# design 1

**Design 1: the clock network**

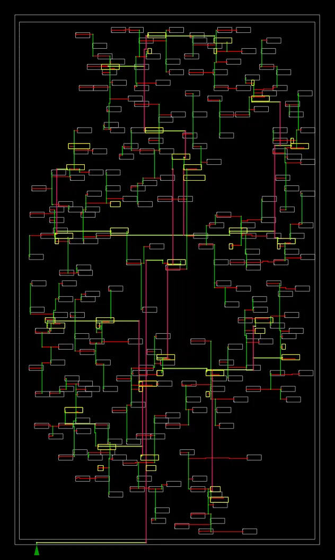

$ cat src/rtl/uart_cmd_dispatcher.sv
// uart_cmd_dispatcher: turns decoded UART command frames into DDS config-bus
// writes. Holds one active and one pending frame; each frame issues 1..4
// valid/ready writes with a per-write timeout guard.
// Optional: define UART_CMD_STATS_EN for live frame_cnt / err_cnt counters;
// without it both are tied to 0.
module uart_cmd_dispatcher #(
  parameter int NUM_CH  = 2,
  parameter int TIMEOUT = 1024
) (
  input  logic        sys_clk,
  input  logic        sys_rst_n,   // active-high synchronous reset
  input  logic        recv_done,
  input  logic [7:0]  rev_data0,
  input  logic [7:0]  rev_data1,
  input  logic [7:0]  rev_data2,
  input  logic [7:0]  rev_data3,
  input  logic [7:0]  rev_data4,
  input  logic [7:0]  rev_data5,
  input  logic [7:0]  rev_data6,
  input  logic [7:0]  rev_data7,
  input  logic [7:0]  rev_data8,
  input  logic [7:0]  rev_data9,
  input  logic [7:0]  rev_data10,
  output logic        cfg_valid,
  input  logic        cfg_ready,
  output logic [7:0]  cfg_addr,
  output logic [31:0] cfg_wdata,
  output logic        busy,
  output logic        cmd_done,
  output logic        cmd_err,
  output logic [1:0]  err_code,
  output logic        frame_drop,
  output logic [15:0] frame_cnt,
  output logic [15:0] err_cnt
);

  localparam int TW = $clog2(TIMEOUT + 1);

  typedef struct packed {
    logic [7:0]  op;
    logic [7:0]  ch;
    logic [31:0] freq;
    logic [15:0] phase;
    logic [15:0] amp;
    logic [7:0]  wave;
  } frame_t;

  typedef enum logic [2:0] {S_IDLE, S_DECODE, S_ISSUE, S_DONE, S_ERR} state_t;

  state_t        state;
  frame_t        act, pend, in_frame;
  logic          pend_vld;
  logic [1:0]    widx, widx_nxt, widx_last;
  logic [TW-1:0] wait_cnt;
  logic          fin, op_ok, ch_ok, dec_err, to_err;
  logic          cap_act, cap_pend, drop_now;

  // register number of write 'idx' for a given opcode
  function automatic logic [3:0] wr_reg(input logic [7:0] op, input logic [1:0] idx);
    case (op)
      8'h01:   wr_reg = 4'h0;
      8'h02:   wr_reg = 4'h1;
      8'h03:   wr_reg = 4'h2;
      8'h04:   wr_reg = {2'b00, idx};
      8'h05:   wr_reg = 4'hF;
      default: wr_reg = 4'h0;
    endcase
  endfunction

  // write data for a register, narrow fields zero-extended
  function automatic logic [31:0] wr_data(input frame_t f, input logic [3:0] r);
    case (r)
      4'h0:    wr_data = f.freq;
      4'h1:    wr_data = {16'h0, f.phase};
      4'h2:    wr_data = {16'h0, f.amp};
      4'h3:    wr_data = {24'h0, f.wave};
      4'hF:    wr_data = 32'h1;
      default: wr_data = 32'h0;
    endcase
  endfunction

  // assemble the incoming payload into a frame record
  always_comb begin
    in_frame       = '0;
    in_frame.op    = rev_data0;
    in_frame.ch    = rev_data1;
    in_frame.freq  = {rev_data2, rev_data3, rev_data4, rev_data5};
    in_frame.phase = {rev_data6, rev_data7};
    in_frame.amp   = {rev_data8, rev_data9};
    in_frame.wave  = rev_data10;
  end

  // frame routing and error detection; in DONE/ERR the pending slot is being
  // emptied this edge, so a new frame may land there without a drop
  always_comb begin
    fin       = (state == S_DONE) || (state == S_ERR);
    op_ok     = (act.op >= 8'h01) && (act.op <= 8'h05);
    ch_ok     = act.ch < 8'(NUM_CH);
    dec_err   = (state == S_DECODE) && !(op_ok && ch_ok);
    to_err    = (state == S_ISSUE) && !cfg_ready && (wait_cnt == TW'(TIMEOUT));
    widx_last = (act.op == 8'h04) ? 2'd3 : 2'd0;
    widx_nxt  = widx + 2'd1;
    cap_act   = recv_done && ((state == S_IDLE) || (fin && !pend_vld));
    cap_pend  = recv_done && !cap_act && (!pend_vld || fin);
    drop_now  = recv_done && !cap_act && !cap_pend;
  end

  assign busy = (state != S_IDLE);

  // main sequencer: capture, decode, issue writes, report
  always_ff @(posedge sys_clk) begin
    if (sys_rst_n) begin
      state      <= S_IDLE;
      act        <= '0;
      pend       <= '0;
      pend_vld   <= 1'b0;
      widx       <= '0;
      wait_cnt   <= '0;
      cfg_valid  <= 1'b0;
      cfg_addr   <= '0;
      cfg_wdata  <= '0;
      cmd_done   <= 1'b0;
      cmd_err    <= 1'b0;
      err_code   <= '0;
      frame_drop <= 1'b0;
    end else begin
      cmd_done   <= 1'b0;
      cmd_err    <= 1'b0;
      frame_drop <= drop_now;
      if (cap_pend) begin
        pend     <= in_frame;
        pend_vld <= 1'b1;
      end
      case (state)
        S_IDLE: begin
          if (cap_act) begin
            act   <= in_frame;
            state <= S_DECODE;
          end
        end
        S_DECODE: begin
          if (dec_err) begin
            state    <= S_ERR;
            cmd_err  <= 1'b1;
            err_code <= op_ok ? 2'd2 : 2'd1;
          end else begin
            state     <= S_ISSUE;
            widx      <= '0;
            wait_cnt  <= '0;
            cfg_valid <= 1'b1;
            cfg_addr  <= {act.ch[3:0], wr_reg(act.op, 2'd0)};
            cfg_wdata <= wr_data(act, wr_reg(act.op, 2'd0));
          end
        end
        S_ISSUE: begin
          if (cfg_ready) begin
            wait_cnt <= '0;
            if (widx == widx_last) begin
              cfg_valid <= 1'b0;
              state     <= S_DONE;
              cmd_done  <= 1'b1;
            end else begin
              widx      <= widx_nxt;
              cfg_addr  <= {act.ch[3:0], wr_reg(act.op, widx_nxt)};
              cfg_wdata <= wr_data(act, wr_reg(act.op, widx_nxt));
            end
          end else if (to_err) begin
            cfg_valid <= 1'b0;
            state     <= S_ERR;
            cmd_err   <= 1'b1;
            err_code  <= 2'd3;
          end else begin
            wait_cnt <= wait_cnt + TW'(1);
          end
        end
        S_DONE, S_ERR: begin
          if (pend_vld) begin
            act   <= pend;
            state <= S_DECODE;
            if (!cap_pend) pend_vld <= 1'b0;
          end else if (cap_act) begin
            act   <= in_frame;
            state <= S_DECODE;
          end else begin
            state <= S_IDLE;
          end
        end
        default: state <= S_IDLE;
      endcase
    end
  end

`ifdef UART_CMD_STATS_EN
  // accepted-frame and error statistics, wrapping at 16 bits
  always_ff @(posedge sys_clk) begin
    if (sys_rst_n) begin
      frame_cnt <= '0;
      err_cnt   <= '0;
    end else begin
      frame_cnt <= frame_cnt + {15'd0, cap_act | cap_pend};
      err_cnt   <= err_cnt + {15'd0, dec_err | to_err} + {15'd0, drop_now};
    end
  end
`else
  assign frame_cnt = '0;
  assign err_cnt   = '0;
`endif

endmodule

$ cat config.mk
export PLATFORM = sky130hd
export DESIGN_NAME = uart_cmd_dispatcher
export DESIGN_NICKNAME = d
export VERILOG_FILES = /design/src/rtl/uart_cmd_dispatcher.sv
export SDC_FILE = /design/constraint.sdc
export NUM_CORES = 1
export LEC_CHECK = 0
export CORE_AREA = 2 2 155 271
export DETAILED_ROUTE_END_ITERATION = 8
export DIE_AREA = 0 0 157 273
export DONT_BUFFER_PORTS = 1
export PLACE_DENSITY = 0.38
export SYNTH_ARGS = -nofsm -noshare
export SYNTH_HDL_FRONTEND = slang
export SYNTH_SLANG_ARGS = --single-unit
$ cat constraint.sdc
create_clock -name sys_clk -period 3.4 [get_ports sys_clk]
set_input_delay 0.68 -clock sys_clk [delete_from_list [all_inputs] [get_ports sys_clk]]
set_output_delay 0.68 -clock sys_clk [all_outputs]
set_load 0.01 [all_outputs]
# design 2

===== src/rtl/puf_response_capture_if.sv =====
// PUF response capture bundle: challenge in/out, chain
// oscillator inputs and the response valid/ready handshake.
interface puf_response_capture_if #(
  parameter int CW    = 32,
  parameter int CNT_W = 16
);
  logic             start;
  logic [CW-1:0]    challenge_in;
  logic [CW-1:0]    challenge_out;
  logic             busy;
  logic             osc_q;
  logic             osc_s;
  logic             resp_valid;
  logic             resp_ready;
  logic             resp_bit;
  logic             tie;
  logic             sat;
  logic [CNT_W-1:0] count_q;
  logic [CNT_W-1:0] count_s;

  modport master (
    output start, challenge_in, osc_q, osc_s, resp_ready,
    input  challenge_out, busy, resp_valid, resp_bit,
    input  tie, sat, count_q, count_s
  );

  modport slave (
    input  start, challenge_in, osc_q, osc_s, resp_ready,
    output challenge_out, busy, resp_valid, resp_bit,
    output tie, sat, count_q, count_s
  );
endinterface


===== src/rtl/puf_response_capture.sv =====
// PUF response capture: drives a challenge, settles, counts
// q/s oscillator edges over a fixed window and compares them.
module puf_response_capture #(
  parameter int CW     = 32,
  parameter int CNT_W  = 16,
  parameter int SETTLE = 8,
  parameter int WINDOW = 1024
) (
  input  logic clk,
  input  logic reset,
  puf_response_capture_if.slave bus
);

  localparam int TW = $clog2(SETTLE + WINDOW + 1);

  typedef enum logic [1:0] {
    S_IDLE,
    S_SETTLE,
    S_COUNT,
    S_DONE
  } state_t;

  state_t           state;
  state_t           nstate;
  logic [TW-1:0]    tmr;
  logic [1:0]       q_sy;
  logic [1:0]       s_sy;
  logic             q_h;
  logic             s_h;
  logic             eq;
  logic             es;
  logic [CNT_W-1:0] cq;
  logic [CNT_W-1:0] cs;
  logic [CNT_W-1:0] cq_nx;
  logic [CNT_W-1:0] cs_nx;
  logic             hit_q;
  logic             hit_s;
  logic             sat_acc;
  logic [CW-1:0]    chal_r;
  logic             rbit;
  logic             rtie;
  logic             rsat;
  logic [CNT_W-1:0] rcq;
  logic [CNT_W-1:0] rcs;
  logic             accept;
  logic             settle_end;
  logic             win_end;

  assign accept     = (state == S_IDLE) && bus.start;
  assign settle_end = (state == S_SETTLE)
                   && (tmr == TW'(SETTLE - 1));
  assign win_end    = (state == S_COUNT)
                   && (tmr == TW'(WINDOW - 1));

  assign eq = q_sy[1] & ~q_h;
  assign es = s_sy[1] & ~s_h;

  assign hit_q = (state == S_COUNT) && eq && (cq == '1);
  assign hit_s = (state == S_COUNT) && es && (cs == '1);

  assign cq_nx = ((state == S_COUNT) && eq && (cq != '1))
               ? cq + 1'b1 : cq;
  assign cs_nx = ((state == S_COUNT) && es && (cs != '1))
               ? cs + 1'b1 : cs;

  // Two-flop synchronisers plus one history flop per oscillator
  always_ff @(posedge clk) begin
    if (reset) begin
      q_sy <= '0;
      s_sy <= '0;
      q_h  <= 1'b0;
      s_h  <= 1'b0;
    end else begin
      q_sy <= {q_sy[0], bus.osc_q};
      s_sy <= {s_sy[0], bus.osc_s};
      q_h  <= q_sy[1];
      s_h  <= s_sy[1];
    end
  end

  // FSM state register
  always_ff @(posedge clk) begin
    if (reset) state <= S_IDLE;
    else       state <= nstate;
  end

  // FSM next-state logic
  always_comb begin
    nstate = state;
    unique case (state)
      S_IDLE:   if (bus.start)      nstate = S_SETTLE;
      S_SETTLE: if (settle_end)     nstate = S_COUNT;
      S_COUNT:  if (win_end)        nstate = S_DONE;
      S_DONE:   if (bus.resp_ready) nstate = S_IDLE;
      default:                      nstate = S_IDLE;
    endcase
  end

  // FSM outputs
  always_comb begin
    bus.busy       = (state != S_IDLE);
    bus.resp_valid = (state == S_DONE);
  end

  // Phase timer, restarts at each phase boundary
  always_ff @(posedge clk) begin
    if (reset) begin
      tmr <= '0;
    end else if (settle_end || win_end) begin
      tmr <= '0;
    end else if (state == S_SETTLE || state == S_COUNT) begin
      tmr <= tmr + 1'b1;
    end else begin
      tmr <= '0;
    end
  end

  // Saturating edge counters and sticky saturation flag
  always_ff @(posedge clk) begin
    if (reset) begin
      cq      <= '0;
      cs      <= '0;
      sat_acc <= 1'b0;
    end else if (accept) begin
      cq      <= '0;
      cs      <= '0;
      sat_acc <= 1'b0;
    end else if (state == S_COUNT) begin
      cq      <= cq_nx;
      cs      <= cs_nx;
      sat_acc <= sat_acc | hit_q | hit_s;
    end
  end

  // Challenge latch, only updated on accept
  always_ff @(posedge clk) begin
    if (reset)       chal_r <= '0;
    else if (accept) chal_r <= bus.challenge_in;
  end

  // Response registers, captured on the last window edge
  always_ff @(posedge clk) begin
    if (reset) begin
      rbit <= 1'b0;
      rtie <= 1'b0;
      rsat <= 1'b0;
      rcq  <= '0;
      rcs  <= '0;
    end else if (win_end) begin
      rbit <= (cq_nx > cs_nx);
      rtie <= (cq_nx == cs_nx);
      rsat <= sat_acc | hit_q | hit_s;
      rcq  <= cq_nx;
      rcs  <= cs_nx;
    end
  end

  assign bus.challenge_out = chal_r;
  assign bus.resp_bit      = rbit;
  assign bus.tie           = rtie;
  assign bus.sat           = rsat;
  assign bus.count_q       = rcq;
  assign bus.count_s       = rcs;

endmodule


===== src/flat_wrapper.sv =====
// flat-port wrapper written by rule: the top's interface ports become plain ports
module puf_response_capture_flat 
#(
  parameter int CW     = 32,
  parameter int CNT_W  = 16,
  parameter int SETTLE = 8,
  parameter int WINDOW = 1024
)
  (clk, reset, bus_start, bus_challenge_in, bus_osc_q, bus_osc_s, bus_resp_ready, bus_challenge_out, bus_busy, bus_resp_valid, bus_resp_bit, bus_tie, bus_sat, bus_count_q, bus_count_s);
  puf_response_capture_if #(.CW(CW), .CNT_W(CNT_W)) bus_i ();
  input  logic clk;
  input  logic reset;
  input wire logic [$bits(bus_i.start)-1:0] bus_start;
  input wire logic [$bits(bus_i.challenge_in)-1:0] bus_challenge_in;
  input wire logic [$bits(bus_i.osc_q)-1:0] bus_osc_q;
  input wire logic [$bits(bus_i.osc_s)-1:0] bus_osc_s;
  input wire logic [$bits(bus_i.resp_ready)-1:0] bus_resp_ready;
  output wire logic [$bits(bus_i.challenge_out)-1:0] bus_challenge_out;
  output wire logic [$bits(bus_i.busy)-1:0] bus_busy;
  output wire logic [$bits(bus_i.resp_valid)-1:0] bus_resp_valid;
  output wire logic [$bits(bus_i.resp_bit)-1:0] bus_resp_bit;
  output wire logic [$bits(bus_i.tie)-1:0] bus_tie;
  output wire logic [$bits(bus_i.sat)-1:0] bus_sat;
  output wire logic [$bits(bus_i.count_q)-1:0] bus_count_q;
  output wire logic [$bits(bus_i.count_s)-1:0] bus_count_s;
  assign bus_i.start = bus_start;
  assign bus_i.challenge_in = bus_challenge_in;
  assign bus_i.osc_q = bus_osc_q;
  assign bus_i.osc_s = bus_osc_s;
  assign bus_i.resp_ready = bus_resp_ready;
  assign bus_challenge_out = bus_i.challenge_out;
  assign bus_busy = bus_i.busy;
  assign bus_resp_valid = bus_i.resp_valid;
  assign bus_resp_bit = bus_i.resp_bit;
  assign bus_tie = bus_i.tie;
  assign bus_sat = bus_i.sat;
  assign bus_count_q = bus_i.count_q;
  assign bus_count_s = bus_i.count_s;
  puf_response_capture #(.CW(CW), .CNT_W(CNT_W), .SETTLE(SETTLE), .WINDOW(WINDOW)) u_core (.clk(clk), .reset(reset), .bus(bus_i));
endmodule

===== config.mk =====
export PLATFORM = sky130hd
export DESIGN_NAME = puf_response_capture_flat
export DESIGN_NICKNAME = d
export VERILOG_FILES = /design/src/rtl/puf_response_capture_if.sv /design/src/rtl/puf_response_capture.sv /design/src/flat_wrapper.sv
export SDC_FILE = /design/constraint.sdc
export NUM_CORES = 1
export LEC_CHECK = 0
export ABC_AREA = 1
export CAP_MARGIN = 10
export CORE_MARGIN = 3
export CORE_UTILIZATION = 30
export CTS_CLUSTER_SIZE = 24
export DETAILED_ROUTE_END_ITERATION = 10
export GPL_TIMING_DRIVEN = 0
export PLACE_DENSITY = 0.47
export SYNTH_ARGS = -nofsm -noshare
export SYNTH_HDL_FRONTEND = slang
export SYNTH_SLANG_ARGS = --single-unit

===== constraint.sdc =====
create_clock -name clk -period 7.8 [get_ports clk]
set_input_delay 0.78 -clock clk [delete_from_list [all_inputs] [get_ports clk]]
set_output_delay 0.78 -clock clk [all_outputs]
set_load 0.01 [all_outputs]

# design 3

`src/rtl/spi_transmitter.sv`:
```
// spi_transmitter: SPI master, WIDTH-bit MSB-first full-duplex words, SCK mode (CKP/CPH) chosen per word.
// Define SPI_BURST_EN to chain back-to-back words with SS held low while START stays high.
module spi_transmitter #(
  parameter int unsigned WIDTH = 16,
  parameter int unsigned DIV   = 2
) (
  input  logic             CLK,
  input  logic             RESET,
  input  logic             START,
  input  logic             CKP,
  input  logic             CPH,
  input  logic [WIDTH-1:0] DATA_TX,
  input  logic             MISO,
  output logic             SCK,
  output logic             SS,
  output logic             MOSI,
  output logic [WIDTH-1:0] DATA_RX,
  output logic             BUSY,
  output logic             DONE
);

  localparam int unsigned DIV_W  = (DIV > 1) ? $clog2(DIV) : 1;
  localparam int unsigned EDGES  = 2 * WIDTH;
  localparam int unsigned EDGE_W = $clog2(EDGES);

  typedef enum logic [1:0] {
    IDLE  = 2'd0,
    SETUP = 2'd1,
    SHIFT = 2'd2,
    HOLD  = 2'd3
  } state_t;

  state_t            state_q, state_d;
  logic [DIV_W-1:0]  div_cnt_q, div_cnt_d;
  logic [EDGE_W-1:0] edge_cnt_q, edge_cnt_d;
  logic              ckp_q, ckp_d;
  logic              cph_q, cph_d;
  logic [WIDTH-1:0]  tx_q, tx_d;
  logic [WIDTH-1:0]  rx_q, rx_d;
  logic [WIDTH-1:0]  data_rx_q, data_rx_d;
  logic              sck_q, sck_d;
  logic              ss_q, ss_d;
  logic              mosi_q, mosi_d;
  logic              busy_q, busy_d;
  logic              done_q, done_d;

  logic              div_last_c;
  logic              start_word_c;
  logic              edge_fire_c;
  logic [EDGE_W-1:0] edge_idx_c;

  assign div_last_c = (div_cnt_q == DIV_W'(DIV - 1));

  // State and datapath registers
  always_ff @(posedge CLK or negedge RESET) begin
    if (!RESET) begin
      state_q    <= IDLE;
      div_cnt_q  <= '0;
      edge_cnt_q <= '0;
      ckp_q      <= 1'b0;
      cph_q      <= 1'b0;
      tx_q       <= '0;
      rx_q       <= '0;
      data_rx_q  <= '0;
      sck_q      <= 1'b0;
      ss_q       <= 1'b1;
      mosi_q     <= 1'b0;
      busy_q     <= 1'b0;
      done_q     <= 1'b0;
    end else begin
      state_q    <= state_d;
      div_cnt_q  <= div_cnt_d;
      edge_cnt_q <= edge_cnt_d;
      ckp_q      <= ckp_d;
      cph_q      <= cph_d;
      tx_q       <= tx_d;
      rx_q       <= rx_d;
      data_rx_q  <= data_rx_d;
      sck_q      <= sck_d;
      ss_q       <= ss_d;
      mosi_q     <= mosi_d;
      busy_q     <= busy_d;
      done_q     <= done_d;
    end
  end

  // Next-state and next-output logic
  always_comb begin
    state_d      = state_q;
    div_cnt_d    = div_cnt_q;
    edge_cnt_d   = edge_cnt_q;
    ckp_d        = ckp_q;
    cph_d        = cph_q;
    tx_d         = tx_q;
    rx_d         = rx_q;
    data_rx_d    = data_rx_q;
    sck_d        = sck_q;
    ss_d         = ss_q;
    mosi_d       = mosi_q;
    busy_d       = busy_q;
    done_d       = 1'b0;
    start_word_c = 1'b0;
    edge_fire_c  = 1'b0;
    edge_idx_c   = '0;

    case (state_q)
      IDLE: begin
        sck_d        = CKP;
        start_word_c = START;
      end

      SETUP: begin
        sck_d = ckp_q;
        if (div_last_c) begin
          state_d     = SHIFT;
          div_cnt_d   = '0;
          edge_fire_c = 1'b1;
          edge_idx_c  = '0;
        end else begin
          div_cnt_d = div_cnt_q + DIV_W'(1);
        end
      end

      SHIFT: begin
        if (div_last_c) begin
          div_cnt_d = '0;
          if (edge_cnt_q == EDGE_W'(EDGES - 1)) begin
            state_d = HOLD;
          end else begin
            edge_fire_c = 1'b1;
            edge_idx_c  = edge_cnt_q + EDGE_W'(1);
          end
        end else begin
          div_cnt_d = div_cnt_q + DIV_W'(1);
        end
      end

      HOLD: begin
        sck_d = ckp_q;
        if (div_last_c) begin
          div_cnt_d = '0;
          state_d   = IDLE;
          ss_d      = 1'b1;
          busy_d    = 1'b0;
          done_d    = 1'b1;
          data_rx_d = rx_q;
`ifdef SPI_BURST_EN
          start_word_c = START;
`else
          start_word_c = 1'b0;
`endif
        end else begin
          div_cnt_d = div_cnt_q + DIV_W'(1);
        end
      end

      default: begin
        state_d = IDLE;
      end
    endcase

    // Even edge index = leading edge; sample when parity matches CPH, otherwise drive
    if (edge_fire_c) begin
      sck_d      = ~sck_q;
      edge_cnt_d = edge_idx_c;
      if (edge_idx_c[0] == cph_q) begin
        rx_d = {rx_q[WIDTH-2:0], MISO};
      end else if (cph_q || (edge_idx_c != EDGE_W'(EDGES - 1))) begin
        mosi_d = tx_q[WIDTH-1];
        tx_d   = {tx_q[WIDTH-2:0], 1'b0};
      end
    end

    // Word launch: CPH=0 presents the MSB together with SS falling
    if (start_word_c) begin
      state_d   = SETUP;
      div_cnt_d = '0;
      ckp_d     = CKP;
      cph_d     = CPH;
      rx_d      = '0;
      ss_d      = 1'b0;
      busy_d    = 1'b1;
      sck_d     = CKP;
      if (!CPH) begin
        mosi_d = DATA_TX[WIDTH-1];
        tx_d   = {DATA_TX[WIDTH-2:0], 1'b0};
      end else begin
        tx_d = DATA_TX;
      end
    end
  end

  assign SCK     = sck_q;
  assign SS      = ss_q;
  assign MOSI    = mosi_q;
  assign DATA_RX = data_rx_q;
  assign BUSY    = busy_q;
  assign DONE    = done_q;

endmodule
```
`config.mk`:
```
export PLATFORM = sky130hd
export DESIGN_NAME = spi_transmitter
export DESIGN_NICKNAME = d
export VERILOG_FILES = /design/src/rtl/spi_transmitter.sv
export SDC_FILE = /design/constraint.sdc
export NUM_CORES = 1
export LEC_CHECK = 0
export CORE_ASPECT_RATIO = 0.8
export CORE_MARGIN = 10
export CORE_UTILIZATION = 45
export DETAILED_ROUTE_END_ITERATION = 10
export HOLD_SLACK_MARGIN = 0.03
export PLACE_DENSITY = 0.75
export SETUP_SLACK_MARGIN = 0.5
export SLEW_MARGIN = 15
export SYNTH_ARGS = -nofsm -noshare
export SYNTH_HDL_FRONTEND = slang
export SYNTH_SLANG_ARGS = --single-unit
```
`constraint.sdc`:
```
create_clock -name CLK -period 2.5 [get_ports CLK]
set_clock_uncertainty 0.2 [all_clocks]
set_input_delay 0.5 -clock CLK [delete_from_list [all_inputs] [get_ports CLK]]
set_output_delay 0.5 -clock CLK [all_outputs]
set_load 0.01 [all_outputs]
```
**Design 3: signal wires on met3**

Scale: 4 px per um.
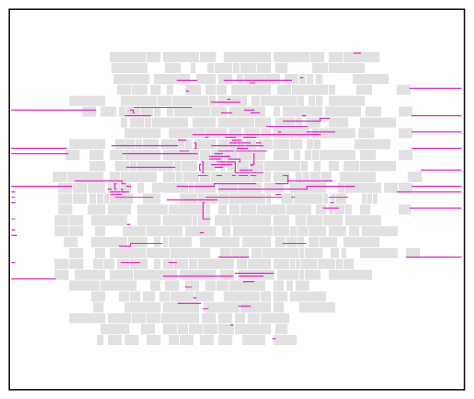
longest straight run: 31.7 um
share of all routed wire: 6.8%

**Design 3: a small window of the routed layout**

Window x 60 to 110, y 45 to 95 um. Cells in gray, sequential cells in the stronger gray; small squares are vias.
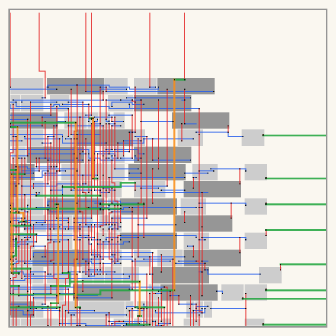
legend:
  M1:
    color: blue
  M2:
    color: red
  M3:
    color: green
  M4:
    color: orange
cells with their middle in the window: 91
netlist names of flops here include: `DATA_RX` (9), `rx_q` (8)
sequential cells in the window: 19
most frequent: dfrtp_1 (19), clkdlybuf4s50_1 (11), mux2_2 (8)

==> deck_impl_summary.md, design 3 <==
Implementation Results

Clocking
  • Clock sinks: 63
  • Clk buf depth: 2
  • Resize count post-CTS: 30
  • CTS tree: built
  • H-tree levels: 3
  • CTS Hold Buffers Added: 1
  • Setup bufs post-CTS: 14

Setup path
  • CP startpoint: edge_cnt_q[1]
  • Critical setup path kind: reg -> reg
  • Worst setup EP type: flop
  • Worst R2R Path Depth: 9
  • CP Data Required Time: 2.51 ns

Layout
  • Reg area: 1579 um2
  • Leading cell kind: combinational gates
  • Inverters: 3
  • Logic area: 1853 um2
  • Most instantiated logic cells after routing: dfrtp_1, clkdlybuf4s50_1, a21oi_1, mux2_2, buf_4
  • Bufs w/o clock: 86
  • Signal buffers share of area: 20.69%
  • Combinational gates: 200
  • P&R area growth vs syn: 51.03%
  • Clock buf count: 10
  • Share of cells above drive strength 1: 36.41%

Synthesis
  • Cell Type Count: 40
  • Top cells by count: dfrtp_1, o21ai_0, a21oi_1, nand3_1, mux2_2
  • Synthesized Nets: 318
  • Mux area share: 11.54%
  • Most numerous cell in the Yosys netlist: dfrtp_1
  • Synth async-reset ratio: 100.0%
  • EDFF count, synth: 0
  • Ys cells: 289

STA
  • Slew @ Worst Pin: 0.5313 ns
  • Final setup violation count: 0
  • Slew margin rel.: 64.58%

Global routing
  • Met1 Track Usage GR: 20.89%
  • Met3 Usage GRT: 4.753%
  • Initial antenna violation count: 0

Placed design
  • Inst Count DP: 407

Flow run
  • Tool warnings: 33

Die
  • Well Taps: 87
  • Rows: 27
  • Die X: 113.4 um

Power and ir drop
  • Pwr/cell area: 1225 nW/um2

Worst hold path
  • Hold Crit Class: in -> async

Outcome
  • Status: finished clean
design 3: power breakdown:
| group | switching [uW] | internal (uW) | total [uW] |
|---|---|---|---|
| logic | 1560 | 1630 | 3190 |
| clock network | 431 | 558 | 989 |
| registers | 294 | 1340 | 1630 |
| total | 2290 | 3520 | 5810 |
design 3: stage by stage:
step / hold slack (ns) / TNS, ns / power [uW] / utilization, %
floorplan: 0.004409 / 0 / 2882 / -
global placement: 0.09996 / 0 / 3436 / 55.24
detailed placement: 0.09932 / -0.5824 / 3502 / 55.24
CTS: 0.2622 / 0 / 5156 / 64.21
global route: 0.2838 / -0.02807 / 6057 / 69.56
finish: 0.2640 / 0 / 5813 / 69.56
design 3: cells by family after synthesis:
logic type	after synthesis
AND-OR/OR-AND	99
adder cells (fa/ha/maj)	7
XOR/XNOR	3
AND/OR/NAND/NOR	54
flip-flops	63
buffers and inverters	29
multiplexers	34
design 3: routing by layer:
| layer | wire [um] | part of all wire, % |
|---|---|---|
| met1 | 4130 | 41 |
| met4 | 409 | 4.0 |
| met3 | 693 | 6.8 |
| met2 | 4918 | 48 |
| met5 | 0 | 0 |
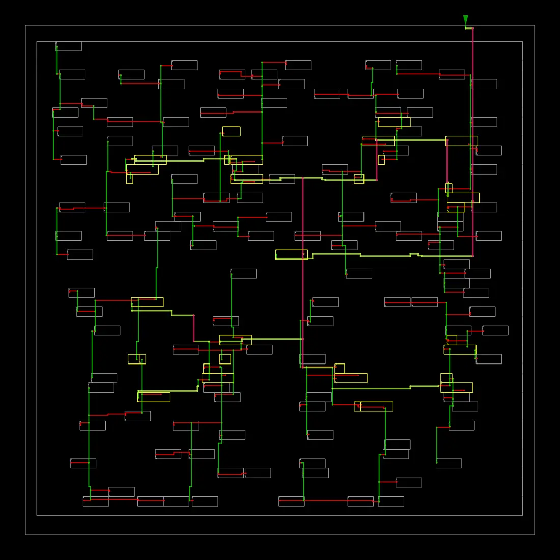
**Above:** design 2 (the clock network).
clock distribution power: 711 uW
Worst-Skew Late Latency: 0.42 ns
clock buf count: 20

==> deck_impl_summary.md, design 2 <==
Implementation Results

Die
  • Well Taps: 260
  • # IOs: 107
  • Core area: 18960 um2

Setup path
  • CP Data Required Time: 8.08 ns
  • Worst R2R Path Depth: 18
  • Total stage count of the critical path: 18

Outcome
  • Status: finished clean

Synthesis
  • Fa+ha+maj area frac: 5.105%
  • Synthesized Nets: 906
  • Xor+xnor area frac: 3.425%
  • Main area contributors after synthesis: dfxtp_1, nor2_1, nand2_1
  • Synthesis area per yosys: 5882 um2

STA
  • Setup WS post-layout: 4.642 ns
  • Fmax: 316.6 MHz

Layout
  • Logic area: 2943 um2
  • Share of cells above drive strength 1: 9.980%

Clocking
  • CTS root buffer: clkbuf_16
  • Clock sinks: 119

Placed design
  • Placed Instance Area: 7268 um2
  • HPWL after detailed placement: 12.64 mm

Worst hold path
  • Hold Crit Start: u_core.s_sy[0]

Global routing
  • Grt total ovfl: 0
-- design 2: report_power, final --
| part | switching (uW) | internal (uW) | leakage [uW] |
|---|---|---|---|
| Combinational | 217 | 177 | 0.00210 |
| Clock | 291 | 420 | 0.000262 |
| Sequential | 31.6 | 668 | 0.000967 |
-- design 2: sequential cells by signal (all words and copies together) (netlist names) --
signal,cells
u_core.bus.challenge_out,32
u_core.bus.count_q,16
u_core.bus.count_s,16
u_core.bus.resp_bit,1
u_core.bus.sat,1
u_core.bus.tie,1
u_core.cq,16
u_core.cs,16
u_core.q_h,1
u_core.q_sy,2
u_core.s_h,1
u_core.s_sy,2
u_core.sat_acc,1
u_core.state,2
u_core.tmr,11
-- design 2: layer usage --
metal / share of wire [%] / wire, um
met2: 46 / 7724
met1: 48 / 8056
met4: 1.6 / 272
met3: 3.5 / 580
met5: 0 / 0
-- design 2: synthesized netlist by cell type, drive strengths merged --
cell type / number
dfxtp: 119
xor2: 15
inv: 105
o22ai: 1
nor2: 195
nand2: 189
nand4: 18
and3: 1
clkbuf: 12
nand3: 46
a21o: 1
nor3: 7
clkinv: 1
xnor2: 8
and2: 4
buf: 17
or2: 1
o21ai: 51
ha: 24
o211ai: 1
a21oi: 27
nand3b: 1
**Design 1: pin map**

Scale: 2 px per um. Pins as bars across the die edge, other pins in gray.
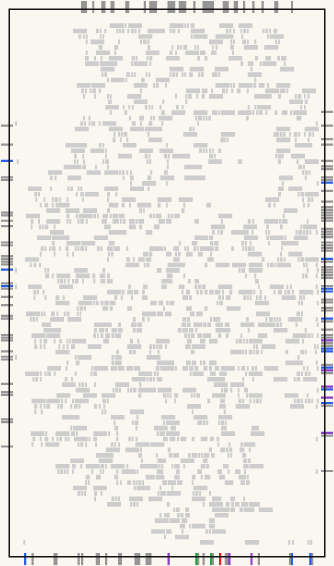
legend:
  `err_code`:
    color: green
    pins: 2
    direction: output
    edge: bottom
  `cmd_err`:
    color: red
    pins: 1
    direction: output
    edge: bottom
  `err_cnt`:
    color: blue
    pins: 16
    direction: output
    edge: 10 right, 3 bottom, 3 left
  `rev_data0`:
    color: purple
    pins: 8
    direction: input
    edge: 5 right, 3 bottom
all pins by edge: 62 right, 41 top, 35 left, 33 bottom
IO buf count: 0
vertical die size: 273 um

Notes on 'the clock network' of design 1 above:
number of CTS-inserted buffers: 25
registers: 238
clock buf count: 34

==> deck_impl_summary.md, design 1 <==
Implementation Results

Global routing
  • Number of global-route vias before repair: 8728
  • GRT Resource Usage Total: 16.60%

Die
  • Die X: 157 um
  • FP Core Util: 25.75%

Synthesis
  • Synth area leader: dfxtp_1
  • Top cells by count: nor2_1, dfxtp_1, nand2_1
  • Main area contributors after synthesis: dfxtp_1, nor2_1, nand2_1
  • Synth async-reset ratio: 0%
  • Fa+ha+maj area frac: 0.3591%

Outcome
  • Status: finished clean

Setup path
  • Slowest CP cell: nor2_4
  • Worst Setup EP: cfg_addr[6]
  • CP arrival: 3.34 ns
  • CP cell instances: or3b_1 > o31ai_2 > a31oi_4 > nor2_4 > buf_4 > nand2_1 > a21oi_1

Drt
  • M1 WL: 13.93 mm
  • Met3 WL: 2.345 mm

STA
  • Clk_skew: 0.01797 ns

Power and ir drop
  • Switching fraction of total power: 25.92%

Placed design
  • Setup WS pre-CTS: 0.5043 ns
## design 1: cell type report
type / count / area share [%]
clock inverter: 11 / 0.9541
clock buffer: 34 / 6.078
timing repair buffer: 23 / 1.908
sequential: 238 / 40.82
inverter: 8 / 0.2573
tap: 550 / 5.896
multi-input combinational: 1008 / 44.08
## design 1: layout by cell type (no fill, tap or decap), types with 3 or more instances in the layout
master     count
nor2b_1        5
a221o_1        9
clkbuf_16     25
or2_2          3
nor3_1        20
buf_4         19
clkinv_2       7
a211oi_1      11
buf_12         4
a21oi_1      137
mux2i_1       12
a2bb2oi_1     17
nand3b_1       4
xor2_1         3
nor4b_1        4
and3b_1        5
o22ai_1        3
nor4_1        90
dfxtp_1      238
ha_1           3
xnor2_1        8
clkbuf_8       5
a211o_1       14
nor2_1       307
a22o_1         5
nand2b_1       3
nor3b_1        4
clkbuf_1       4
nand3_1        8
conb_1        32
a221oi_1      10
nand2_1      219
o21ai_0       21
inv_1          7
## design 1: metrics by stage
step	total power (uW)	area, um2
2_1_floorplan	3511	10570
3_3_place_gp	3637	10850
3_5_place_dp	3640	10850
4_1_cts	6507	11670
5_1_grt	6670	11670
6_report	6380	11670

# design 4

**Design 4: signal wires on met3**

Scale: 4 px per um.
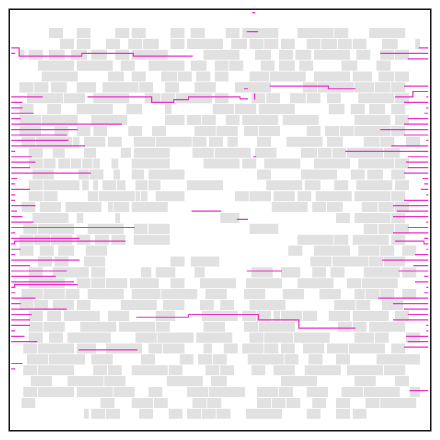

**src/rtl/t02_wb_request_master_if.sv**
```systemverilog
// rtl/t02_wb_request_master_if.sv - Wishbone classic single-master bus bundle for the team-02 memory path
interface t02_wb_request_master_if;
   logic [31:0] ADR_O;
   logic [31:0] DAT_O;
   logic [3:0]  SEL_O;
   logic        WE_O;
   logic        STB_O;
   logic        CYC_O;
   logic [31:0] DAT_I;
   logic        ACK_I;

   modport master (
      output ADR_O, DAT_O, SEL_O, WE_O, STB_O, CYC_O,
      input  DAT_I, ACK_I
   );

   modport slave (
      input  ADR_O, DAT_O, SEL_O, WE_O, STB_O, CYC_O,
      output DAT_I, ACK_I
   );
endinterface

```
**src/rtl/t02_wb_request_master.sv**
```systemverilog
// rtl/t02_wb_request_master.sv - one Wishbone classic cycle per RAM request; ACK timeout under T02_WB_TIMEOUT_EN
module t02_wb_request_master #(
   parameter int TIMEOUT_CYCLES = 64
) (
   input  logic        CLK,
   input  logic        nRST,
   input  logic        Ren,
   input  logic        Wen,
   input  logic [31:0] ramaddr,
   input  logic [31:0] ramstore,
   output logic [31:0] ramload,
   output logic        busy_o,
   output logic        bus_err,
   t02_wb_request_master_if.master wb
);

   typedef enum logic [1:0] {IDLE, BUS, DONE} state_t;

   state_t state, next_state;
   logic   req;
   logic   start;
   logic   ack_done;
   logic   timeout;
   logic   unused_addr_lsb;

   // Ren=Wen=1 is the controller's idle encoding, so only exactly one asserted counts.
   assign req    = Ren ^ Wen;
   assign busy_o = req & (state != DONE);

   assign unused_addr_lsb = ^ramaddr[1:0];

   always_ff @(posedge CLK, negedge nRST) begin
      if (!nRST) begin
         state <= IDLE;
      end else begin
         state <= next_state;
      end
   end

   always_comb begin
      next_state = state;
      start      = 1'b0;
      ack_done   = 1'b0;
      case (state)
         IDLE: begin
            if (req) begin
               next_state = BUS;
               start      = 1'b1;
            end
         end
         BUS: begin
            if (wb.ACK_I) begin
               next_state = DONE;
               ack_done   = 1'b1;
            end else if (timeout) begin
               next_state = DONE;
            end
         end
         DONE:    next_state = IDLE;
         default: next_state = IDLE;
      endcase
   end

`ifdef T02_WB_TIMEOUT_EN
   localparam int CNT_W = $clog2(TIMEOUT_CYCLES + 1);

   logic [CNT_W-1:0] tmo_cnt;

   // Fires on the BUS cycle whose closing edge would bring the count to TIMEOUT_CYCLES.
   assign timeout = (state == BUS) && !wb.ACK_I && (tmo_cnt == CNT_W'(TIMEOUT_CYCLES - 1));

   always_ff @(posedge CLK, negedge nRST) begin
      if (!nRST) begin
         tmo_cnt <= '0;
         bus_err <= 1'b0;
      end else begin
         if (state == BUS && next_state == BUS) begin
            tmo_cnt <= tmo_cnt + CNT_W'(1);
         end else begin
            tmo_cnt <= '0;
         end
         bus_err <= timeout;
      end
   end
`else
   logic unused_timeout_cfg;

   assign unused_timeout_cfg = (TIMEOUT_CYCLES == 0);
   assign timeout            = 1'b0;
   assign bus_err            = 1'b0;
`endif

   always_ff @(posedge CLK, negedge nRST) begin
      if (!nRST) begin
         wb.ADR_O <= '0;
         wb.DAT_O <= '0;
         wb.SEL_O <= '0;
         wb.WE_O  <= 1'b0;
         wb.STB_O <= 1'b0;
         wb.CYC_O <= 1'b0;
         ramload  <= '0;
      end else begin
         if (start) begin
            wb.ADR_O <= {ramaddr[31:2], 2'b00};
            wb.DAT_O <= ramstore;
            wb.SEL_O <= 4'hF;
            wb.WE_O  <= Wen;
            wb.STB_O <= 1'b1;
            wb.CYC_O <= 1'b1;
         end else if (ack_done || timeout) begin
            wb.WE_O  <= 1'b0;
            wb.STB_O <= 1'b0;
            wb.CYC_O <= 1'b0;
         end

         // WE_O still holds the latched direction on the terminating cycle.
         if (ack_done && !wb.WE_O) begin
            ramload <= wb.DAT_I;
         end else if (timeout && !wb.WE_O) begin
            ramload <= 32'hBAD0_BAD0;
         end
      end
   end

endmodule
```
**src/flat_wrapper.sv**
```systemverilog
// flat-port wrapper written by rule: the top's interface ports become plain ports
module t02_wb_request_master_flat 
#(
   parameter int TIMEOUT_CYCLES = 64
)
  (CLK, nRST, Ren, Wen, ramaddr, ramstore, ramload, busy_o, bus_err, wb_ADR_O, wb_DAT_O, wb_SEL_O, wb_WE_O, wb_STB_O, wb_CYC_O, wb_DAT_I, wb_ACK_I);
  t02_wb_request_master_if wb_i ();
  input  logic CLK;
  input  logic nRST;
  input  logic Ren;
  input  logic Wen;
  input  logic [31:0] ramaddr;
  input  logic [31:0] ramstore;
  output logic [31:0] ramload;
  output logic busy_o;
  output logic bus_err;
  output wire logic [$bits(wb_i.ADR_O)-1:0] wb_ADR_O;
  output wire logic [$bits(wb_i.DAT_O)-1:0] wb_DAT_O;
  output wire logic [$bits(wb_i.SEL_O)-1:0] wb_SEL_O;
  output wire logic [$bits(wb_i.WE_O)-1:0] wb_WE_O;
  output wire logic [$bits(wb_i.STB_O)-1:0] wb_STB_O;
  output wire logic [$bits(wb_i.CYC_O)-1:0] wb_CYC_O;
  input wire logic [$bits(wb_i.DAT_I)-1:0] wb_DAT_I;
  input wire logic [$bits(wb_i.ACK_I)-1:0] wb_ACK_I;
  assign wb_ADR_O = wb_i.ADR_O;
  assign wb_DAT_O = wb_i.DAT_O;
  assign wb_SEL_O = wb_i.SEL_O;
  assign wb_WE_O = wb_i.WE_O;
  assign wb_STB_O = wb_i.STB_O;
  assign wb_CYC_O = wb_i.CYC_O;
  assign wb_i.DAT_I = wb_DAT_I;
  assign wb_i.ACK_I = wb_ACK_I;
  t02_wb_request_master #(.TIMEOUT_CYCLES(TIMEOUT_CYCLES)) u_core (.CLK(CLK), .nRST(nRST), .Ren(Ren), .Wen(Wen), .ramaddr(ramaddr), .ramstore(ramstore), .ramload(ramload), .busy_o(busy_o), .bus_err(bus_err), .wb(wb_i));
endmodule
```
**config.mk**
```make
export PLATFORM = sky130hd
export DESIGN_NAME = t02_wb_request_master_flat
export DESIGN_NICKNAME = d
export VERILOG_FILES = /design/src/rtl/t02_wb_request_master_if.sv /design/src/rtl/t02_wb_request_master.sv /design/src/flat_wrapper.sv
export SDC_FILE = /design/constraint.sdc
export NUM_CORES = 1
export LEC_CHECK = 0
export CORE_MARGIN = 2
export CORE_UTILIZATION = 40
export CTS_CLUSTER_SIZE = 10
export DETAILED_ROUTE_END_ITERATION = 12
export PLACE_DENSITY_LB_ADDON = 0.08
export SLEW_MARGIN = 20
export SYNTH_ARGS = -nofsm -noshare
export SYNTH_HDL_FRONTEND = slang
export SYNTH_SLANG_ARGS = --single-unit
```
**constraint.sdc**
```tcl
create_clock -name CLK -period 2.25 [get_ports CLK]
set_clock_uncertainty 0.15 [all_clocks]
set_input_delay 0.675 -clock CLK [delete_from_list [all_inputs] [get_ports CLK]]
set_output_delay 0.675 -clock CLK [all_outputs]
set_load 0.005 [all_outputs]
```
# design 5

## src/rtl/comp_mon_pkg.sv

```systemverilog
// Shared definitions for the comparator result monitor: run-state codes and
// the one-hot validity helper for the {y_gt, y_eq, y_lt} flag vector.
package comp_mon_pkg;

  localparam int ST_W = 2;

  localparam logic [ST_W-1:0] ST_IDLE = 2'b00;
  localparam logic [ST_W-1:0] ST_GT   = 2'b01;
  localparam logic [ST_W-1:0] ST_EQ   = 2'b10;
  localparam logic [ST_W-1:0] ST_LT   = 2'b11;

  function automatic logic onehot3(input logic [2:0] flags);
    return (flags == 3'b100) || (flags == 3'b010) || (flags == 3'b001);
  endfunction

endpackage

```

## src/rtl/comp_result_monitor_sat_counter.sv

```systemverilog
// Saturating up-counter with synchronous reset and soft clear; holds at all-ones
// instead of wrapping.
module sat_counter #(
  parameter int W = 16
) (
  input  logic         clk,
  input  logic         rst,
  input  logic         clr,
  input  logic         inc,
  output logic [W-1:0] q
);

  logic [W-1:0] cnt_q, cnt_d;

  always_comb begin
    cnt_d = cnt_q;
    if (clr)
      cnt_d = '0;
    else if (inc && (cnt_q != '1))
      cnt_d = cnt_q + W'(1);
  end

  always_ff @(posedge clk) begin
    if (rst)
      cnt_q <= '0;
    else
      cnt_q <= cnt_d;
  end

  assign q = cnt_q;

endmodule

```

## src/rtl/comp_result_monitor.sv

```systemverilog
// Comparator result monitor: outcome tallies, run tracking with streak alarm and
// sticky one-hot error. Define COMP_MON_HIST_EN to add the 4-deep outcome history port.
module comp_result_monitor
  import comp_mon_pkg::*;
#(
  parameter int CNT_W     = 16,
  parameter int RUN_W     = 8,
  parameter int STREAK_TH = 4
) (
  input  logic             clk,
  input  logic             rst,
  input  logic             in_valid,
  input  logic             y_gt,
  input  logic             y_eq,
  input  logic             y_lt,
  input  logic             clear,
  output logic [CNT_W-1:0] cnt_gt,
  output logic [CNT_W-1:0] cnt_eq,
  output logic [CNT_W-1:0] cnt_lt,
  output logic [1:0]       run_state,
  output logic [RUN_W-1:0] run_len,
  output logic             alarm,
  output logic             err_onehot
`ifdef COMP_MON_HIST_EN
  ,
  output logic [7:0]       hist
`endif
);

  localparam logic [RUN_W-1:0] RunMax   = '1;
  localparam logic [RUN_W-1:0] ThMinus1 = RUN_W'(STREAK_TH - 1);

  logic [2:0]      flags;
  logic            sampleGood;
  logic            sampleBad;
  logic [ST_W-1:0] sampleCode;

  logic [ST_W-1:0]  state_q, state_d;
  logic [RUN_W-1:0] runLen_q, runLen_d;
  logic             alarm_q, alarm_d;
  logic             err_q, err_d;

  assign flags      = {y_gt, y_eq, y_lt};
  assign sampleGood = in_valid && onehot3(flags);
  assign sampleBad  = in_valid && !onehot3(flags);

  always_comb begin
    sampleCode = ST_IDLE;
    if (y_gt)
      sampleCode = ST_GT;
    else if (y_eq)
      sampleCode = ST_EQ;
    else if (y_lt)
      sampleCode = ST_LT;
  end

  sat_counter #(.W(CNT_W)) u_cnt_gt (
    .clk(clk), .rst(rst), .clr(clear), .inc(sampleGood && y_gt), .q(cnt_gt)
  );
  sat_counter #(.W(CNT_W)) u_cnt_eq (
    .clk(clk), .rst(rst), .clr(clear), .inc(sampleGood && y_eq), .q(cnt_eq)
  );
  sat_counter #(.W(CNT_W)) u_cnt_lt (
    .clk(clk), .rst(rst), .clr(clear), .inc(sampleGood && y_lt), .q(cnt_lt)
  );

  // A new run fires the alarm only when the threshold is 1; a continuing run fires
  // it only on the step into the threshold, so saturation never re-triggers it.
  always_comb begin
    state_d  = state_q;
    runLen_d = runLen_q;
    alarm_d  = 1'b0;
    err_d    = err_q;
    if (clear) begin
      state_d  = ST_IDLE;
      runLen_d = '0;
      err_d    = 1'b0;
    end else if (sampleBad) begin
      state_d  = ST_IDLE;
      runLen_d = '0;
      err_d    = 1'b1;
    end else if (sampleGood) begin
      state_d = sampleCode;
      if (state_q == sampleCode) begin
        if (runLen_q != RunMax)
          runLen_d = runLen_q + RUN_W'(1);
        alarm_d = (runLen_q == ThMinus1);
      end else begin
        runLen_d = RUN_W'(1);
        alarm_d  = (STREAK_TH == 1);
      end
    end
  end

  always_ff @(posedge clk) begin
    if (rst) begin
      state_q  <= ST_IDLE;
      runLen_q <= '0;
      alarm_q  <= 1'b0;
      err_q    <= 1'b0;
    end else begin
      state_q  <= state_d;
      runLen_q <= runLen_d;
      alarm_q  <= alarm_d;
      err_q    <= err_d;
    end
  end

  assign run_state  = state_q;
  assign run_len    = runLen_q;
  assign alarm      = alarm_q;
  assign err_onehot = err_q;

`ifdef COMP_MON_HIST_EN
  logic [7:0] hist_q, hist_d;

  always_comb begin
    hist_d = hist_q;
    if (clear)
      hist_d = '0;
    else if (sampleGood)
      hist_d = {hist_q[5:0], sampleCode};
  end

  always_ff @(posedge clk) begin
    if (rst)
      hist_q <= '0;
    else
      hist_q <= hist_d;
  end

  assign hist = hist_q;
`endif

endmodule

```

## config.mk

```make
export PLATFORM = sky130hd
export DESIGN_NAME = comp_result_monitor
export DESIGN_NICKNAME = d
export VERILOG_FILES = /design/src/rtl/comp_mon_pkg.sv /design/src/rtl/comp_result_monitor_sat_counter.sv /design/src/rtl/comp_result_monitor.sv
export SDC_FILE = /design/constraint.sdc
export NUM_CORES = 1
export LEC_CHECK = 0
export CORE_ASPECT_RATIO = 2
export CORE_MARGIN = 3
export CORE_UTILIZATION = 52
export CTS_CLUSTER_SIZE = 14
export DETAILED_ROUTE_END_ITERATION = 16
export GPL_TIMING_DRIVEN = 0
export HOLD_SLACK_MARGIN = 0.15
export PLACE_DENSITY_LB_ADDON = 0.25
export SETUP_SLACK_MARGIN = 0.15
export SLEW_MARGIN = 40
export SYNTH_ARGS = -nofsm -noshare
export SYNTH_HDL_FRONTEND = slang
export SYNTH_HIERARCHICAL = 1
export SYNTH_SLANG_ARGS = --single-unit
```

## constraint.sdc

```tcl
create_clock -name clk -period 2.85 [get_ports clk]
set_clock_uncertainty 0.15 [all_clocks]
set_input_delay 0.57 -clock clk [delete_from_list [all_inputs] [get_ports clk]]
set_output_delay 0.57 -clock clk [all_outputs]
set_load 0.02 [all_outputs]
```

# design 6

`src/rtl/contador_updown.sv`:
```
// Bidirectional range-limited counter with wrap, saturate, bounce and one-shot modes.
// Synchronous load with clamping and a registered terminal-count pulse.
//
// state    | meaning
// ---------+-----------------------------------------------------------
// S_RUN    | counting allowed on enabled cycles
// S_STOPPED| one-shot finished; holds until the next load
module contador_updown #(
    parameter int WIDTH = 4,
    parameter int CMIN  = 0,
    parameter int CMAX  = 9
) (
    input  logic             clk,
    input  logic             reset,
    input  logic             en,
    input  logic             load,
    input  logic [WIDTH-1:0] load_val,
    input  logic             mdir,
    input  logic [1:0]       mode,
    output logic [WIDTH-1:0] cont,
    output logic             dir_q,
    output logic             tc,
    output logic             done
);

    localparam logic [WIDTH-1:0] LO = WIDTH'(CMIN);
    localparam logic [WIDTH-1:0] HI = WIDTH'(CMAX);

    localparam logic [1:0] M_WRAP    = 2'b00;
    localparam logic [1:0] M_SAT     = 2'b01;
    localparam logic [1:0] M_BOUNCE  = 2'b10;

    typedef enum logic {S_RUN, S_STOPPED} state_t;
    state_t state;

    logic             d;
    logic             sd;
    logic             at_lim;
    logic             arrive;
    logic [WIDTH-1:0] step_val;
    logic [WIDTH-1:0] load_clamped;

    // sd is the direction the step actually moves; it differs from d only
    // when bounce mode starts a step sitting on the limit it is heading for.
    always_comb begin
        d        = (mode == M_BOUNCE) ? dir_q : mdir;
        at_lim   = d ? (cont == LO) : (cont == HI);
        sd       = d;
        if (mode == M_BOUNCE && at_lim)
            sd = ~d;
        step_val = sd ? (cont - 1'b1) : (cont + 1'b1);
        arrive   = sd ? (step_val == LO) : (step_val == HI);
    end

    always_comb begin
        load_clamped = load_val;
        if (int'(load_val) < CMIN)
            load_clamped = LO;
        else if (int'(load_val) > CMAX)
            load_clamped = HI;
    end

    always_ff @(posedge clk or negedge reset) begin
        if (!reset) begin
            cont  <= LO;
            dir_q <= 1'b0;
            tc    <= 1'b0;
            done  <= 1'b0;
            state <= S_RUN;
        end else begin
            tc <= 1'b0;
            if (load) begin
                cont  <= load_clamped;
                dir_q <= mdir;
                done  <= 1'b0;
                state <= S_RUN;
            end else if (en && state == S_RUN) begin
                case (mode)
                    M_WRAP: begin
                        dir_q <= d;
                        if (at_lim) begin
                            cont <= d ? HI : LO;
                        end else begin
                            cont <= step_val;
                            tc   <= arrive;
                        end
                    end
                    M_SAT: begin
                        dir_q <= d;
                        if (!at_lim) begin
                            cont <= step_val;
                            tc   <= arrive;
                        end
                    end
                    M_BOUNCE: begin
                        cont  <= step_val;
                        tc    <= arrive;
                        dir_q <= arrive ? ~sd : sd;
                    end
                    default: begin
                        dir_q <= d;
                        if (!at_lim) begin
                            cont <= step_val;
                            tc   <= arrive;
                            if (arrive) begin
                                done  <= 1'b1;
                                state <= S_STOPPED;
                            end
                        end
                    end
                endcase
            end
        end
    end

endmodule

```
`config.mk`:
```
export PLATFORM = sky130hd
export DESIGN_NAME = contador_updown
export DESIGN_NICKNAME = d
export VERILOG_FILES = /design/src/rtl/contador_updown.sv
export SDC_FILE = /design/constraint.sdc
export NUM_CORES = 1
export LEC_CHECK = 0
export ABC_AREA = 1
export CAP_MARGIN = 20
export CORE_MARGIN = 5
export CORE_UTILIZATION = 47
export DETAILED_ROUTE_END_ITERATION = 16
export HOLD_SLACK_MARGIN = 0.06
export PLACE_DENSITY = 0.77
export SLEW_MARGIN = 25
export SYNTH_ARGS = -nofsm -noshare
export SYNTH_HDL_FRONTEND = slang
export SYNTH_SLANG_ARGS = --single-unit
```
`constraint.sdc`:
```
create_clock -name clk -period 2.53 [get_ports clk]
set_input_delay 0.506 -clock clk [delete_from_list [all_inputs] [get_ports clk]]
set_output_delay 0.506 -clock clk [all_outputs]
set_load 0.02 [all_outputs]
```
# design 7

--- src/rtl/sonar_pkg.sv ---
// Shared types and default timing for the sonar trigger/echo link.
package sonar_pkg;

  localparam int unsigned ECHO_W_DEF    = 18;
  localparam int unsigned TRIG_MIN_DEF  = 10;
  localparam int unsigned BURST_DLY_DEF = 200;
  localparam int unsigned ECHO_MAX_DEF  = 38000;
  localparam int unsigned HOLDOFF_DEF   = 1000;

  typedef enum logic [2:0] {
    IDLE  = 3'd0,
    ARM   = 3'd1,
    BURST = 3'd2,
    ECHO  = 3'd3,
    HOLD  = 3'd4
  } sonar_state_e;

endpackage

--- src/rtl/sonar_dcnt.sv ---
// Loadable down-counter with enable and zero flag; stops at zero.
module sonar_dcnt #(
  parameter int unsigned W = 18
) (
  input  logic         clk,
  input  logic         rst,
  input  logic         load,
  input  logic         en,
  input  logic [W-1:0] load_val,
  output logic         zero_c
);

  logic [W-1:0] count;

  always_ff @(posedge clk or posedge rst) begin
    if (rst) begin
      count <= '0;
    end else if (load) begin
      count <= load_val;
    end else if (en && (count != '0)) begin
      count <= count - W'(1);
    end
  end

  assign zero_c = (count == '0);

endmodule

--- src/rtl/sonar_echo_responder.sv ---
// Sensor-side model of an ultrasonic ranger: answers a valid trig with an echo of programmed width.
// Optional macro SONAR_TRIG_SYNC_EN adds a 2-flop synchronizer on trig.
module sonar_echo_responder
  import sonar_pkg::*;
#(
  parameter int unsigned TRIG_MIN  = TRIG_MIN_DEF,
  parameter int unsigned BURST_DLY = BURST_DLY_DEF,
  parameter int unsigned ECHO_MAX  = ECHO_MAX_DEF,
  parameter int unsigned HOLDOFF   = HOLDOFF_DEF,
  parameter int unsigned ECHO_W    = ECHO_W_DEF
) (
  input  logic              clk,
  input  logic              rst,
  input  logic              trig,
  input  logic [ECHO_W-1:0] dist_us,
  input  logic              obj_present,
  output logic              echo,
  output logic              busy,
  output logic              trig_err
);

  localparam logic [ECHO_W-1:0] TRIG_MIN_V  = ECHO_W'(TRIG_MIN);
  localparam logic [ECHO_W-1:0] ECHO_MAX_V  = ECHO_W'(ECHO_MAX);
  // Counter reloads are N-1 so the state lasts exactly N cycles.
  localparam logic [ECHO_W-1:0] BURST_LD_V  = ECHO_W'(BURST_DLY - 1);
  localparam logic [ECHO_W-1:0] HOLD_LD_V   = ECHO_W'(HOLDOFF - 1);

  sonar_state_e      state, next_state;
  logic              trig_s, trig_q, trig_rise_c;
  logic [ECHO_W-1:0] hcnt, hcnt_d;
  logic [ECHO_W-1:0] width_q, width_d, width_c;
  logic              cnt_load, cnt_en, cnt_zero;
  logic [ECHO_W-1:0] cnt_val;
  logic              echo_d, busy_d, trig_err_d;

`ifdef SONAR_TRIG_SYNC_EN
  logic [1:0] trig_sync;

  always_ff @(posedge clk or posedge rst) begin
    if (rst) begin
      trig_sync <= 2'b00;
    end else begin
      trig_sync <= {trig_sync[0], trig};
    end
  end

  assign trig_s = trig_sync[1];
`else
  assign trig_s = trig;
`endif

  always_ff @(posedge clk or posedge rst) begin
    if (rst) begin
      trig_q <= 1'b0;
    end else begin
      trig_q <= trig_s;
    end
  end

  assign trig_rise_c = trig_s & ~trig_q;

  // Echo width clamp applied at the moment the trigger is accepted.
  always_comb begin
    width_c = dist_us;
    if (!obj_present) begin
      width_c = ECHO_MAX_V;
    end else if (dist_us == '0) begin
      width_c = ECHO_W'(1);
    end else if (dist_us > ECHO_MAX_V) begin
      width_c = ECHO_MAX_V;
    end
  end

  always_ff @(posedge clk or posedge rst) begin
    if (rst) begin
      state <= IDLE;
    end else begin
      state <= next_state;
    end
  end

  always_comb begin
    next_state = state;
    case (state)
      IDLE:    if (trig_rise_c) next_state = ARM;
      ARM:     if (!trig_s) next_state = (hcnt >= TRIG_MIN_V) ? BURST : IDLE;
      BURST:   if (cnt_zero) next_state = ECHO;
      ECHO:    if (cnt_zero) next_state = HOLD;
      HOLD:    if (cnt_zero) next_state = IDLE;
      default: next_state = IDLE;
    endcase
  end

  always_comb begin
    cnt_load   = 1'b0;
    cnt_val    = '0;
    cnt_en     = 1'b0;
    hcnt_d     = hcnt;
    width_d    = width_q;
    echo_d     = (next_state == ECHO);
    busy_d     = (next_state != IDLE);
    trig_err_d = 1'b0;
    case (state)
      IDLE: begin
        if (trig_rise_c) hcnt_d = ECHO_W'(1);
      end
      ARM: begin
        if (trig_s) begin
          if (hcnt < TRIG_MIN_V) hcnt_d = hcnt + ECHO_W'(1);
        end else if (next_state == BURST) begin
          width_d  = width_c;
          cnt_load = 1'b1;
          cnt_val  = BURST_LD_V;
        end else begin
          trig_err_d = 1'b1;
        end
      end
      BURST: begin
        cnt_en = 1'b1;
        if (cnt_zero) begin
          cnt_load = 1'b1;
          cnt_val  = width_q - ECHO_W'(1);
        end
      end
      ECHO: begin
        cnt_en = 1'b1;
        if (cnt_zero) begin
          cnt_load = 1'b1;
          cnt_val  = HOLD_LD_V;
        end
      end
      HOLD: begin
        cnt_en = 1'b1;
      end
      default: ;
    endcase
  end

  always_ff @(posedge clk or posedge rst) begin
    if (rst) begin
      echo     <= 1'b0;
      busy     <= 1'b0;
      trig_err <= 1'b0;
      hcnt     <= '0;
      width_q  <= '0;
    end else begin
      echo     <= echo_d;
      busy     <= busy_d;
      trig_err <= trig_err_d;
      hcnt     <= hcnt_d;
      width_q  <= width_d;
    end
  end

  sonar_dcnt #(.W(ECHO_W)) u_dcnt (
    .clk      (clk),
    .rst      (rst),
    .load     (cnt_load),
    .en       (cnt_en),
    .load_val (cnt_val),
    .zero_c   (cnt_zero)
  );

endmodule

--- config.mk ---
export PLATFORM = sky130hd
export DESIGN_NAME = sonar_echo_responder
export DESIGN_NICKNAME = d
export VERILOG_FILES = /design/src/rtl/sonar_pkg.sv /design/src/rtl/sonar_dcnt.sv /design/src/rtl/sonar_echo_responder.sv
export SDC_FILE = /design/constraint.sdc
export NUM_CORES = 1
export LEC_CHECK = 0
export CAP_MARGIN = 20
export CELL_PAD_IN_SITES_DETAIL_PLACEMENT = 1
export CELL_PAD_IN_SITES_GLOBAL_PLACEMENT = 1
export CORE_MARGIN = 2
export CORE_UTILIZATION = 47
export CTS_BUF_LIST = sky130_fd_sc_hd__clkbuf_4 sky130_fd_sc_hd__clkbuf_8
export DETAILED_ROUTE_END_ITERATION = 10
export PLACE_DENSITY = 0.82
export REMOVE_ABC_BUFFERS = 1
export SLEW_MARGIN = 20
export SYNTH_ARGS = -nofsm -noshare
export SYNTH_HDL_FRONTEND = slang
export SYNTH_SLANG_ARGS = --single-unit
--- constraint.sdc ---
create_clock -name clk -period 2.85 [get_ports clk]
set_clock_uncertainty 0.15 [all_clocks]
set_input_delay 0.4275 -clock clk [delete_from_list [all_inputs] [get_ports clk]]
set_output_delay 0.4275 -clock clk [all_outputs]
set_load 0.1 [all_outputs]
**Design 7: pin map**

Scale: 4 px per um. Pins as bars across the die edge, other pins in gray.
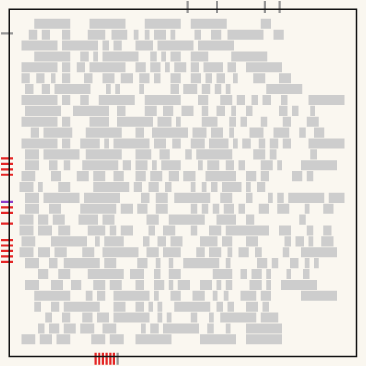
legend:
  `rst`:
    color: purple
    pins: 1
    direction: input
    edge: left
  `dist_us`:
    color: red
    pins: 18
    direction: input
    edge: 12 left, 6 bottom

==> deck_impl_summary.md, design 7 <==
Implementation Results

Setup path
  • R2r endpoint: u_dcnt.count[17]
  • CP Data Required Time: 2.92 ns
  • CP arrival: 2.71 ns
  • Worst Setup EP: u_dcnt.count[17]
  • Reg-to-reg slack, setup: 0.21 ns
  • Max stage delay on crit path: 0.58 ns

STA
  • Cycle use final: 92.78%
  • Slew @ Worst Pin: 0.6939 ns

Outcome
  • Status: finished clean

Power and ir drop
  • Part of the power in registers: 50.4%
  • Leak: 0.001612 uW
  • Clock distribution power: 783 uW
  • Clock Power Share: 45.2%

Worst hold path
  • Hold Crit Class: in -> async

Placed design
  • Setup WS pre-CTS: 0.07842 ns
  • Placed Instance Area: 3615 um2
  • HPWL after detailed placement: 6.312 mm

Drt
  • Met2 routed WL: 4.285 mm
  • Met3 WL: 269 um
  • Vias: 2689
  • Vias/cell: 6.056
  • Per-cell routed wire length: 19.57 um

Global routing
  • Met3 Usage GRT: 4.000%
  • Largest net degree at the start of global routing: 34
  • GR peak layer: met2

Synthesis
  • Synth area leader: dfrtp_1
  • Main area contributors after synthesis: dfrtp_1, nor2_1, nor2b_1

Clocking
  • Setup bufs post-CTS: 0
  • Clock sinks: 61
  • Clk buf depth: 2

Layout
  • Leading cell kind: combinational gates
  • Combinational share of cell area: 42.02%
  • Logic area: 1604 um2

Flow run
  • Tool warnings: 26

Die
  • FP Core Util: 47.77%
  • Die X: 86.41 um
-- design 7: logic make-up after synthesis --
group | share of synthesized area [%]
and+or+nand+nor | 25.01
adders and majority gates | 1.568
muxes | 0.3528
DFF | 47.82
xor gates and xnor gates | 5.214
AOI/OAI and AO/OA | 17.80
buffers and inverters | 2.234
-- design 7: placed cells by master (no fill, tap or decap), types with 9 or more instances in the layout --
cell type         n
nand2_1          13
nor3_1           11
o21ai_1          16
dfrtp_1          61
nor2_1           29
buf_4            17
a21oi_1          12
xnor2_1          10
xor2_1            9
nor4_1           10
a22o_1           11
nand3_1           9
nor2b_1          16
clkdlybuf4s50_1  21
clkbuf_8          9
-- design 7: state kept, by name, indices dropped and copies added, names as in the netlist --
name / cells
hcnt: 18
width_q: 18
echo: 1
trig_err: 1
state: 3
busy: 1
u_dcnt.count: 18
trig_q: 1
-- design 7: repair_timing --
action,in CTS,in global routing
endpoints found under the setup margin,0,1
gates resized,0,1
hold buffers,0,0
-- design 7: worst max-delay path: cells and delay by family, from the launching register on --
family	cells	cell delay (ns)
flip-flops	1	0.39
AND-OR/OR-AND	2	0.32
AND/OR/NAND/NOR	4	1.65
**Design 5: met4 routing**

Scale: 4 px per um. Supply wires on this layer in gray.
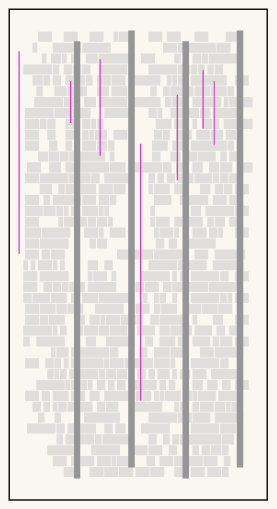
wire length on this layer: 199 um
share of all routed wire: 2.2%
nets with wire on the layer: 5
Vias: 3444
routed wire length: 9.080 mm

**Design 5: the clock network**

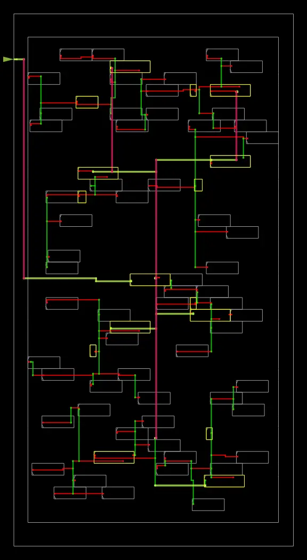
Worst-Skew Late Latency: 0.33 ns
clock buf count: 14
registers: 60
clock sinks: 60

==> deck_impl_summary.md, design 5 <==
Implementation Results

STA
  • Slew margin rel.: 50.53%
  • Max-slew violations: 0
  • Post-Route Setup TNS: 0 ns
  • RSZ-0062 raised after global routing: no

Synthesis
  • Synth Cell Area: 3517 um2
  • Yosys simple share: 31.20%
  • Ys Warns: 6
  • Syn_area_per_cell: 8.837 um2
  • Fa+ha+maj area frac: 1.423%
  • Synthesis area per yosys: 3517 um2

Setup path
  • CP cell instances: dlygate4sd2_1 > xor2_1 > o211a_1 > buf_6 > and2_2 > and4_4 > and3_1 > buf_4 > a31oi_1 > a311oi_1
  • CP arrival: 2.61 ns
  • Reg-to-reg slack, setup: 0.87 ns

Global routing
  • Met2 GRT Util: 44.78%
  • First-pass GRT wire length: 15.04 mm
  • Number of global-route vias before repair: 3330
  • GR peak layer: met2
  • Initial antenna violation count: 0

Layout
  • Share of cells above drive strength 1: 16.08%
  • Top cell excl fill/tap: clkdlybuf4s50_1
  • Reg area: 1201 um2
  • Core Util, Final: 71.32%

Drt
  • Initial DRC count: 207
  • Met3 WL: 320 um
  • Per-cell routed wire length: 16.07 um
  • M1 WL: 3.592 mm
  • Antenna Violating Nets Remaining: 0

Outcome
  • Status: finished clean

Flow run
  • Tool warnings: 26

Power and ir drop
  • Power, Total: 1932 uW

Placed design
  • Placed Instance Area: 4265 um2

Die
  • Chip area: 7846 um2
design 5: cell usage after synthesis, types with 6 or more instances:
library cell,n,area [um2]
nand2_1,48,180.2
nor3_1,12,60.06
dfxtp_1,60,1201
a311oi_1,6,52.55
buf_6,11,123.9
o21ai_0,15,75.07
or3_2,9,67.56
nor2_1,11,41.29
and2_2,7,52.55
nand3_1,21,105.1
and3_4,6,67.56
a21oi_1,23,115.1
a211oi_1,12,90.09
o21ai_1,6,30.03
and3_1,9,56.30
or3_1,12,75.07
a2111o_1,6,67.56
mux2i_1,18,180.2
nand4_1,13,81.33
and2_1,7,43.79
a31oi_1,15,93.84
design 5: where the power goes:
part	leakage (uW)	switching [uW]	total [uW]	internal, uW
sequential	0.000484	6.01	850	844
clock	0.000131	363	972	609
combinational	0.000984	64.8	110	45.2
design 5: final cells by class:
cell class,instances,area share [%]
multi-input cells,312,46.89
flip-flops and latches,60,26.27
repair buffers,65,14.20
clock buffers,14,5.554
plain buffers,22,4.186
well taps,86,2.353
inverters,4,0.3283
clock inverters,2,0.2189
design 5: what timing repair did:
action | CTS | global route
endpoints found under the setup margin | 13 | 19
resized | 5 | 5
setup buffers | 0 | 1
**Design 4: the clock network**

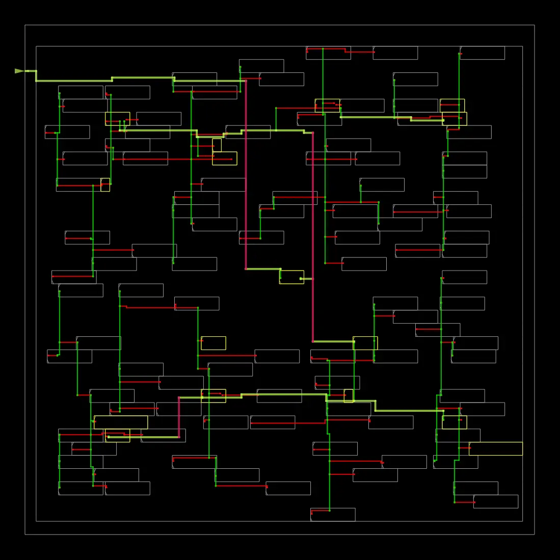
clock sinks: 99
clock distribution power: 1270 uW
Worst-Skew Late Latency: 0.37 ns

## Picture notes: 'signal wires on met3' of design 4
longest straight run: 30.6 um
share of all routed wire: 9.1%
main direction: horizontal
nets with wire on the layer: 106
met3 Usage GRT: 8.235%
Vias: 2632
routed wire length: 9.376 mm

==> deck_impl_summary.md, design 4 <==
Implementation Results

Drt
  • Initial DRC count: 65
  • Antenna Violating Nets Remaining: 0

Clocking
  • Clk slew on worst S/H paths: 0.10 ns
  • Clk buf depth: 2
  • CTS tree: built

Power and ir drop
  • Internal cell power: 6208 uW

Synthesis
  • Syn_area_per_cell: 17.67 um2
  • Synth Cell Area: 4083 um2
  • Main area contributors after synthesis: dfrtp_1, mux2_4, mux2_2

Setup path
  • Total stage count of the critical path: 1
  • Crit path max-delay family: buffers and inverters

Layout
  • Share of cells above drive strength 1: 26.97%

STA
  • Setup WS post-layout: 0.09542 ns

Outcome
  • Status: finished clean

Placed design
  • Placed Instance Area: 6232 um2
  • Placer Congestion: 0.7528
-- design 4: layout by cell type, fill, tap and decap left out --
master,synthesis,layout
o21ai_0,3,3
clkbuf_8,0,11
o21bai_1,1,1
buf_2,4,1
a21oi_1,2,2
mux2_1,11,11
clkdlybuf4s50_1,0,196
nand2b_1,1,1
or3_4,0,1
o21ba_2,1,1
mux2_4,59,59
inv_1,2,2
dfrtp_1,99,98
conb_1,1,3
dlygate4sd2_1,0,2
mux2_2,24,24
a2bb2oi_1,1,1
dfrtp_2,0,1
and3b_1,1,1
bufinv_16,0,2
buf_12,6,6
and2b_2,1,1
xnor2_1,1,1
nor2b_1,2,1
buf_4,7,9
clkinv_2,0,3
nor2_1,2,2
nor2b_2,0,1
-- design 4: per-layer routing --
metal	up-vias	track usage (%)	share of wire (%)
met4	0	5.810	1.5
met5	-	0	0
met1	1298	21.96	41
met3	13	8.235	9.1
met2	118	28.80	49
li1	1203	-	-
-- design 4: state kept, by name, summed over array words and instances, names as in the netlist --
name and cells:
u_core.wb.WE_O 1, u_core.wb.ADR_O 30, u_core.wb.CYC_O 1, u_core.wb.SEL_O 1, u_core.ramload 32, u_core.state 2, u_core.wb.DAT_O 32
**Design 6: signal metal coverage by tile**

Scale: 6 px per um. The die is cut into 10 by 10 equal tiles; dark purple is low, yellow is high, scaled to the fullest tile. Values are wire area over tile area, all layers added.
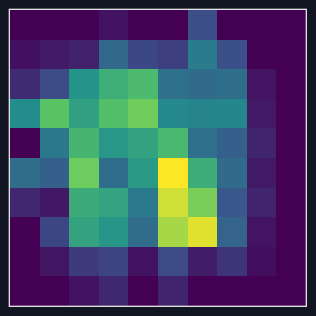
nearly empty tiles: 27%
tiles over half the peak: 23%
fullest tile: 0.48
densest ninth of the die: center
mean over tiles: 0.13

==> deck_impl_summary.md, design 6 <==
Implementation Results

Outcome
  • Status: finished clean

Global routing
  • Initial antenna violation count: 0
  • Met1 Track Usage GR: 21.71%
  • Met3 Usage GRT: 1.529%
  • First-pass GRT wire length: 3.408 mm

Synthesis
  • Ys cells: 116
  • Cell Type Count: 21
  • Synthesis area per yosys: 724.4 um2

Flow run
  • Max Cap Viol: 0
  • Tool warnings: 28

Drt
  • Initial DRC count: 40
  • DR top layer: met4
  • Vias/cell: 5.143
  • Per-cell routed wire length: 12.27 um
  • Met2 routed WL: 968 um

Die
  • Rows: 14
  • Vertical die size: 49.26 um
  • # IOs: 18

STA
  • Fin. Hold Viols: 0
  • Setup WS post-layout: 0.2025 ns
  • Max-slew violations: 0
  • Slew @ Worst Pin: 0.3588 ns
  • Fin crit period: 2.328 ns
  • Clk_skew: 0.001138 ns
  • Slew margin rel.: 76.01%
  • Cycle use final: 92.00%

Setup path
  • Reg-to-reg slack, setup: 0.25 ns
  • Worst Setup EP: dir_q
  • Startpoint Class: input port
  • R2r endpoint: dir_q
  • Reg-to-Reg Start: cont[1]

Placed design
  • Placer Congestion: 0.8414
  • HPWL after detailed placement: 1.658 mm

Layout
  • Ant. Diodes: 0
  • Signal buffers share of area: 23.18%
  • Bufs w/o clock: 26
  • Clk tree area frac: 2.549%
  • Inverters: 21
  • Sequential share of cell area: 16.99%
  • Cell Count, Final, Fillers Out: 161

Power and ir drop
  • Worst IR Drop VDD: 0.5264 mV
  • Leak: 0.0005369 uW
  • Pwr/cell area: 842.9 nW/um2

Clocking
  • Clock sinks: 7
  • Worst-Skew Late Latency: 0.25 ns
## design 6: Yosys cell counts
library cell	count	area, um2
nor2_2	1	6.260
clkbuf_1	1	3.750
nand3_1	12	60.06
o21a_1	1	7.510
nor2_1	15	56.30
o21ai_2	2	17.52
nand2_1	32	120.1
nand3_2	2	20.02
nand4_1	1	6.260
nand2_4	1	11.26
inv_4	1	6.260
dfrtp_1	7	175.2
nand2_2	8	50.05
inv_1	17	63.81
xnor2_1	1	8.760
inv_2	3	11.26
ha_1	4	50.05
a21oi_1	3	15.01
fa_1	1	20.02
o21ai_0	1	5.000
o21ai_1	2	10.01
## design 6: report_power, final
part | total (uW) | internal, uW | switching [uW]
registers | 177 | 142 | 35.8
logic | 590 | 261 | 329
clock network | 102 | 60.2 | 41.8
total | 869 | 463 | 406
## design 6: cell families after synthesis
kind of cell / after synthesis / synth area share (%)
adder cells (fa/ha/maj): 5 / 9.672
buffers and inverters: 22 / 11.74
flip-flops: 7 / 24.18
AND-OR/OR-AND: 9 / 7.599
AND/OR/NAND/NOR: 72 / 45.60
XOR/XNOR: 1 / 1.209
## design 6: state kept, by name (all words and copies together), names as in the netlist
signal,flops
tc,1
state,1
cont,4
dir_q,1

# design 8

**Design 8: a small window of the routed layout**

Window x 75 to 125, y 75 to 125 um. Cells in gray, sequential cells in the stronger gray; small squares are vias.
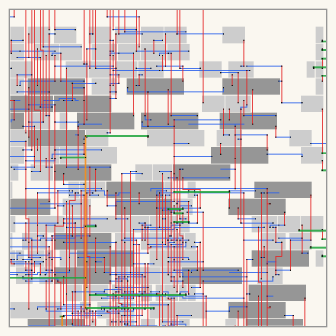

$ cat src/rtl/apb2axi_rd_engine.sv
// apb2axi_rd_engine: multi-outstanding AXI3 read engine.
// Allocates ARIDs from a free pool, issues AR bursts back-to-back and checks/forwards R beats.
module apb2axi_rd_engine #(
    parameter int AXI_ADDR_W  = 32,
    parameter int AXI_DATA_W  = 64,
    parameter int AXI_ID_W    = 4,
    parameter int OUTSTANDING = 4,
    parameter int CNT_W       = $clog2(OUTSTANDING + 1)
) (
    input  logic                  aclk,
    input  logic                  aresetn,
    input  logic                  req_valid,
    output logic                  req_ready,
    input  logic [AXI_ADDR_W-1:0] req_addr,
    input  logic [3:0]            req_len,
    input  logic [2:0]            req_size,
    output logic [AXI_ID_W-1:0]   arid,
    output logic [AXI_ADDR_W-1:0] araddr,
    output logic [3:0]            arlen,
    output logic [2:0]            arsize,
    output logic [1:0]            arburst,
    output logic                  arlock,
    output logic [3:0]            arcache,
    output logic [2:0]            arprot,
    output logic                  arvalid,
    input  logic                  arready,
    input  logic [AXI_ID_W-1:0]   rid,
    input  logic [AXI_DATA_W-1:0] rdata,
    input  logic [1:0]            rresp,
    input  logic                  rlast,
    input  logic                  rvalid,
    output logic                  rready,
    output logic                  rsp_valid,
    input  logic                  rsp_ready,
    output logic [AXI_ID_W-1:0]   rsp_id,
    output logic [AXI_DATA_W-1:0] rsp_data,
    output logic [1:0]            rsp_resp,
    output logic                  rsp_last,
    output logic                  rsp_err,
    output logic [CNT_W-1:0]      outstanding_cnt,
    output logic                  idle
);

    function automatic logic [CNT_W-1:0] popcount(input logic [OUTSTANDING-1:0] vec);
        logic [CNT_W-1:0] sum;
        sum = '0;
        for (int i = 0; i < OUTSTANDING; i++) begin
            sum = sum + CNT_W'(vec[i]);
        end
        return sum;
    endfunction

    logic [OUTSTANDING-1:0] busy_r;
    logic [OUTSTANDING-1:0] busy_nxt_s;
    logic [3:0]             remaining_r     [OUTSTANDING];
    logic [3:0]             remaining_nxt_s [OUTSTANDING];
    logic [CNT_W-1:0]       cnt_r;

    logic                  arvalid_r;
    logic [AXI_ID_W-1:0]   arid_r;
    logic [AXI_ADDR_W-1:0] araddr_r;
    logic [3:0]            arlen_r;
    logic [2:0]            arsize_r;

    logic                  rsp_valid_r;
    logic [AXI_ID_W-1:0]   rsp_id_r;
    logic [AXI_DATA_W-1:0] rsp_data_r;
    logic [1:0]            rsp_resp_r;
    logic                  rsp_last_r;
    logic                  rsp_err_r;

    logic [AXI_ID_W-1:0] free_id_s;
    logic                any_free_s;
    logic                hit_busy_s;
    logic [3:0]          hit_rem_s;
    logic                req_fire_s;
    logic                r_fire_s;
    logic                rem_zero_s;
    logic                beat_err_s;
    logic                beat_free_s;
    logic                beat_dec_s;

    // Lowest-index free ID; scanning downward lets the lowest index win.
    always_comb begin
        free_id_s = '0;
        for (int i = OUTSTANDING - 1; i >= 0; i--) begin
            free_id_s = busy_r[i] ? free_id_s : AXI_ID_W'(i);
        end
    end

    // Tracking state of the ID carried by the incoming R beat; out-of-pool IDs never hit.
    always_comb begin
        hit_busy_s = 1'b0;
        hit_rem_s  = 4'd0;
        for (int i = 0; i < OUTSTANDING; i++) begin
            hit_busy_s = (rid == AXI_ID_W'(i)) ? busy_r[i]      : hit_busy_s;
            hit_rem_s  = (rid == AXI_ID_W'(i)) ? remaining_r[i] : hit_rem_s;
        end
    end

    assign any_free_s  = |(~busy_r);
    assign req_ready   = any_free_s & (~arvalid_r | arready);
    assign req_fire_s  = req_valid & req_ready;
    assign rready      = ~rsp_valid_r | rsp_ready;
    assign r_fire_s    = rvalid & rready;
    assign rem_zero_s  = (hit_rem_s == 4'd0);
    // rlast must coincide exactly with the final counted beat; any mismatch retires the ID.
    assign beat_err_s  = ~hit_busy_s | (rlast ^ rem_zero_s);
    assign beat_free_s = hit_busy_s & (rlast | rem_zero_s);
    assign beat_dec_s  = hit_busy_s & ~rlast & ~rem_zero_s;

    // Next busy bitmap and beat counters from allocation and beat retirement.
    always_comb begin
        busy_nxt_s      = busy_r;
        remaining_nxt_s = remaining_r;
        for (int i = 0; i < OUTSTANDING; i++) begin
            if (req_fire_s && (free_id_s == AXI_ID_W'(i))) begin
                busy_nxt_s[i]      = 1'b1;
                remaining_nxt_s[i] = req_len;
            end else if (r_fire_s && (rid == AXI_ID_W'(i)) && beat_free_s) begin
                busy_nxt_s[i] = 1'b0;
            end else if (r_fire_s && (rid == AXI_ID_W'(i)) && beat_dec_s) begin
                remaining_nxt_s[i] = remaining_r[i] - 4'd1;
            end else begin
                busy_nxt_s[i] = busy_r[i];
            end
        end
    end

    // Per-ID tracking registers and outstanding count.
    always_ff @(posedge aclk or negedge aresetn) begin
        if (!aresetn) begin
            busy_r <= '0;
            cnt_r  <= '0;
            for (int i = 0; i < OUTSTANDING; i++) begin
                remaining_r[i] <= 4'd0;
            end
        end else begin
            busy_r      <= busy_nxt_s;
            remaining_r <= remaining_nxt_s;
            cnt_r       <= popcount(busy_nxt_s);
        end
    end

    // AR channel: load on request handshake, drop valid once the slave accepts.
    always_ff @(posedge aclk or negedge aresetn) begin
        if (!aresetn) begin
            arvalid_r <= 1'b0;
            arid_r    <= '0;
            araddr_r  <= '0;
            arlen_r   <= 4'd0;
            arsize_r  <= 3'd0;
        end else if (req_fire_s) begin
            arvalid_r <= 1'b1;
            arid_r    <= free_id_s;
            araddr_r  <= req_addr;
            arlen_r   <= req_len;
            arsize_r  <= req_size;
        end else if (arready) begin
            arvalid_r <= 1'b0;
        end else begin
            arvalid_r <= arvalid_r;
        end
    end

    // Response stage: one registered slot, fields held until the next accepted beat.
    always_ff @(posedge aclk or negedge aresetn) begin
        if (!aresetn) begin
            rsp_valid_r <= 1'b0;
            rsp_id_r    <= '0;
            rsp_data_r  <= '0;
            rsp_resp_r  <= 2'd0;
            rsp_last_r  <= 1'b0;
            rsp_err_r   <= 1'b0;
        end else if (r_fire_s) begin
            rsp_valid_r <= 1'b1;
            rsp_id_r    <= rid;
            rsp_data_r  <= rdata;
            rsp_resp_r  <= rresp;
            rsp_last_r  <= rlast;
            rsp_err_r   <= beat_err_s;
        end else if (rsp_ready) begin
            rsp_valid_r <= 1'b0;
        end else begin
            rsp_valid_r <= rsp_valid_r;
        end
    end

    assign arvalid         = arvalid_r;
    assign arid            = arid_r;
    assign araddr          = araddr_r;
    assign arlen           = arlen_r;
    assign arsize          = arsize_r;
    assign arburst         = 2'b01;
    assign arlock          = 1'b0;
    assign arcache         = 4'd0;
    assign arprot          = 3'd0;
    assign rsp_valid       = rsp_valid_r;
    assign rsp_id          = rsp_id_r;
    assign rsp_data        = rsp_data_r;
    assign rsp_resp        = rsp_resp_r;
    assign rsp_last        = rsp_last_r;
    assign rsp_err         = rsp_err_r;
    assign outstanding_cnt = cnt_r;
    assign idle            = ~(|busy_r) & ~arvalid_r;

endmodule

$ cat config.mk
export PLATFORM = sky130hd
export DESIGN_NAME = apb2axi_rd_engine
export DESIGN_NICKNAME = d
export VERILOG_FILES = /design/src/rtl/apb2axi_rd_engine.sv
export SDC_FILE = /design/constraint.sdc
export NUM_CORES = 1
export LEC_CHECK = 0
export ABC_CLOCK_PERIOD_IN_PS = 3200
export CAP_MARGIN = 20
export CORE_MARGIN = 8
export CORE_UTILIZATION = 42
export DETAILED_ROUTE_END_ITERATION = 12
export HOLD_SLACK_MARGIN = 0.06
export PLACE_DENSITY = 0.8
export SETUP_SLACK_MARGIN = 0.4
export SYNTH_ARGS = -nofsm -noshare
export SYNTH_HDL_FRONTEND = slang
export SYNTH_SLANG_ARGS = --single-unit
$ cat constraint.sdc
create_clock -name aclk -period 3.2 [get_ports aclk]
set_input_delay 0.64 -clock aclk [delete_from_list [all_inputs] [get_ports aclk]]
set_output_delay 0.64 -clock aclk [all_outputs]
set_load 0.05 [all_outputs]
# design 9

**config.mk**
```make
export PLATFORM = sky130hd
export DESIGN_NAME = mash_nth
export DESIGN_NICKNAME = d
export VERILOG_FILES = /design/src/rtl/mash_pkg.sv /design/src/rtl/mash_efm_stage.sv /design/src/rtl/mash_nth.sv
export SDC_FILE = /design/constraint.sdc
export NUM_CORES = 1
export LEC_CHECK = 0
export ABC_CLOCK_PERIOD_IN_PS = 8100
export CORE_UTILIZATION = 30
export CTS_CLUSTER_SIZE = 14
export DETAILED_ROUTE_END_ITERATION = 6
export PLACE_DENSITY = 0.5
export SETUP_SLACK_MARGIN = 0.15
export SLEW_MARGIN = 5
export SYNTH_ARGS = -nofsm -noshare
export SYNTH_HDL_FRONTEND = slang
export SYNTH_SLANG_ARGS = --single-unit
```
**constraint.sdc**
```tcl
create_clock -name aclk -period 8.1 [get_ports aclk]
set_input_delay 1.62 -clock aclk [delete_from_list [all_inputs] [get_ports aclk]]
set_output_delay 1.62 -clock aclk [all_outputs]
set_load 0.01 [all_outputs]
```
**src/rtl/mash_pkg.sv**
```systemverilog
// Shared types and constants for the configurable-order MASH modulator.
package mash_pkg;

  localparam int MAX_ORDER_LIMIT = 4;

  typedef logic [1:0] order_t;

  // Fibonacci LFSR x^15 + x^14 + 1, shifting toward the MSB.
  localparam logic [14:0] LFSR_SEED   = 15'h0001;
  localparam int          LFSR_TAP_HI = 14;
  localparam int          LFSR_TAP_LO = 13;

  // An order-N MASH output spans -(2^(N-1)-1)..2^(N-1), so it needs N+1 signed bits.
  function automatic int dac_bw_min(input int order);
    return order + 1;
  endfunction

endpackage

```
**src/rtl/mash_efm_stage.sv**
```systemverilog
// First-order error-feedback stage: modular accumulator whose overflow carry is the stage output.
module mash_efm_stage #(
  parameter int WIDTH = 16
) (
  input  logic             aclk,
  input  logic             arst,
  input  logic             en,
  input  logic             clr,
  input  logic [WIDTH-1:0] din,
  input  logic             cin,
  output logic [WIDTH-1:0] sum,
  output logic             carry
);

  logic [WIDTH-1:0] acc;
  logic [WIDTH:0]   full;

  assign full  = {1'b0, acc} + {1'b0, din} + {{WIDTH{1'b0}}, cin};
  assign sum   = full[WIDTH-1:0];
  assign carry = full[WIDTH];

  // NOTE: registers use non-blocking assignments so every flop samples pre-edge values.
  always_ff @(posedge aclk) begin
    if (arst) begin
      acc <= '0;
    end else if (en) begin
      acc <= clr ? '0 : sum;
    end
  end

endmodule

```
**src/rtl/mash_nth.sv**
```systemverilog
// Configurable-order MASH sigma-delta modulator with AXIS in/out, runtime order select and optional dither.
module mash_nth
  import mash_pkg::*;
#(
  parameter int WIDTH     = 16,
  parameter int MAX_ORDER = 3,
  parameter int DAC_BW    = 4,
  parameter int DITHER_EN = 0
) (
  input  logic                     aclk,
  input  logic                     arst,
  input  order_t                   cfg_order,
  input  logic [WIDTH-1:0]         s_axis_data_tdata,
  input  logic                     s_axis_data_tvalid,
  output logic                     s_axis_data_tready,
  output logic signed [DAC_BW-1:0] m_axis_data_tdata,
  output logic                     m_axis_data_tvalid,
  input  logic                     m_axis_data_tready
);

  if (MAX_ORDER < 1 || MAX_ORDER > MAX_ORDER_LIMIT || DAC_BW < dac_bw_min(MAX_ORDER)) begin : g_bad_param
    $error("mash_nth: illegal MAX_ORDER/DAC_BW combination");
  end

  localparam order_t ORDER_TOP = order_t'(MAX_ORDER - 1);

  logic                     fire;
  logic                     dither;
  order_t                   order_eff;
  logic [MAX_ORDER-1:0]     active;
  logic [MAX_ORDER-1:0]     carry;
  logic [WIDTH-1:0]         stage_sum [MAX_ORDER];
  logic signed [DAC_BW-1:0] term      [MAX_ORDER];
  logic signed [DAC_BW-1:0] y;
  logic [14:0]              lfsr;

  function automatic logic signed [DAC_BW-1:0] b2s(input logic b);
    return $signed({{(DAC_BW-1){1'b0}}, b});
  endfunction

  assign s_axis_data_tready = arst || !m_axis_data_tvalid || m_axis_data_tready;
  assign fire               = s_axis_data_tvalid && s_axis_data_tready;
  assign dither             = (DITHER_EN != 0) ? lfsr[0] : 1'b0;
  assign order_eff          = (cfg_order > ORDER_TOP) ? ORDER_TOP : cfg_order;

  always_comb begin
    for (int i = 0; i < MAX_ORDER; i++) begin
      active[i] = (i <= int'(order_eff));
    end
  end

  for (genvar s = 0; s < MAX_ORDER; s++) begin : g_stage
    logic [WIDTH-1:0] din;
    logic             cin;

    if (s == 0) begin : g_first
      assign din = s_axis_data_tdata;
      assign cin = dither;
    end else begin : g_next
      assign din = stage_sum[s-1];
      assign cin = 1'b0;
    end

    // Inactive stages are held at zero so re-enabling one starts from a clean state.
    mash_efm_stage #(.WIDTH(WIDTH)) u_stage (
      .aclk  (aclk),
      .arst  (arst),
      .en    (fire),
      .clr   (!active[s]),
      .din   (din),
      .cin   (cin),
      .sum   (stage_sum[s]),
      .carry (carry[s])
    );

    if (s == 0) begin : g_t0
      assign term[s] = b2s(carry[s]);
    end else begin : g_tn
      localparam int HD = s;
      // hist[0] is the carry at the previous fire, hist[HD-1] the oldest.
      logic [HD-1:0] hist;

      always_ff @(posedge aclk) begin
        if (arst) begin
          hist <= '0;
        end else if (fire) begin
          hist <= active[s] ? ((hist << 1) | HD'(carry[s])) : '0;
        end
      end

      // (1 - z^-1)^s applied to this stage's carry stream.
      if (s == 1) begin : g_d1
        assign term[s] = b2s(carry[s]) - b2s(hist[0]);
      end else if (s == 2) begin : g_d2
        assign term[s] = b2s(carry[s]) - b2s(hist[0]) - b2s(hist[0]) + b2s(hist[1]);
      end else begin : g_d3
        assign term[s] = b2s(carry[s])
                       - b2s(hist[0]) - b2s(hist[0]) - b2s(hist[0])
                       + b2s(hist[1]) + b2s(hist[1]) + b2s(hist[1])
                       - b2s(hist[2]);
      end
    end
  end

  // NOTE: y gets a default before the loop so no path leaves it unassigned (no latch).
  always_comb begin
    y = '0;
    for (int i = 0; i < MAX_ORDER; i++) begin
      if (active[i]) begin
        y = y + term[i];
      end
    end
  end

  always_ff @(posedge aclk) begin
    if (arst) begin
      lfsr <= LFSR_SEED;
    end else if (fire) begin
      lfsr <= {lfsr[13:0], lfsr[LFSR_TAP_HI] ^ lfsr[LFSR_TAP_LO]};
    end
  end

  always_ff @(posedge aclk) begin
    if (arst) begin
      m_axis_data_tdata  <= '0;
      m_axis_data_tvalid <= 1'b0;
    end else if (fire) begin
      m_axis_data_tdata  <= y;
      m_axis_data_tvalid <= 1'b1;
    end else if (m_axis_data_tready) begin
      m_axis_data_tvalid <= 1'b0;
    end
  end

endmodule

```
# design 10

<file path="src/rtl/rr_x_in_pkg.sv">
// Shared constants and helpers for the rr_x_in arbiter family.
package rr_x_in_pkg;

    // Ceiling log2, for deriving index widths from source counts.
    function automatic int unsigned clog2(input int unsigned n);
        int unsigned r;
        r = 0;
        for (int unsigned i = 0; i < 32; i++) begin
            if ((32'd1 << i) < n) begin
                r = i + 1;
            end
        end
        return r;
    endfunction

    // Exactly one bit set; callers zero-extend narrower vectors.
    function automatic logic is_onehot(input logic [31:0] v);
        return (v != 32'd0) && ((v & (v - 32'd1)) == 32'd0);
    endfunction

    localparam int unsigned IO_SIZE_DEF = 5;
    localparam int unsigned IO_W_DEF    = clog2(IO_SIZE_DEF);
    localparam int unsigned CNT_W_DEF   = 2;

endpackage

</file>
<file path="src/rtl/req_grant_tracker_if.sv">
// Request/grant bundle between the sources/arbiter side and the tracker.
interface req_grant_tracker_if
    import rr_x_in_pkg::*;
#(
    parameter int unsigned IO_SIZE = IO_SIZE_DEF,
    parameter int unsigned IO_w    = IO_W_DEF
);
    logic [IO_SIZE-1:0] req_pulse_in;
    logic [IO_SIZE-1:0] req_vector_out;
    logic [IO_SIZE-1:0] grant_in;
    logic               grant_valid_out;
    logic [IO_w-1:0]    grant_idx_out;
    logic               clr_err_in;
    logic               grant_err_out;
    logic [IO_SIZE-1:0] ovf_out;

    modport slave (
        input  req_pulse_in, grant_in, clr_err_in,
        output req_vector_out, grant_valid_out, grant_idx_out, grant_err_out, ovf_out
    );

    modport master (
        output req_pulse_in, grant_in, clr_err_in,
        input  req_vector_out, grant_valid_out, grant_idx_out, grant_err_out, ovf_out
    );
endinterface

</file>
<file path="src/rtl/onehot_enc_x_in.sv">
// Combinational one-hot to binary encoder; all-zero input encodes to 0.
module onehot_enc_x_in
    import rr_x_in_pkg::*;
#(
    parameter int unsigned IO_SIZE = IO_SIZE_DEF,
    parameter int unsigned IO_w    = IO_W_DEF
) (
    input  logic [IO_SIZE-1:0] i_onehot,
    output logic [IO_w-1:0]    o_idx
);

    // OR together the indices of all set bits (exact for one-hot input).
    always_comb begin
        o_idx = '0;
        for (int unsigned j = 0; j < IO_SIZE; j++) begin
            if (i_onehot[j]) begin
                o_idx = o_idx | IO_w'(j);
            end
        end
    end

endmodule

</file>
<file path="src/rtl/req_grant_tracker.sv">
// Per-source pending-request counters feeding an arbiter; retires one
// request per valid grant and flags protocol violations and overflows.
module req_grant_tracker
    import rr_x_in_pkg::*;
#(
    parameter int unsigned IO_SIZE = IO_SIZE_DEF,
    parameter int unsigned IO_w    = IO_W_DEF,
    parameter int unsigned CNT_w   = CNT_W_DEF
) (
    input  logic               clk,
    input  logic               rst,
    req_grant_tracker_if.slave bus
);

    localparam logic [CNT_w-1:0] CNT_MAX = '1;

    logic [CNT_w-1:0]   r_cnt   [IO_SIZE];
    logic [CNT_w-1:0]   w_cnt_d [IO_SIZE];
    logic [IO_SIZE-1:0] w_pend;
    logic [IO_SIZE-1:0] w_dec;
    logic [IO_SIZE-1:0] w_ovf_set;
    logic [IO_w-1:0]    w_enc_idx;
    logic               w_onehot;
    logic               w_valid;
    logic               w_err_set;

    logic               r_grant_valid;
    logic [IO_w-1:0]    r_grant_idx;
    logic               r_grant_err;
    logic [IO_SIZE-1:0] r_ovf;

    // A grant is honoured only if one-hot and aimed at a pending source.
    assign w_onehot  = is_onehot(32'(bus.grant_in));
    assign w_valid   = w_onehot && ((bus.grant_in & w_pend) != '0);
    assign w_err_set = (bus.grant_in != '0) && !w_valid;
    assign w_dec     = w_valid ? bus.grant_in : '0;

    onehot_enc_x_in #(
        .IO_SIZE (IO_SIZE),
        .IO_w    (IO_w)
    ) u_enc (
        .i_onehot (bus.grant_in),
        .o_idx    (w_enc_idx)
    );

    for (genvar j = 0; j < IO_SIZE; j++) begin : g_src
        logic w_inc;
        logic w_full;
        assign w_inc        = bus.req_pulse_in[j];
        assign w_full       = (r_cnt[j] == CNT_MAX);
        assign w_pend[j]    = (r_cnt[j] != '0);
        // Simultaneous post and retire cancel, even at full.
        assign w_ovf_set[j] = w_inc && !w_dec[j] && w_full;
        assign w_cnt_d[j]   = (w_inc && !w_dec[j] && !w_full) ? r_cnt[j] + 1'b1 :
                              (w_dec[j] && !w_inc)            ? r_cnt[j] - 1'b1 :
                                                                r_cnt[j];
    end

    // Pending-request counters.
    always_ff @(posedge clk or posedge rst) begin
        if (rst) begin
            for (int unsigned j = 0; j < IO_SIZE; j++) begin
                r_cnt[j] <= '0;
            end
        end else begin
            r_cnt <= w_cnt_d;
        end
    end

    // Registered grant report; index holds when no valid grant.
    always_ff @(posedge clk or posedge rst) begin
        if (rst) begin
            r_grant_valid <= 1'b0;
            r_grant_idx   <= '0;
        end else begin
            r_grant_valid <= w_valid;
            if (w_valid) begin
                r_grant_idx <= w_enc_idx;
            end
        end
    end

    // Sticky flags; a set event in the clear cycle wins.
    always_ff @(posedge clk or posedge rst) begin
        if (rst) begin
            r_grant_err <= 1'b0;
            r_ovf       <= '0;
        end else begin
            r_grant_err <= (r_grant_err && !bus.clr_err_in) || w_err_set;
            r_ovf       <= (r_ovf & {IO_SIZE{!bus.clr_err_in}}) | w_ovf_set;
        end
    end

    assign bus.req_vector_out  = w_pend;
    assign bus.grant_valid_out = r_grant_valid;
    assign bus.grant_idx_out   = r_grant_idx;
    assign bus.grant_err_out   = r_grant_err;
    assign bus.ovf_out         = r_ovf;

endmodule

</file>
<file path="src/flat_wrapper.sv">
// flat-port wrapper written by rule: the top's interface ports become plain ports
module req_grant_tracker_flat import rr_x_in_pkg::*;
#(
    parameter int unsigned IO_SIZE = IO_SIZE_DEF,
    parameter int unsigned IO_w    = IO_W_DEF,
    parameter int unsigned CNT_w   = CNT_W_DEF
)
  (clk, rst, bus_req_pulse_in, bus_grant_in, bus_clr_err_in, bus_req_vector_out, bus_grant_valid_out, bus_grant_idx_out, bus_grant_err_out, bus_ovf_out);
  req_grant_tracker_if #(.IO_SIZE(IO_SIZE), .IO_w(IO_w)) bus_i ();
  input  logic clk;
  input  logic rst;
  input wire logic [$bits(bus_i.req_pulse_in)-1:0] bus_req_pulse_in;
  input wire logic [$bits(bus_i.grant_in)-1:0] bus_grant_in;
  input wire logic [$bits(bus_i.clr_err_in)-1:0] bus_clr_err_in;
  output wire logic [$bits(bus_i.req_vector_out)-1:0] bus_req_vector_out;
  output wire logic [$bits(bus_i.grant_valid_out)-1:0] bus_grant_valid_out;
  output wire logic [$bits(bus_i.grant_idx_out)-1:0] bus_grant_idx_out;
  output wire logic [$bits(bus_i.grant_err_out)-1:0] bus_grant_err_out;
  output wire logic [$bits(bus_i.ovf_out)-1:0] bus_ovf_out;
  assign bus_i.req_pulse_in = bus_req_pulse_in;
  assign bus_i.grant_in = bus_grant_in;
  assign bus_i.clr_err_in = bus_clr_err_in;
  assign bus_req_vector_out = bus_i.req_vector_out;
  assign bus_grant_valid_out = bus_i.grant_valid_out;
  assign bus_grant_idx_out = bus_i.grant_idx_out;
  assign bus_grant_err_out = bus_i.grant_err_out;
  assign bus_ovf_out = bus_i.ovf_out;
  req_grant_tracker #(.IO_SIZE(IO_SIZE), .IO_w(IO_w), .CNT_w(CNT_w)) u_core (.clk(clk), .rst(rst), .bus(bus_i));
endmodule
</file>
<file path="config.mk">
export PLATFORM = sky130hd
export DESIGN_NAME = req_grant_tracker_flat
export DESIGN_NICKNAME = d
export VERILOG_FILES = /design/src/rtl/rr_x_in_pkg.sv /design/src/rtl/req_grant_tracker_if.sv /design/src/rtl/onehot_enc_x_in.sv /design/src/rtl/req_grant_tracker.sv /design/src/flat_wrapper.sv
export SDC_FILE = /design/constraint.sdc
export NUM_CORES = 1
export LEC_CHECK = 0
export ABC_AREA = 1
export CAP_MARGIN = 25
export CORE_UTILIZATION = 48
export CTS_CLUSTER_SIZE = 20
export DETAILED_ROUTE_END_ITERATION = 8
export GPL_TIMING_DRIVEN = 0
export PLACE_DENSITY = 0.87
export SYNTH_ARGS = -nofsm -noshare
export SYNTH_HDL_FRONTEND = slang
export SYNTH_HIERARCHICAL = 1
export SYNTH_SLANG_ARGS = --single-unit
</file>
<file path="constraint.sdc">
create_clock -name clk -period 1.8 [get_ports clk]
set_clock_uncertainty 0.2 [all_clocks]
set_input_delay 0.36 -clock clk [delete_from_list [all_inputs] [get_ports clk]]
set_output_delay 0.36 -clock clk [all_outputs]
set_load 0.005 [all_outputs]
</file>
# design 11

==> src/rtl/reducer7_3.sv <==
// reducer7_3: registered 7:3 column compressor.
//
// Every bit column i of the seven operands is reduced independently to its
// 3-bit population count {n2, n1, n0}. The count bits are placed at their
// arithmetic weights so that res1 + res2 + res3 equals the exact sum of the
// seven operands. There is no carry between columns. All outputs are
// registered, with a latency of one cycle and a throughput of one vector per
// cycle.
//
// Ports:
//   a..g  in   WIDTH    operands 0..6
//   res3  out  WIDTH+2  weight-4 vector; bit i+2 holds n2 of column i
//   res2  out  WIDTH+1  weight-2 vector; bit i+1 holds n1 of column i
//   res1  out  WIDTH    weight-1 vector; bit i holds n0 of column i
//   done  out  1        set by the first edge after reset, then held
//   clk   in   1        rising-edge clock
//   rst   in   1        asynchronous active-high reset

module reducer7_3 #(
    parameter int unsigned WIDTH = 32
) (
    input  logic [WIDTH-1:0] a,
    input  logic [WIDTH-1:0] b,
    input  logic [WIDTH-1:0] c,
    input  logic [WIDTH-1:0] d,
    input  logic [WIDTH-1:0] e,
    input  logic [WIDTH-1:0] f,
    input  logic [WIDTH-1:0] g,
    output logic [WIDTH+1:0] res3,
    output logic [WIDTH:0]   res2,
    output logic [WIDTH-1:0] res1,
    output logic             done,
    input  logic             clk,
    input  logic             rst
);

    logic [WIDTH+1:0] res3_d, res3_q;
    logic [WIDTH:0]   res2_d, res2_q;
    logic [WIDTH-1:0] res1_d, res1_q;
    logic             done_d, done_q;

    // Per-column population count. The low bits of res2 and res3 have no
    // source column, so they stay at their zero default.
    always_comb begin
        logic [2:0] cnt;
        cnt    = '0;
        res1_d = '0;
        res2_d = '0;
        res3_d = '0;
        for (int unsigned i = 0; i < WIDTH; i++) begin
            cnt = {2'b00, a[i]} + {2'b00, b[i]} + {2'b00, c[i]} + {2'b00, d[i]}
                + {2'b00, e[i]} + {2'b00, f[i]} + {2'b00, g[i]};
            res1_d[i]     = cnt[0];
            res2_d[i + 1] = cnt[1];
            res3_d[i + 2] = cnt[2];
        end
    end

    // After reset, every edge produces a valid result.
    always_comb begin
        done_d = 1'b1;
    end

    always_ff @(posedge clk or posedge rst) begin
        if (rst) begin
            res1_q <= '0;
            res2_q <= '0;
            res3_q <= '0;
            done_q <= 1'b0;
        end else begin
            res1_q <= res1_d;
            res2_q <= res2_d;
            res3_q <= res3_d;
            done_q <= done_d;
        end
    end

    assign res1 = res1_q;
    assign res2 = res2_q;
    assign res3 = res3_q;
    assign done = done_q;

endmodule

==> config.mk <==
export PLATFORM = sky130hd
export DESIGN_NAME = reducer7_3
export DESIGN_NICKNAME = d
export VERILOG_FILES = /design/src/rtl/reducer7_3.sv
export SDC_FILE = /design/constraint.sdc
export NUM_CORES = 1
export LEC_CHECK = 0
export ABC_AREA = 1
export CAP_MARGIN = 20
export CELL_PAD_IN_SITES_DETAIL_PLACEMENT = 0
export CELL_PAD_IN_SITES_GLOBAL_PLACEMENT = 1
export CORE_MARGIN = 2
export CORE_UTILIZATION = 30
export CTS_CLUSTER_DIAMETER = 120
export DETAILED_ROUTE_END_ITERATION = 16
export PLACE_DENSITY = 0.92
export SYNTH_ARGS = -nofsm -noshare
export SYNTH_HDL_FRONTEND = slang
export SYNTH_SLANG_ARGS = --single-unit
export TNS_END_PERCENT = 10
==> constraint.sdc <==
create_clock -name clk -period 3.8 [get_ports clk]
set_input_delay 0.38 -clock clk [delete_from_list [all_inputs] [get_ports clk]]
set_output_delay 0.38 -clock clk [all_outputs]
set_load 0.05 [all_outputs]
**Design 11: the clock network**

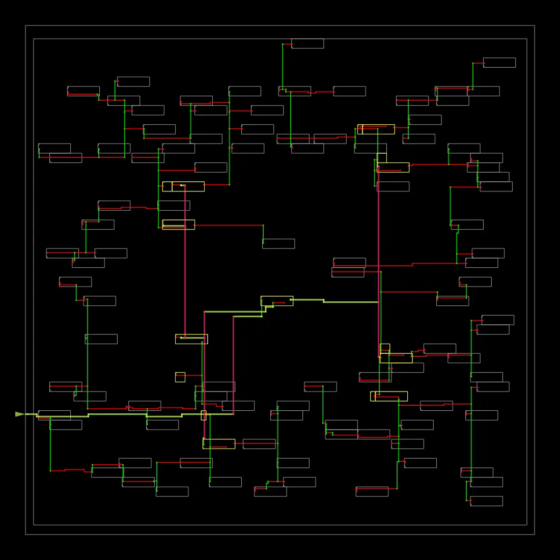
clock distribution power: 853 uW
clock sinks: 97
registers: 97

==> deck_impl_summary.md, design 11 <==
Implementation Results

Outcome
  • Status: finished clean

Drt
  • Vias/cell: 3.789
  • DRT Pass-1 Iters: 4

STA
  • Final setup violation count: 0
  • Worst hold slack: 0.4635 ns
  • Slew margin rel.: 61.45%
  • Post-Route Setup TNS: 0 ns
  • Max-slew violations: 0
  • RSZ-0062 raised after global routing: no

Synthesis
  • Top cells by count: inv_1, fa_1, dfrtp_1
  • Top_reg_cell synth: dfrtp_1
  • Synth flops: 97
  • Dominant kind of combinational cell: adder cells
  • Synth area leader: fa_1
  • Top cell type's share of synthesized area: 42.82%

Layout
  • Share of cells above drive strength 1: 1.818%
  • Fillers: 1746
  • Sequential share of cell area: 24.74%

Power and ir drop
  • Power, Total: 4958 uW
  • Leak: 0.004830 uW

Placed design
  • IO buf count: 322

Global routing
  • First-pass GRT wire length: 25.16 mm

Setup path
  • CP arrival: 2.81 ns

Die
  • Chip area: 21090 um2
[design 11: worst max-delay path, stage by stage]
cell	delay, ns
clkdlybuf4s50_1	0.51
inv_1	0.07
fa_1	0.48
fa_1	0.49
inv_1	0.05
fa_1	0.38
fa_1	0.44
[design 11: power by group]
| group | leakage (uW) | switching [uW] | internal (uW) | total (uW) |
|---|---|---|---|---|
| combinational | 0.00358 | 1710 | 963 | 2670 |
| clock | 0.000115 | 408 | 446 | 853 |
| sequential | 0.00113 | 86.9 | 1340 | 1430 |
| total | 0.00483 | 2210 | 2750 | 4960 |
[design 11: metal layers]
| layer | global-route usage [%] | vias up |
|---|---|---|
| met4 | 6.275 | 0 |
| met3 | 4.874 | 29 |
| met1 | 16.80 | 2038 |
| li1 | - | 1870 |
| met2 | 27.65 | 193 |
| met5 | 0 | - |
[design 11: kinds of logic (layout without fill, tap and decap cells)]
kind of cell             after synthesis  after routing
buffers and inverters                260            596
adder cells (fa/ha/maj)              128            128
other                                  2              4
flip-flops                            97             97
[design 11: worst paths after layout]
check,start,to,cells after the start
setup / recovery,a[14],res2[15],7
hold / removal,rst,res2[21],2
min in group clk,e[29],res1[29],2
max in group asynchronous,rst,res3[10],3
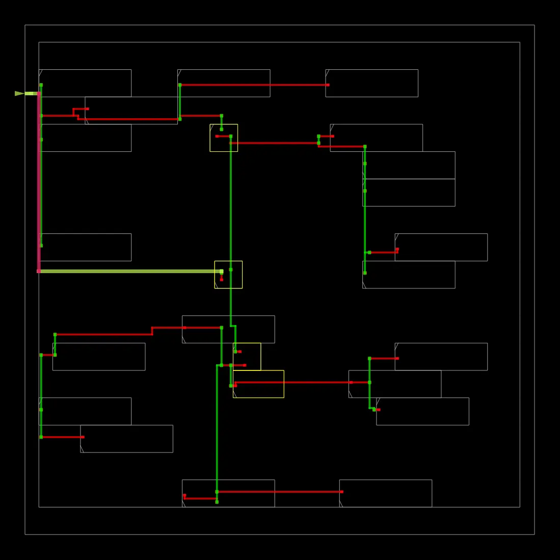
**Above:** design 10 (the clock network).
Worst-Skew Late Latency: 0.30 ns
number of CTS-inserted buffers: 3

==> deck_impl_summary.md, design 10 <==
Implementation Results

Outcome
  • Status: finished clean

Power and ir drop
  • Part of the power in registers: 38.2%
  • Internal cell power: 1157 uW
  • Pwr top: combinational cells

Synthesis
  • Syn_area_per_cell: 7.483 um2
  • Synthesis area per yosys: 1137 um2
  • Top_reg_cell synth: dfrtp_1
  • Synthesized Nets: 165

Setup path
  • Worst setup EP type: flop
  • CP most frequent cell: nand2_1
  • Critical setup path kind: reg -> reg
  • Reg-to-reg slack, setup: 0.05 ns
  • Reg-to-Reg Start: u_core/r_cnt[7]
  • Max stage delay on crit path: 0.41 ns

Clocking
  • Clock sinks: 20
  • H-tree levels: 1
  • Clk buf depth: 2
  • CTS Hold Buffers Added: 0

Layout
  • P&R area growth vs syn: 35.31%
  • Cell Count, Final, Fillers Out: 219
  • Nets: 205
  • Ant. Diodes: 0

Placed design
  • Placer Congestion: 0.7616
  • Setup WS pre-CTS: -0.4528 ns
  • Inst Count DP: 207

Drt
  • Vias/cell: 5.301

STA
  • Worst hold slack: 0.2824 ns

Global routing
  • Number of global-route vias before repair: 1109
## design 10: cell type report
| class | count | area [um2] | share of cell area (%) |
|---|---|---|---|
| Multi-Input combinational cell | 104 | 528.0 | 34.31 |
| Sequential cell | 20 | 500.5 | 32.52 |
| Timing Repair Buffer | 35 | 315.3 | 20.49 |
| Inverter | 25 | 93.84 | 6.098 |
| Clock buffer | 4 | 36.28 | 2.358 |
| Tap cell | 28 | 35.03 | 2.276 |
| Buffer | 3 | 30.03 | 1.951 |
## design 10: logic make-up (layout without fill, tap and decap cells)
group                  after synthesis  in the layout
flip-flops                          20             20
buffers and inverters               28             67
AND-OR/OR-AND                       19             19
AND/OR/NAND/NOR                     85             85
## design 10: layer usage
| layer | global-route usage (%) | routed length, um | vias to the layer above | share of wire, % |
|---|---|---|---|---|
| met5 | 0 | 0 | - | 0 |
| met4 | 12.04 | 70 | 0 | 2.5 |
| met2 | 45.78 | 1501 | 51 | 53 |
| met1 | 24.04 | 1131 | 537 | 40 |
| met3 | 3.636 | 152 | 10 | 5.3 |
| li1 | - | - | 563 | - |
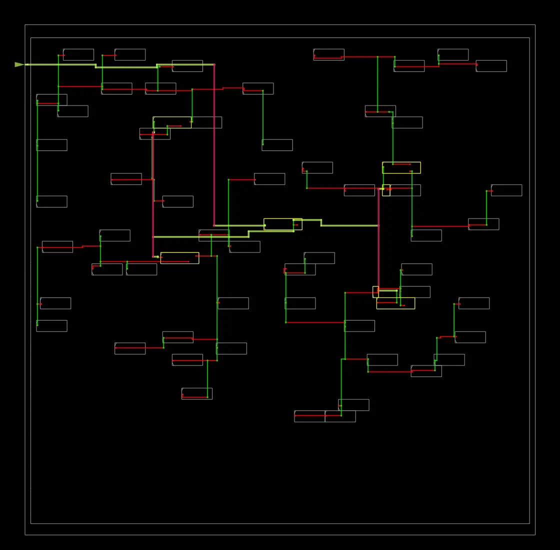
**Above:** design 9 (the clock network).
registers: 56
clock buf count: 6
Worst-Skew Late Latency: 0.30 ns
clock distribution power: 218 uW
clock sinks: 56

**Design 9: pin map**

Scale: 3 px per um. Pins as bars across the die edge, other pins in gray.
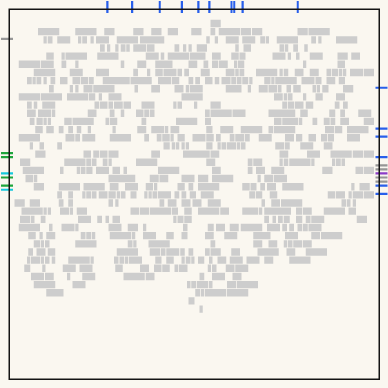
legend:
  `cfg_order`:
    color: cyan
    pins: 2
    direction: input
    edge: left
  `m_axis_data_tdata`:
    color: green
    pins: 4
    direction: output
    edge: left
  `s_axis_data_tdata`:
    color: blue
    pins: 16
    direction: input
    edge: 10 top, 6 right
  `s_axis_data_tvalid`:
    color: purple
    pins: 1
    direction: input
    edge: right
all pins by edge: 11 right, 10 top, 7 left
vertical die size: 122.8 um
Die X: 122.8 um
IO buf count: 27

==> deck_impl_summary.md, design 9 <==
Implementation Results

Outcome
  • Status: finished clean

Clocking
  • CTS root buffer: clkbuf_16
  • CTS tree: built
  • Number of CTS-inserted buffers: 5

Synthesis
  • Main area contributors after synthesis: dfxtp_1, ha_1, a21oi_1
  • Ys cells: 534
  • Ao+oa area frac: 26.71%
  • Synth async-reset ratio: 0%
  • Dominant kind of combinational cell: AND-OR/OR-AND gates

Die
  • Core area: 14040 um2
  • # IOs: 28
  • Rows: 43
  • FP Core Util: 31.19%

Setup path
  • Crit Path Max Fanout: 6
  • CP Data Required Time: 8.32 ns
  • Worst Path Buf+Inv: 1
  • Critical setup path kind: in -> reg
  • Reg-to-Reg Start: g_stage[0].u_stage.acc[5]
  • Startpoint Class: input port

STA
  • Worst hold slack: 0.4583 ns
  • Post-Route Setup TNS: 0 ns
  • Slew margin rel.: 35.62%
  • Slew @ Worst Pin: 0.9604 ns
  • Cycle use final: 94.06%

Layout
  • Ant. Diodes: 0
  • Cell Count, Final, Fillers Out: 744
  • Max FFs per register: 48

Placed design
  • Setup WS pre-CTS: -0.05584 ns
  • Inst Count DP: 735

Power and ir drop
  • Power, Total: 1499 uW
  • Leak: 0.002186 uW

Global routing
  • Met1 Track Usage GR: 21.47%
  • Largest net degree at the start of global routing: 43

Drt
  • Per-cell routed wire length: 14.94 um
  • DRT Pass-1 Iters: 4
  • M1 WL: 5.670 mm
  • DRC Markers: 0

Worst hold path
  • WHS Endpoint: g_stage[2].u_stage.acc[3]
[design 9: report_power, final]
group	switching (uW)	internal (uW)
clock network	105	113
logic	517	405
registers	30.6	328
total	653	847
[design 9: cell usage in the layout (no fill, tap or decap), types with 4 or more instances in the layout]
cell             synthesis  routed
nand3_1                 14      14
and3_1                   6       6
a21oi_1                 58      53
nor2b_1                  6       6
or3_1                    4       4
dfxtp_1                 56      56
o21a_1                   6       6
o21ai_0                 27      27
clkbuf_16                0       5
nand2b_1                 5       5
a21oi_2                  0       4
a211oi_1                 6       5
nor2_1                  34      34
inv_1                   23      23
xnor2_1                 22      20
o21ai_1                  8       8
xor2_1                  16      16
fa_1                     5       4
o21bai_1                 6       6
a22o_1                  17      17
a31oi_1                  8       8
ha_1                    57      56
buf_4                    0      11
nand2_1                 59      59
clkdlybuf4s50_1          0      27
a21o_1                  11      11
nor3_1                  11      10
[design 9: tightest hold or removal path: cells and delay by family (launching register included)]
| kind | cells | cell delay [ns] |
|---|---|---|
| flip-flops | 1 | 0.31 |
| AND/OR/NAND/NOR | 1 | 0.05 |
| AND-OR/OR-AND | 1 | 0.05 |
**Design 8: met4 routing**

Scale: 3 px per um. Supply wires on this layer in gray.
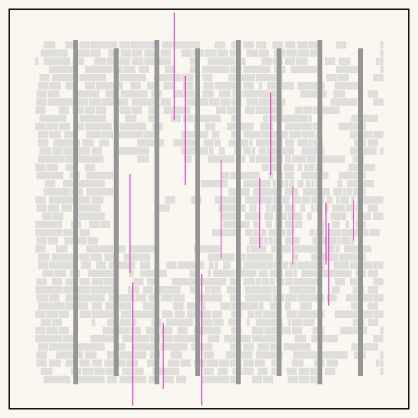
share of all routed wire: 2.3%
longest straight run: 43.5 um
wire length on this layer: 379 um
main direction: vertical
nets with wire on the layer: 11

Notes on 'a small window of the routed layout' of design 8 above:
legend:
  M4:
    color: orange
  M2:
    color: red
  M3:
    color: green
  M1:
    color: blue
netlist names of flops here include: `araddr` (10), `remaining_r` (9), `arlen` (4)
sequential cells in the window: 24
most frequent: clkdlybuf4s50_1 (28), dfrtp_1 (23), mux2_2 (17)
cells with their middle in the window: 119

==> deck_impl_summary.md, design 8 <==
Implementation Results

Layout
  • Share of cells above drive strength 1: 28.84%
  • Cell Count, Final, Fillers Out: 859
  • Top cell excl fill/tap: clkdlybuf4s50_1

Drt
  • DRT Pass-1 Iters: 4
  • Vias/cell: 4.993

Setup path
  • CP cell instances: clkbuf_2 > or4bb_1 > o22a_2 > nand2_2 > ha_2 > nand2b_4 > o21ai_0 > nand2b_1 > fa_1 > ha_2 > ha_2
  • Startpoint Class: input port
  • Worst setup EP type: flop

Global routing
  • Largest net degree at the start of global routing: 67
  • First-pass GRT wire length: 25.90 mm

Placed design
  • Setup WS pre-CTS: -0.3558 ns

Clocking
  • Number of CTS-inserted buffers: 17

STA
  • Fin crit period: 2.767 ns

Outcome
  • Status: finished clean

Power and ir drop
  • Worst IR Drop VDD: 0.5475 mV
design 8: synthesized netlist by cell type (2+ instances only):
| cell type | instances |
|---|---|
| dfrtp_1 | 138 |
| mux2_2 | 110 |
| nand2_1 | 24 |
| o21ai_0 | 19 |
| buf_4 | 12 |
| clkbuf_1 | 12 |
| inv_1 | 11 |
| nand2b_1 | 9 |
| ha_1 | 7 |
| nor4_1 | 6 |
| nand4_1 | 5 |
| nand3_1 | 4 |
| o41ai_1 | 4 |
| xnor2_1 | 4 |
| xor2_1 | 4 |
| nor3_1 | 3 |
| a21oi_1 | 2 |
| buf_6 | 2 |
| conb_1 | 2 |
| mux2_4 | 2 |
| mux2i_1 | 2 |
| nor2_1 | 2 |
| nor3b_1 | 2 |
| o21ai_2 | 2 |
| or4_1 | 2 |
design 8: layout make-up:
type	count	area [um2]
Inverter	11	41.29
Timing Repair Buffer	265	2580
Clock buffer	24	471.7
Tap cell	176	220.2
Sequential cell	138	3455
Multi-Input combinational cell	241	2223
Clock inverter	4	45.04
Fill cell	960	4259
design 8: per-layer routing:
metal	routed length [um]	part of all wire, %
met5	0	0
met4	379	2.3
met3	1518	9.3
met2	8624	53
met1	5750	35

## Gallery

Signal wires on met3.
(a)
Scale: 4 px per um.
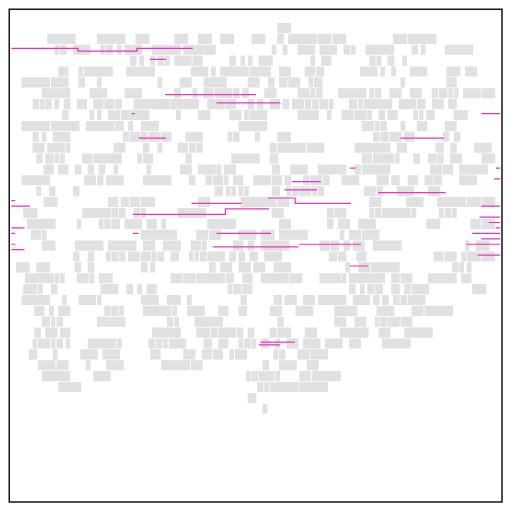
(b)
Scale: 4 px per um.
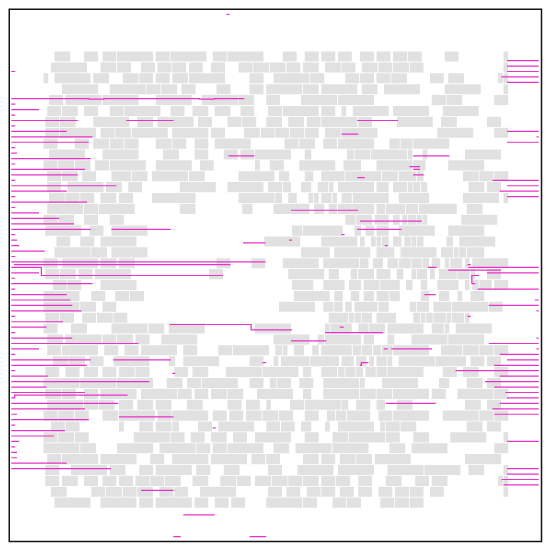
(c)
Scale: 3 px per um.
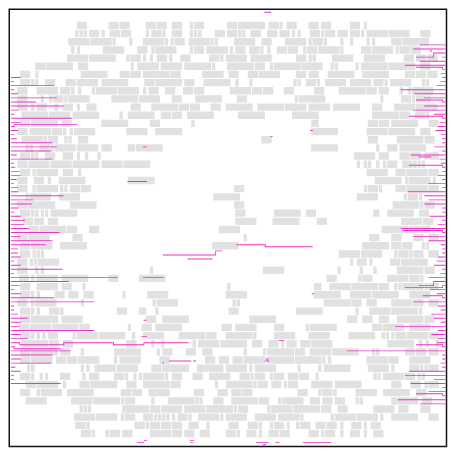
(d)
Scale: 10 px per um.
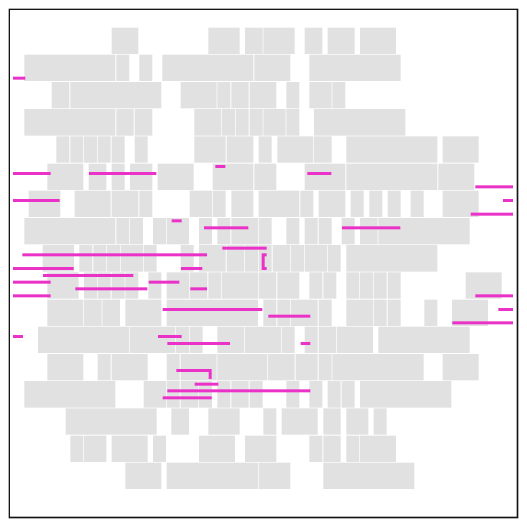
For design 11, see (c).
For design 10, see (d).
For design 9, see (a).
For design 8, see (b).
The one with the smallest die is (d).

Key to (b):
wire length on this layer: 1520 um
share of all routed wire: 9.3%
longest straight run: 63.2 um



==> gallery <==
Pin map.
image #1
Scale: 8 px per um. Pins as bars across the die edge, other pins in gray.
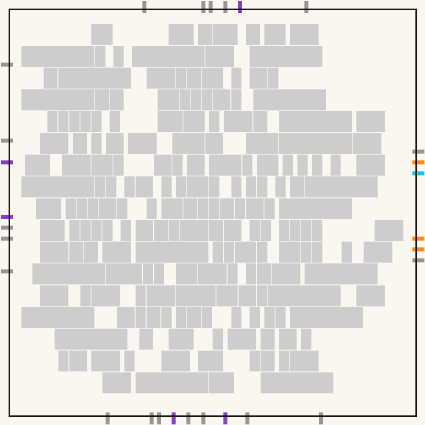
image #2
Scale: 4 px per um. Pins as bars across the die edge, other pins in gray.
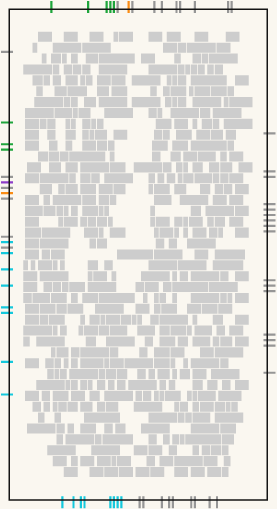
image #3
Scale: 2 px per um. Pins as bars across the die edge, other pins in gray.
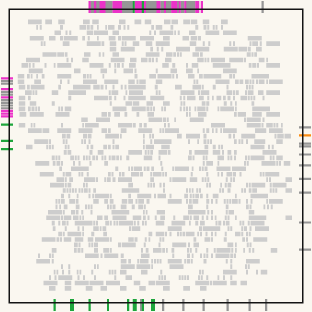
image #4
Scale: 2 px per um. Pins as bars across the die edge, other pins in gray.
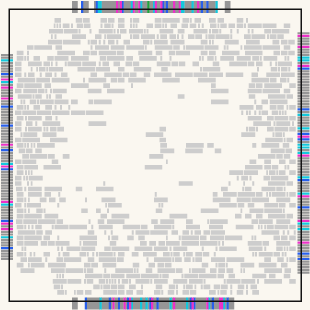
image #5
Scale: 4 px per um. Pins as bars across the die edge, other pins in gray.
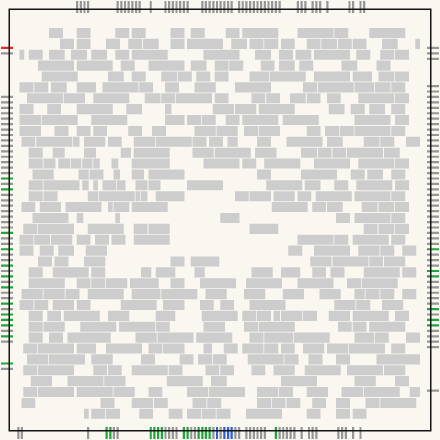
image #6
Scale: 3 px per um. Pins as bars across the die edge, other pins in gray.
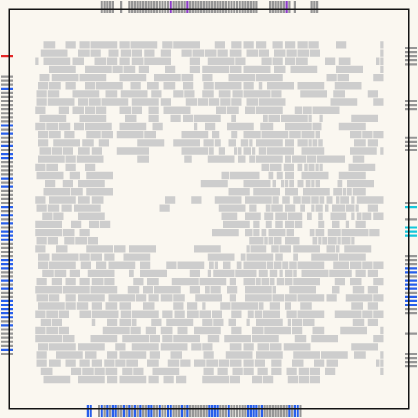
| picture | from |
|---|---|
| image #4 | design 11 |
| image #2 | design 5 |
| image #6 | design 8 |
| image #3 | design 2 |
| image #1 | design 10 |
| image #5 | design 4 |

Key to image #3:
legend:
  `bus_count_q`:
    color: green
    pins: 16
    direction: output
    edge: 11 bottom, 3 left, 2 top
  `bus_resp_bit`:
    color: orange
    pins: 1
    direction: output
    edge: right
  `bus_challenge_out`:
    color: magenta
    pins: 32
    direction: output
    edge: 26 top, 6 left


==> notes/layouts.md <==
Pictures saved along the way, in no particular order.

Signal wires on met3.
panel A
Scale: 4 px per um.
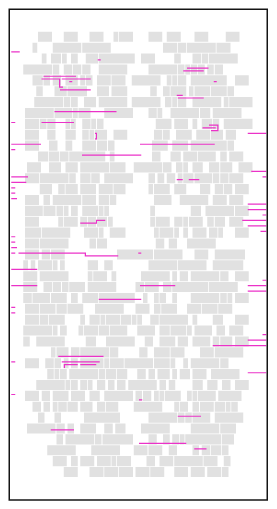
panel B
Scale: 2 px per um.
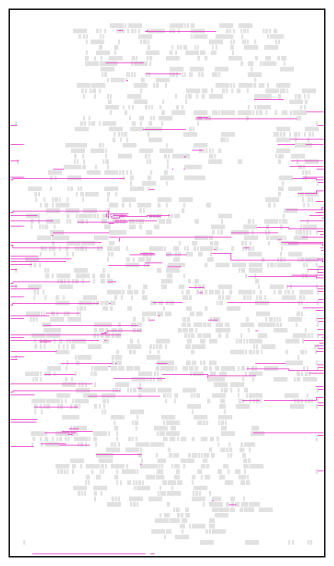
panel C
Scale: 3 px per um.
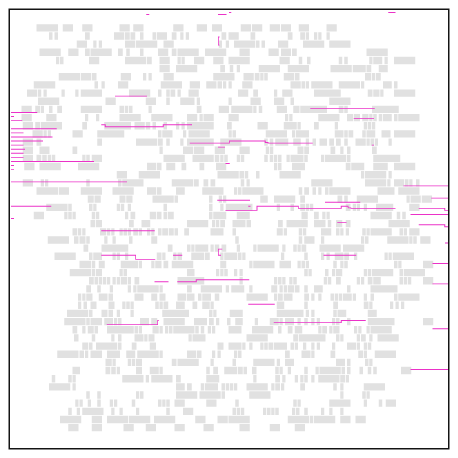
panel D
Scale: 6 px per um.
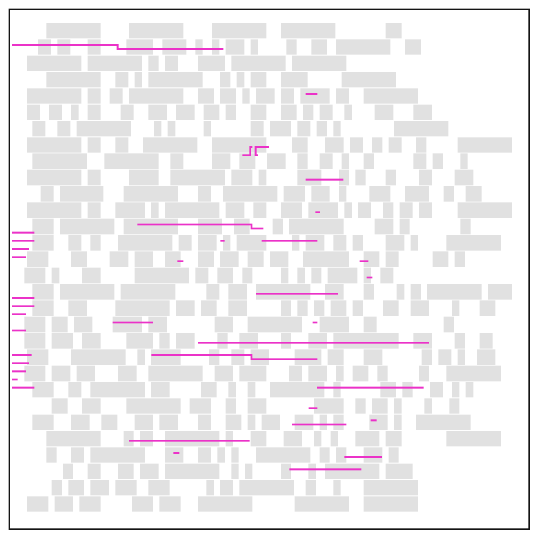
panel E
Scale: 10 px per um.
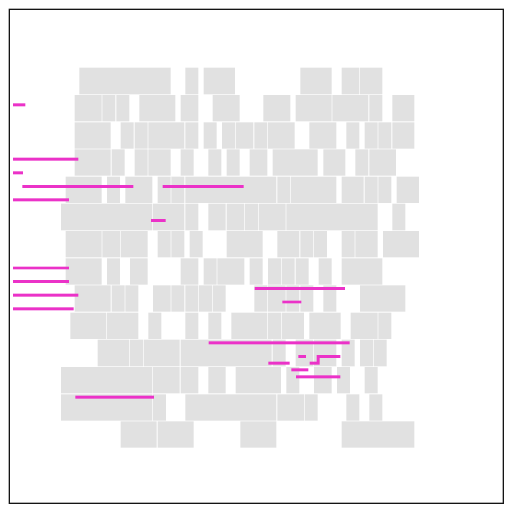
Design 1 is panel B.
Design 5 is panel A.
Design 7 is panel D.
Design 6 is panel E.
Design 2 is panel C.

Key to panel E:
main direction: horizontal
longest straight run: 13.8 um
share of all routed wire: 5.0%

Power and IR drop assume default switching activity.
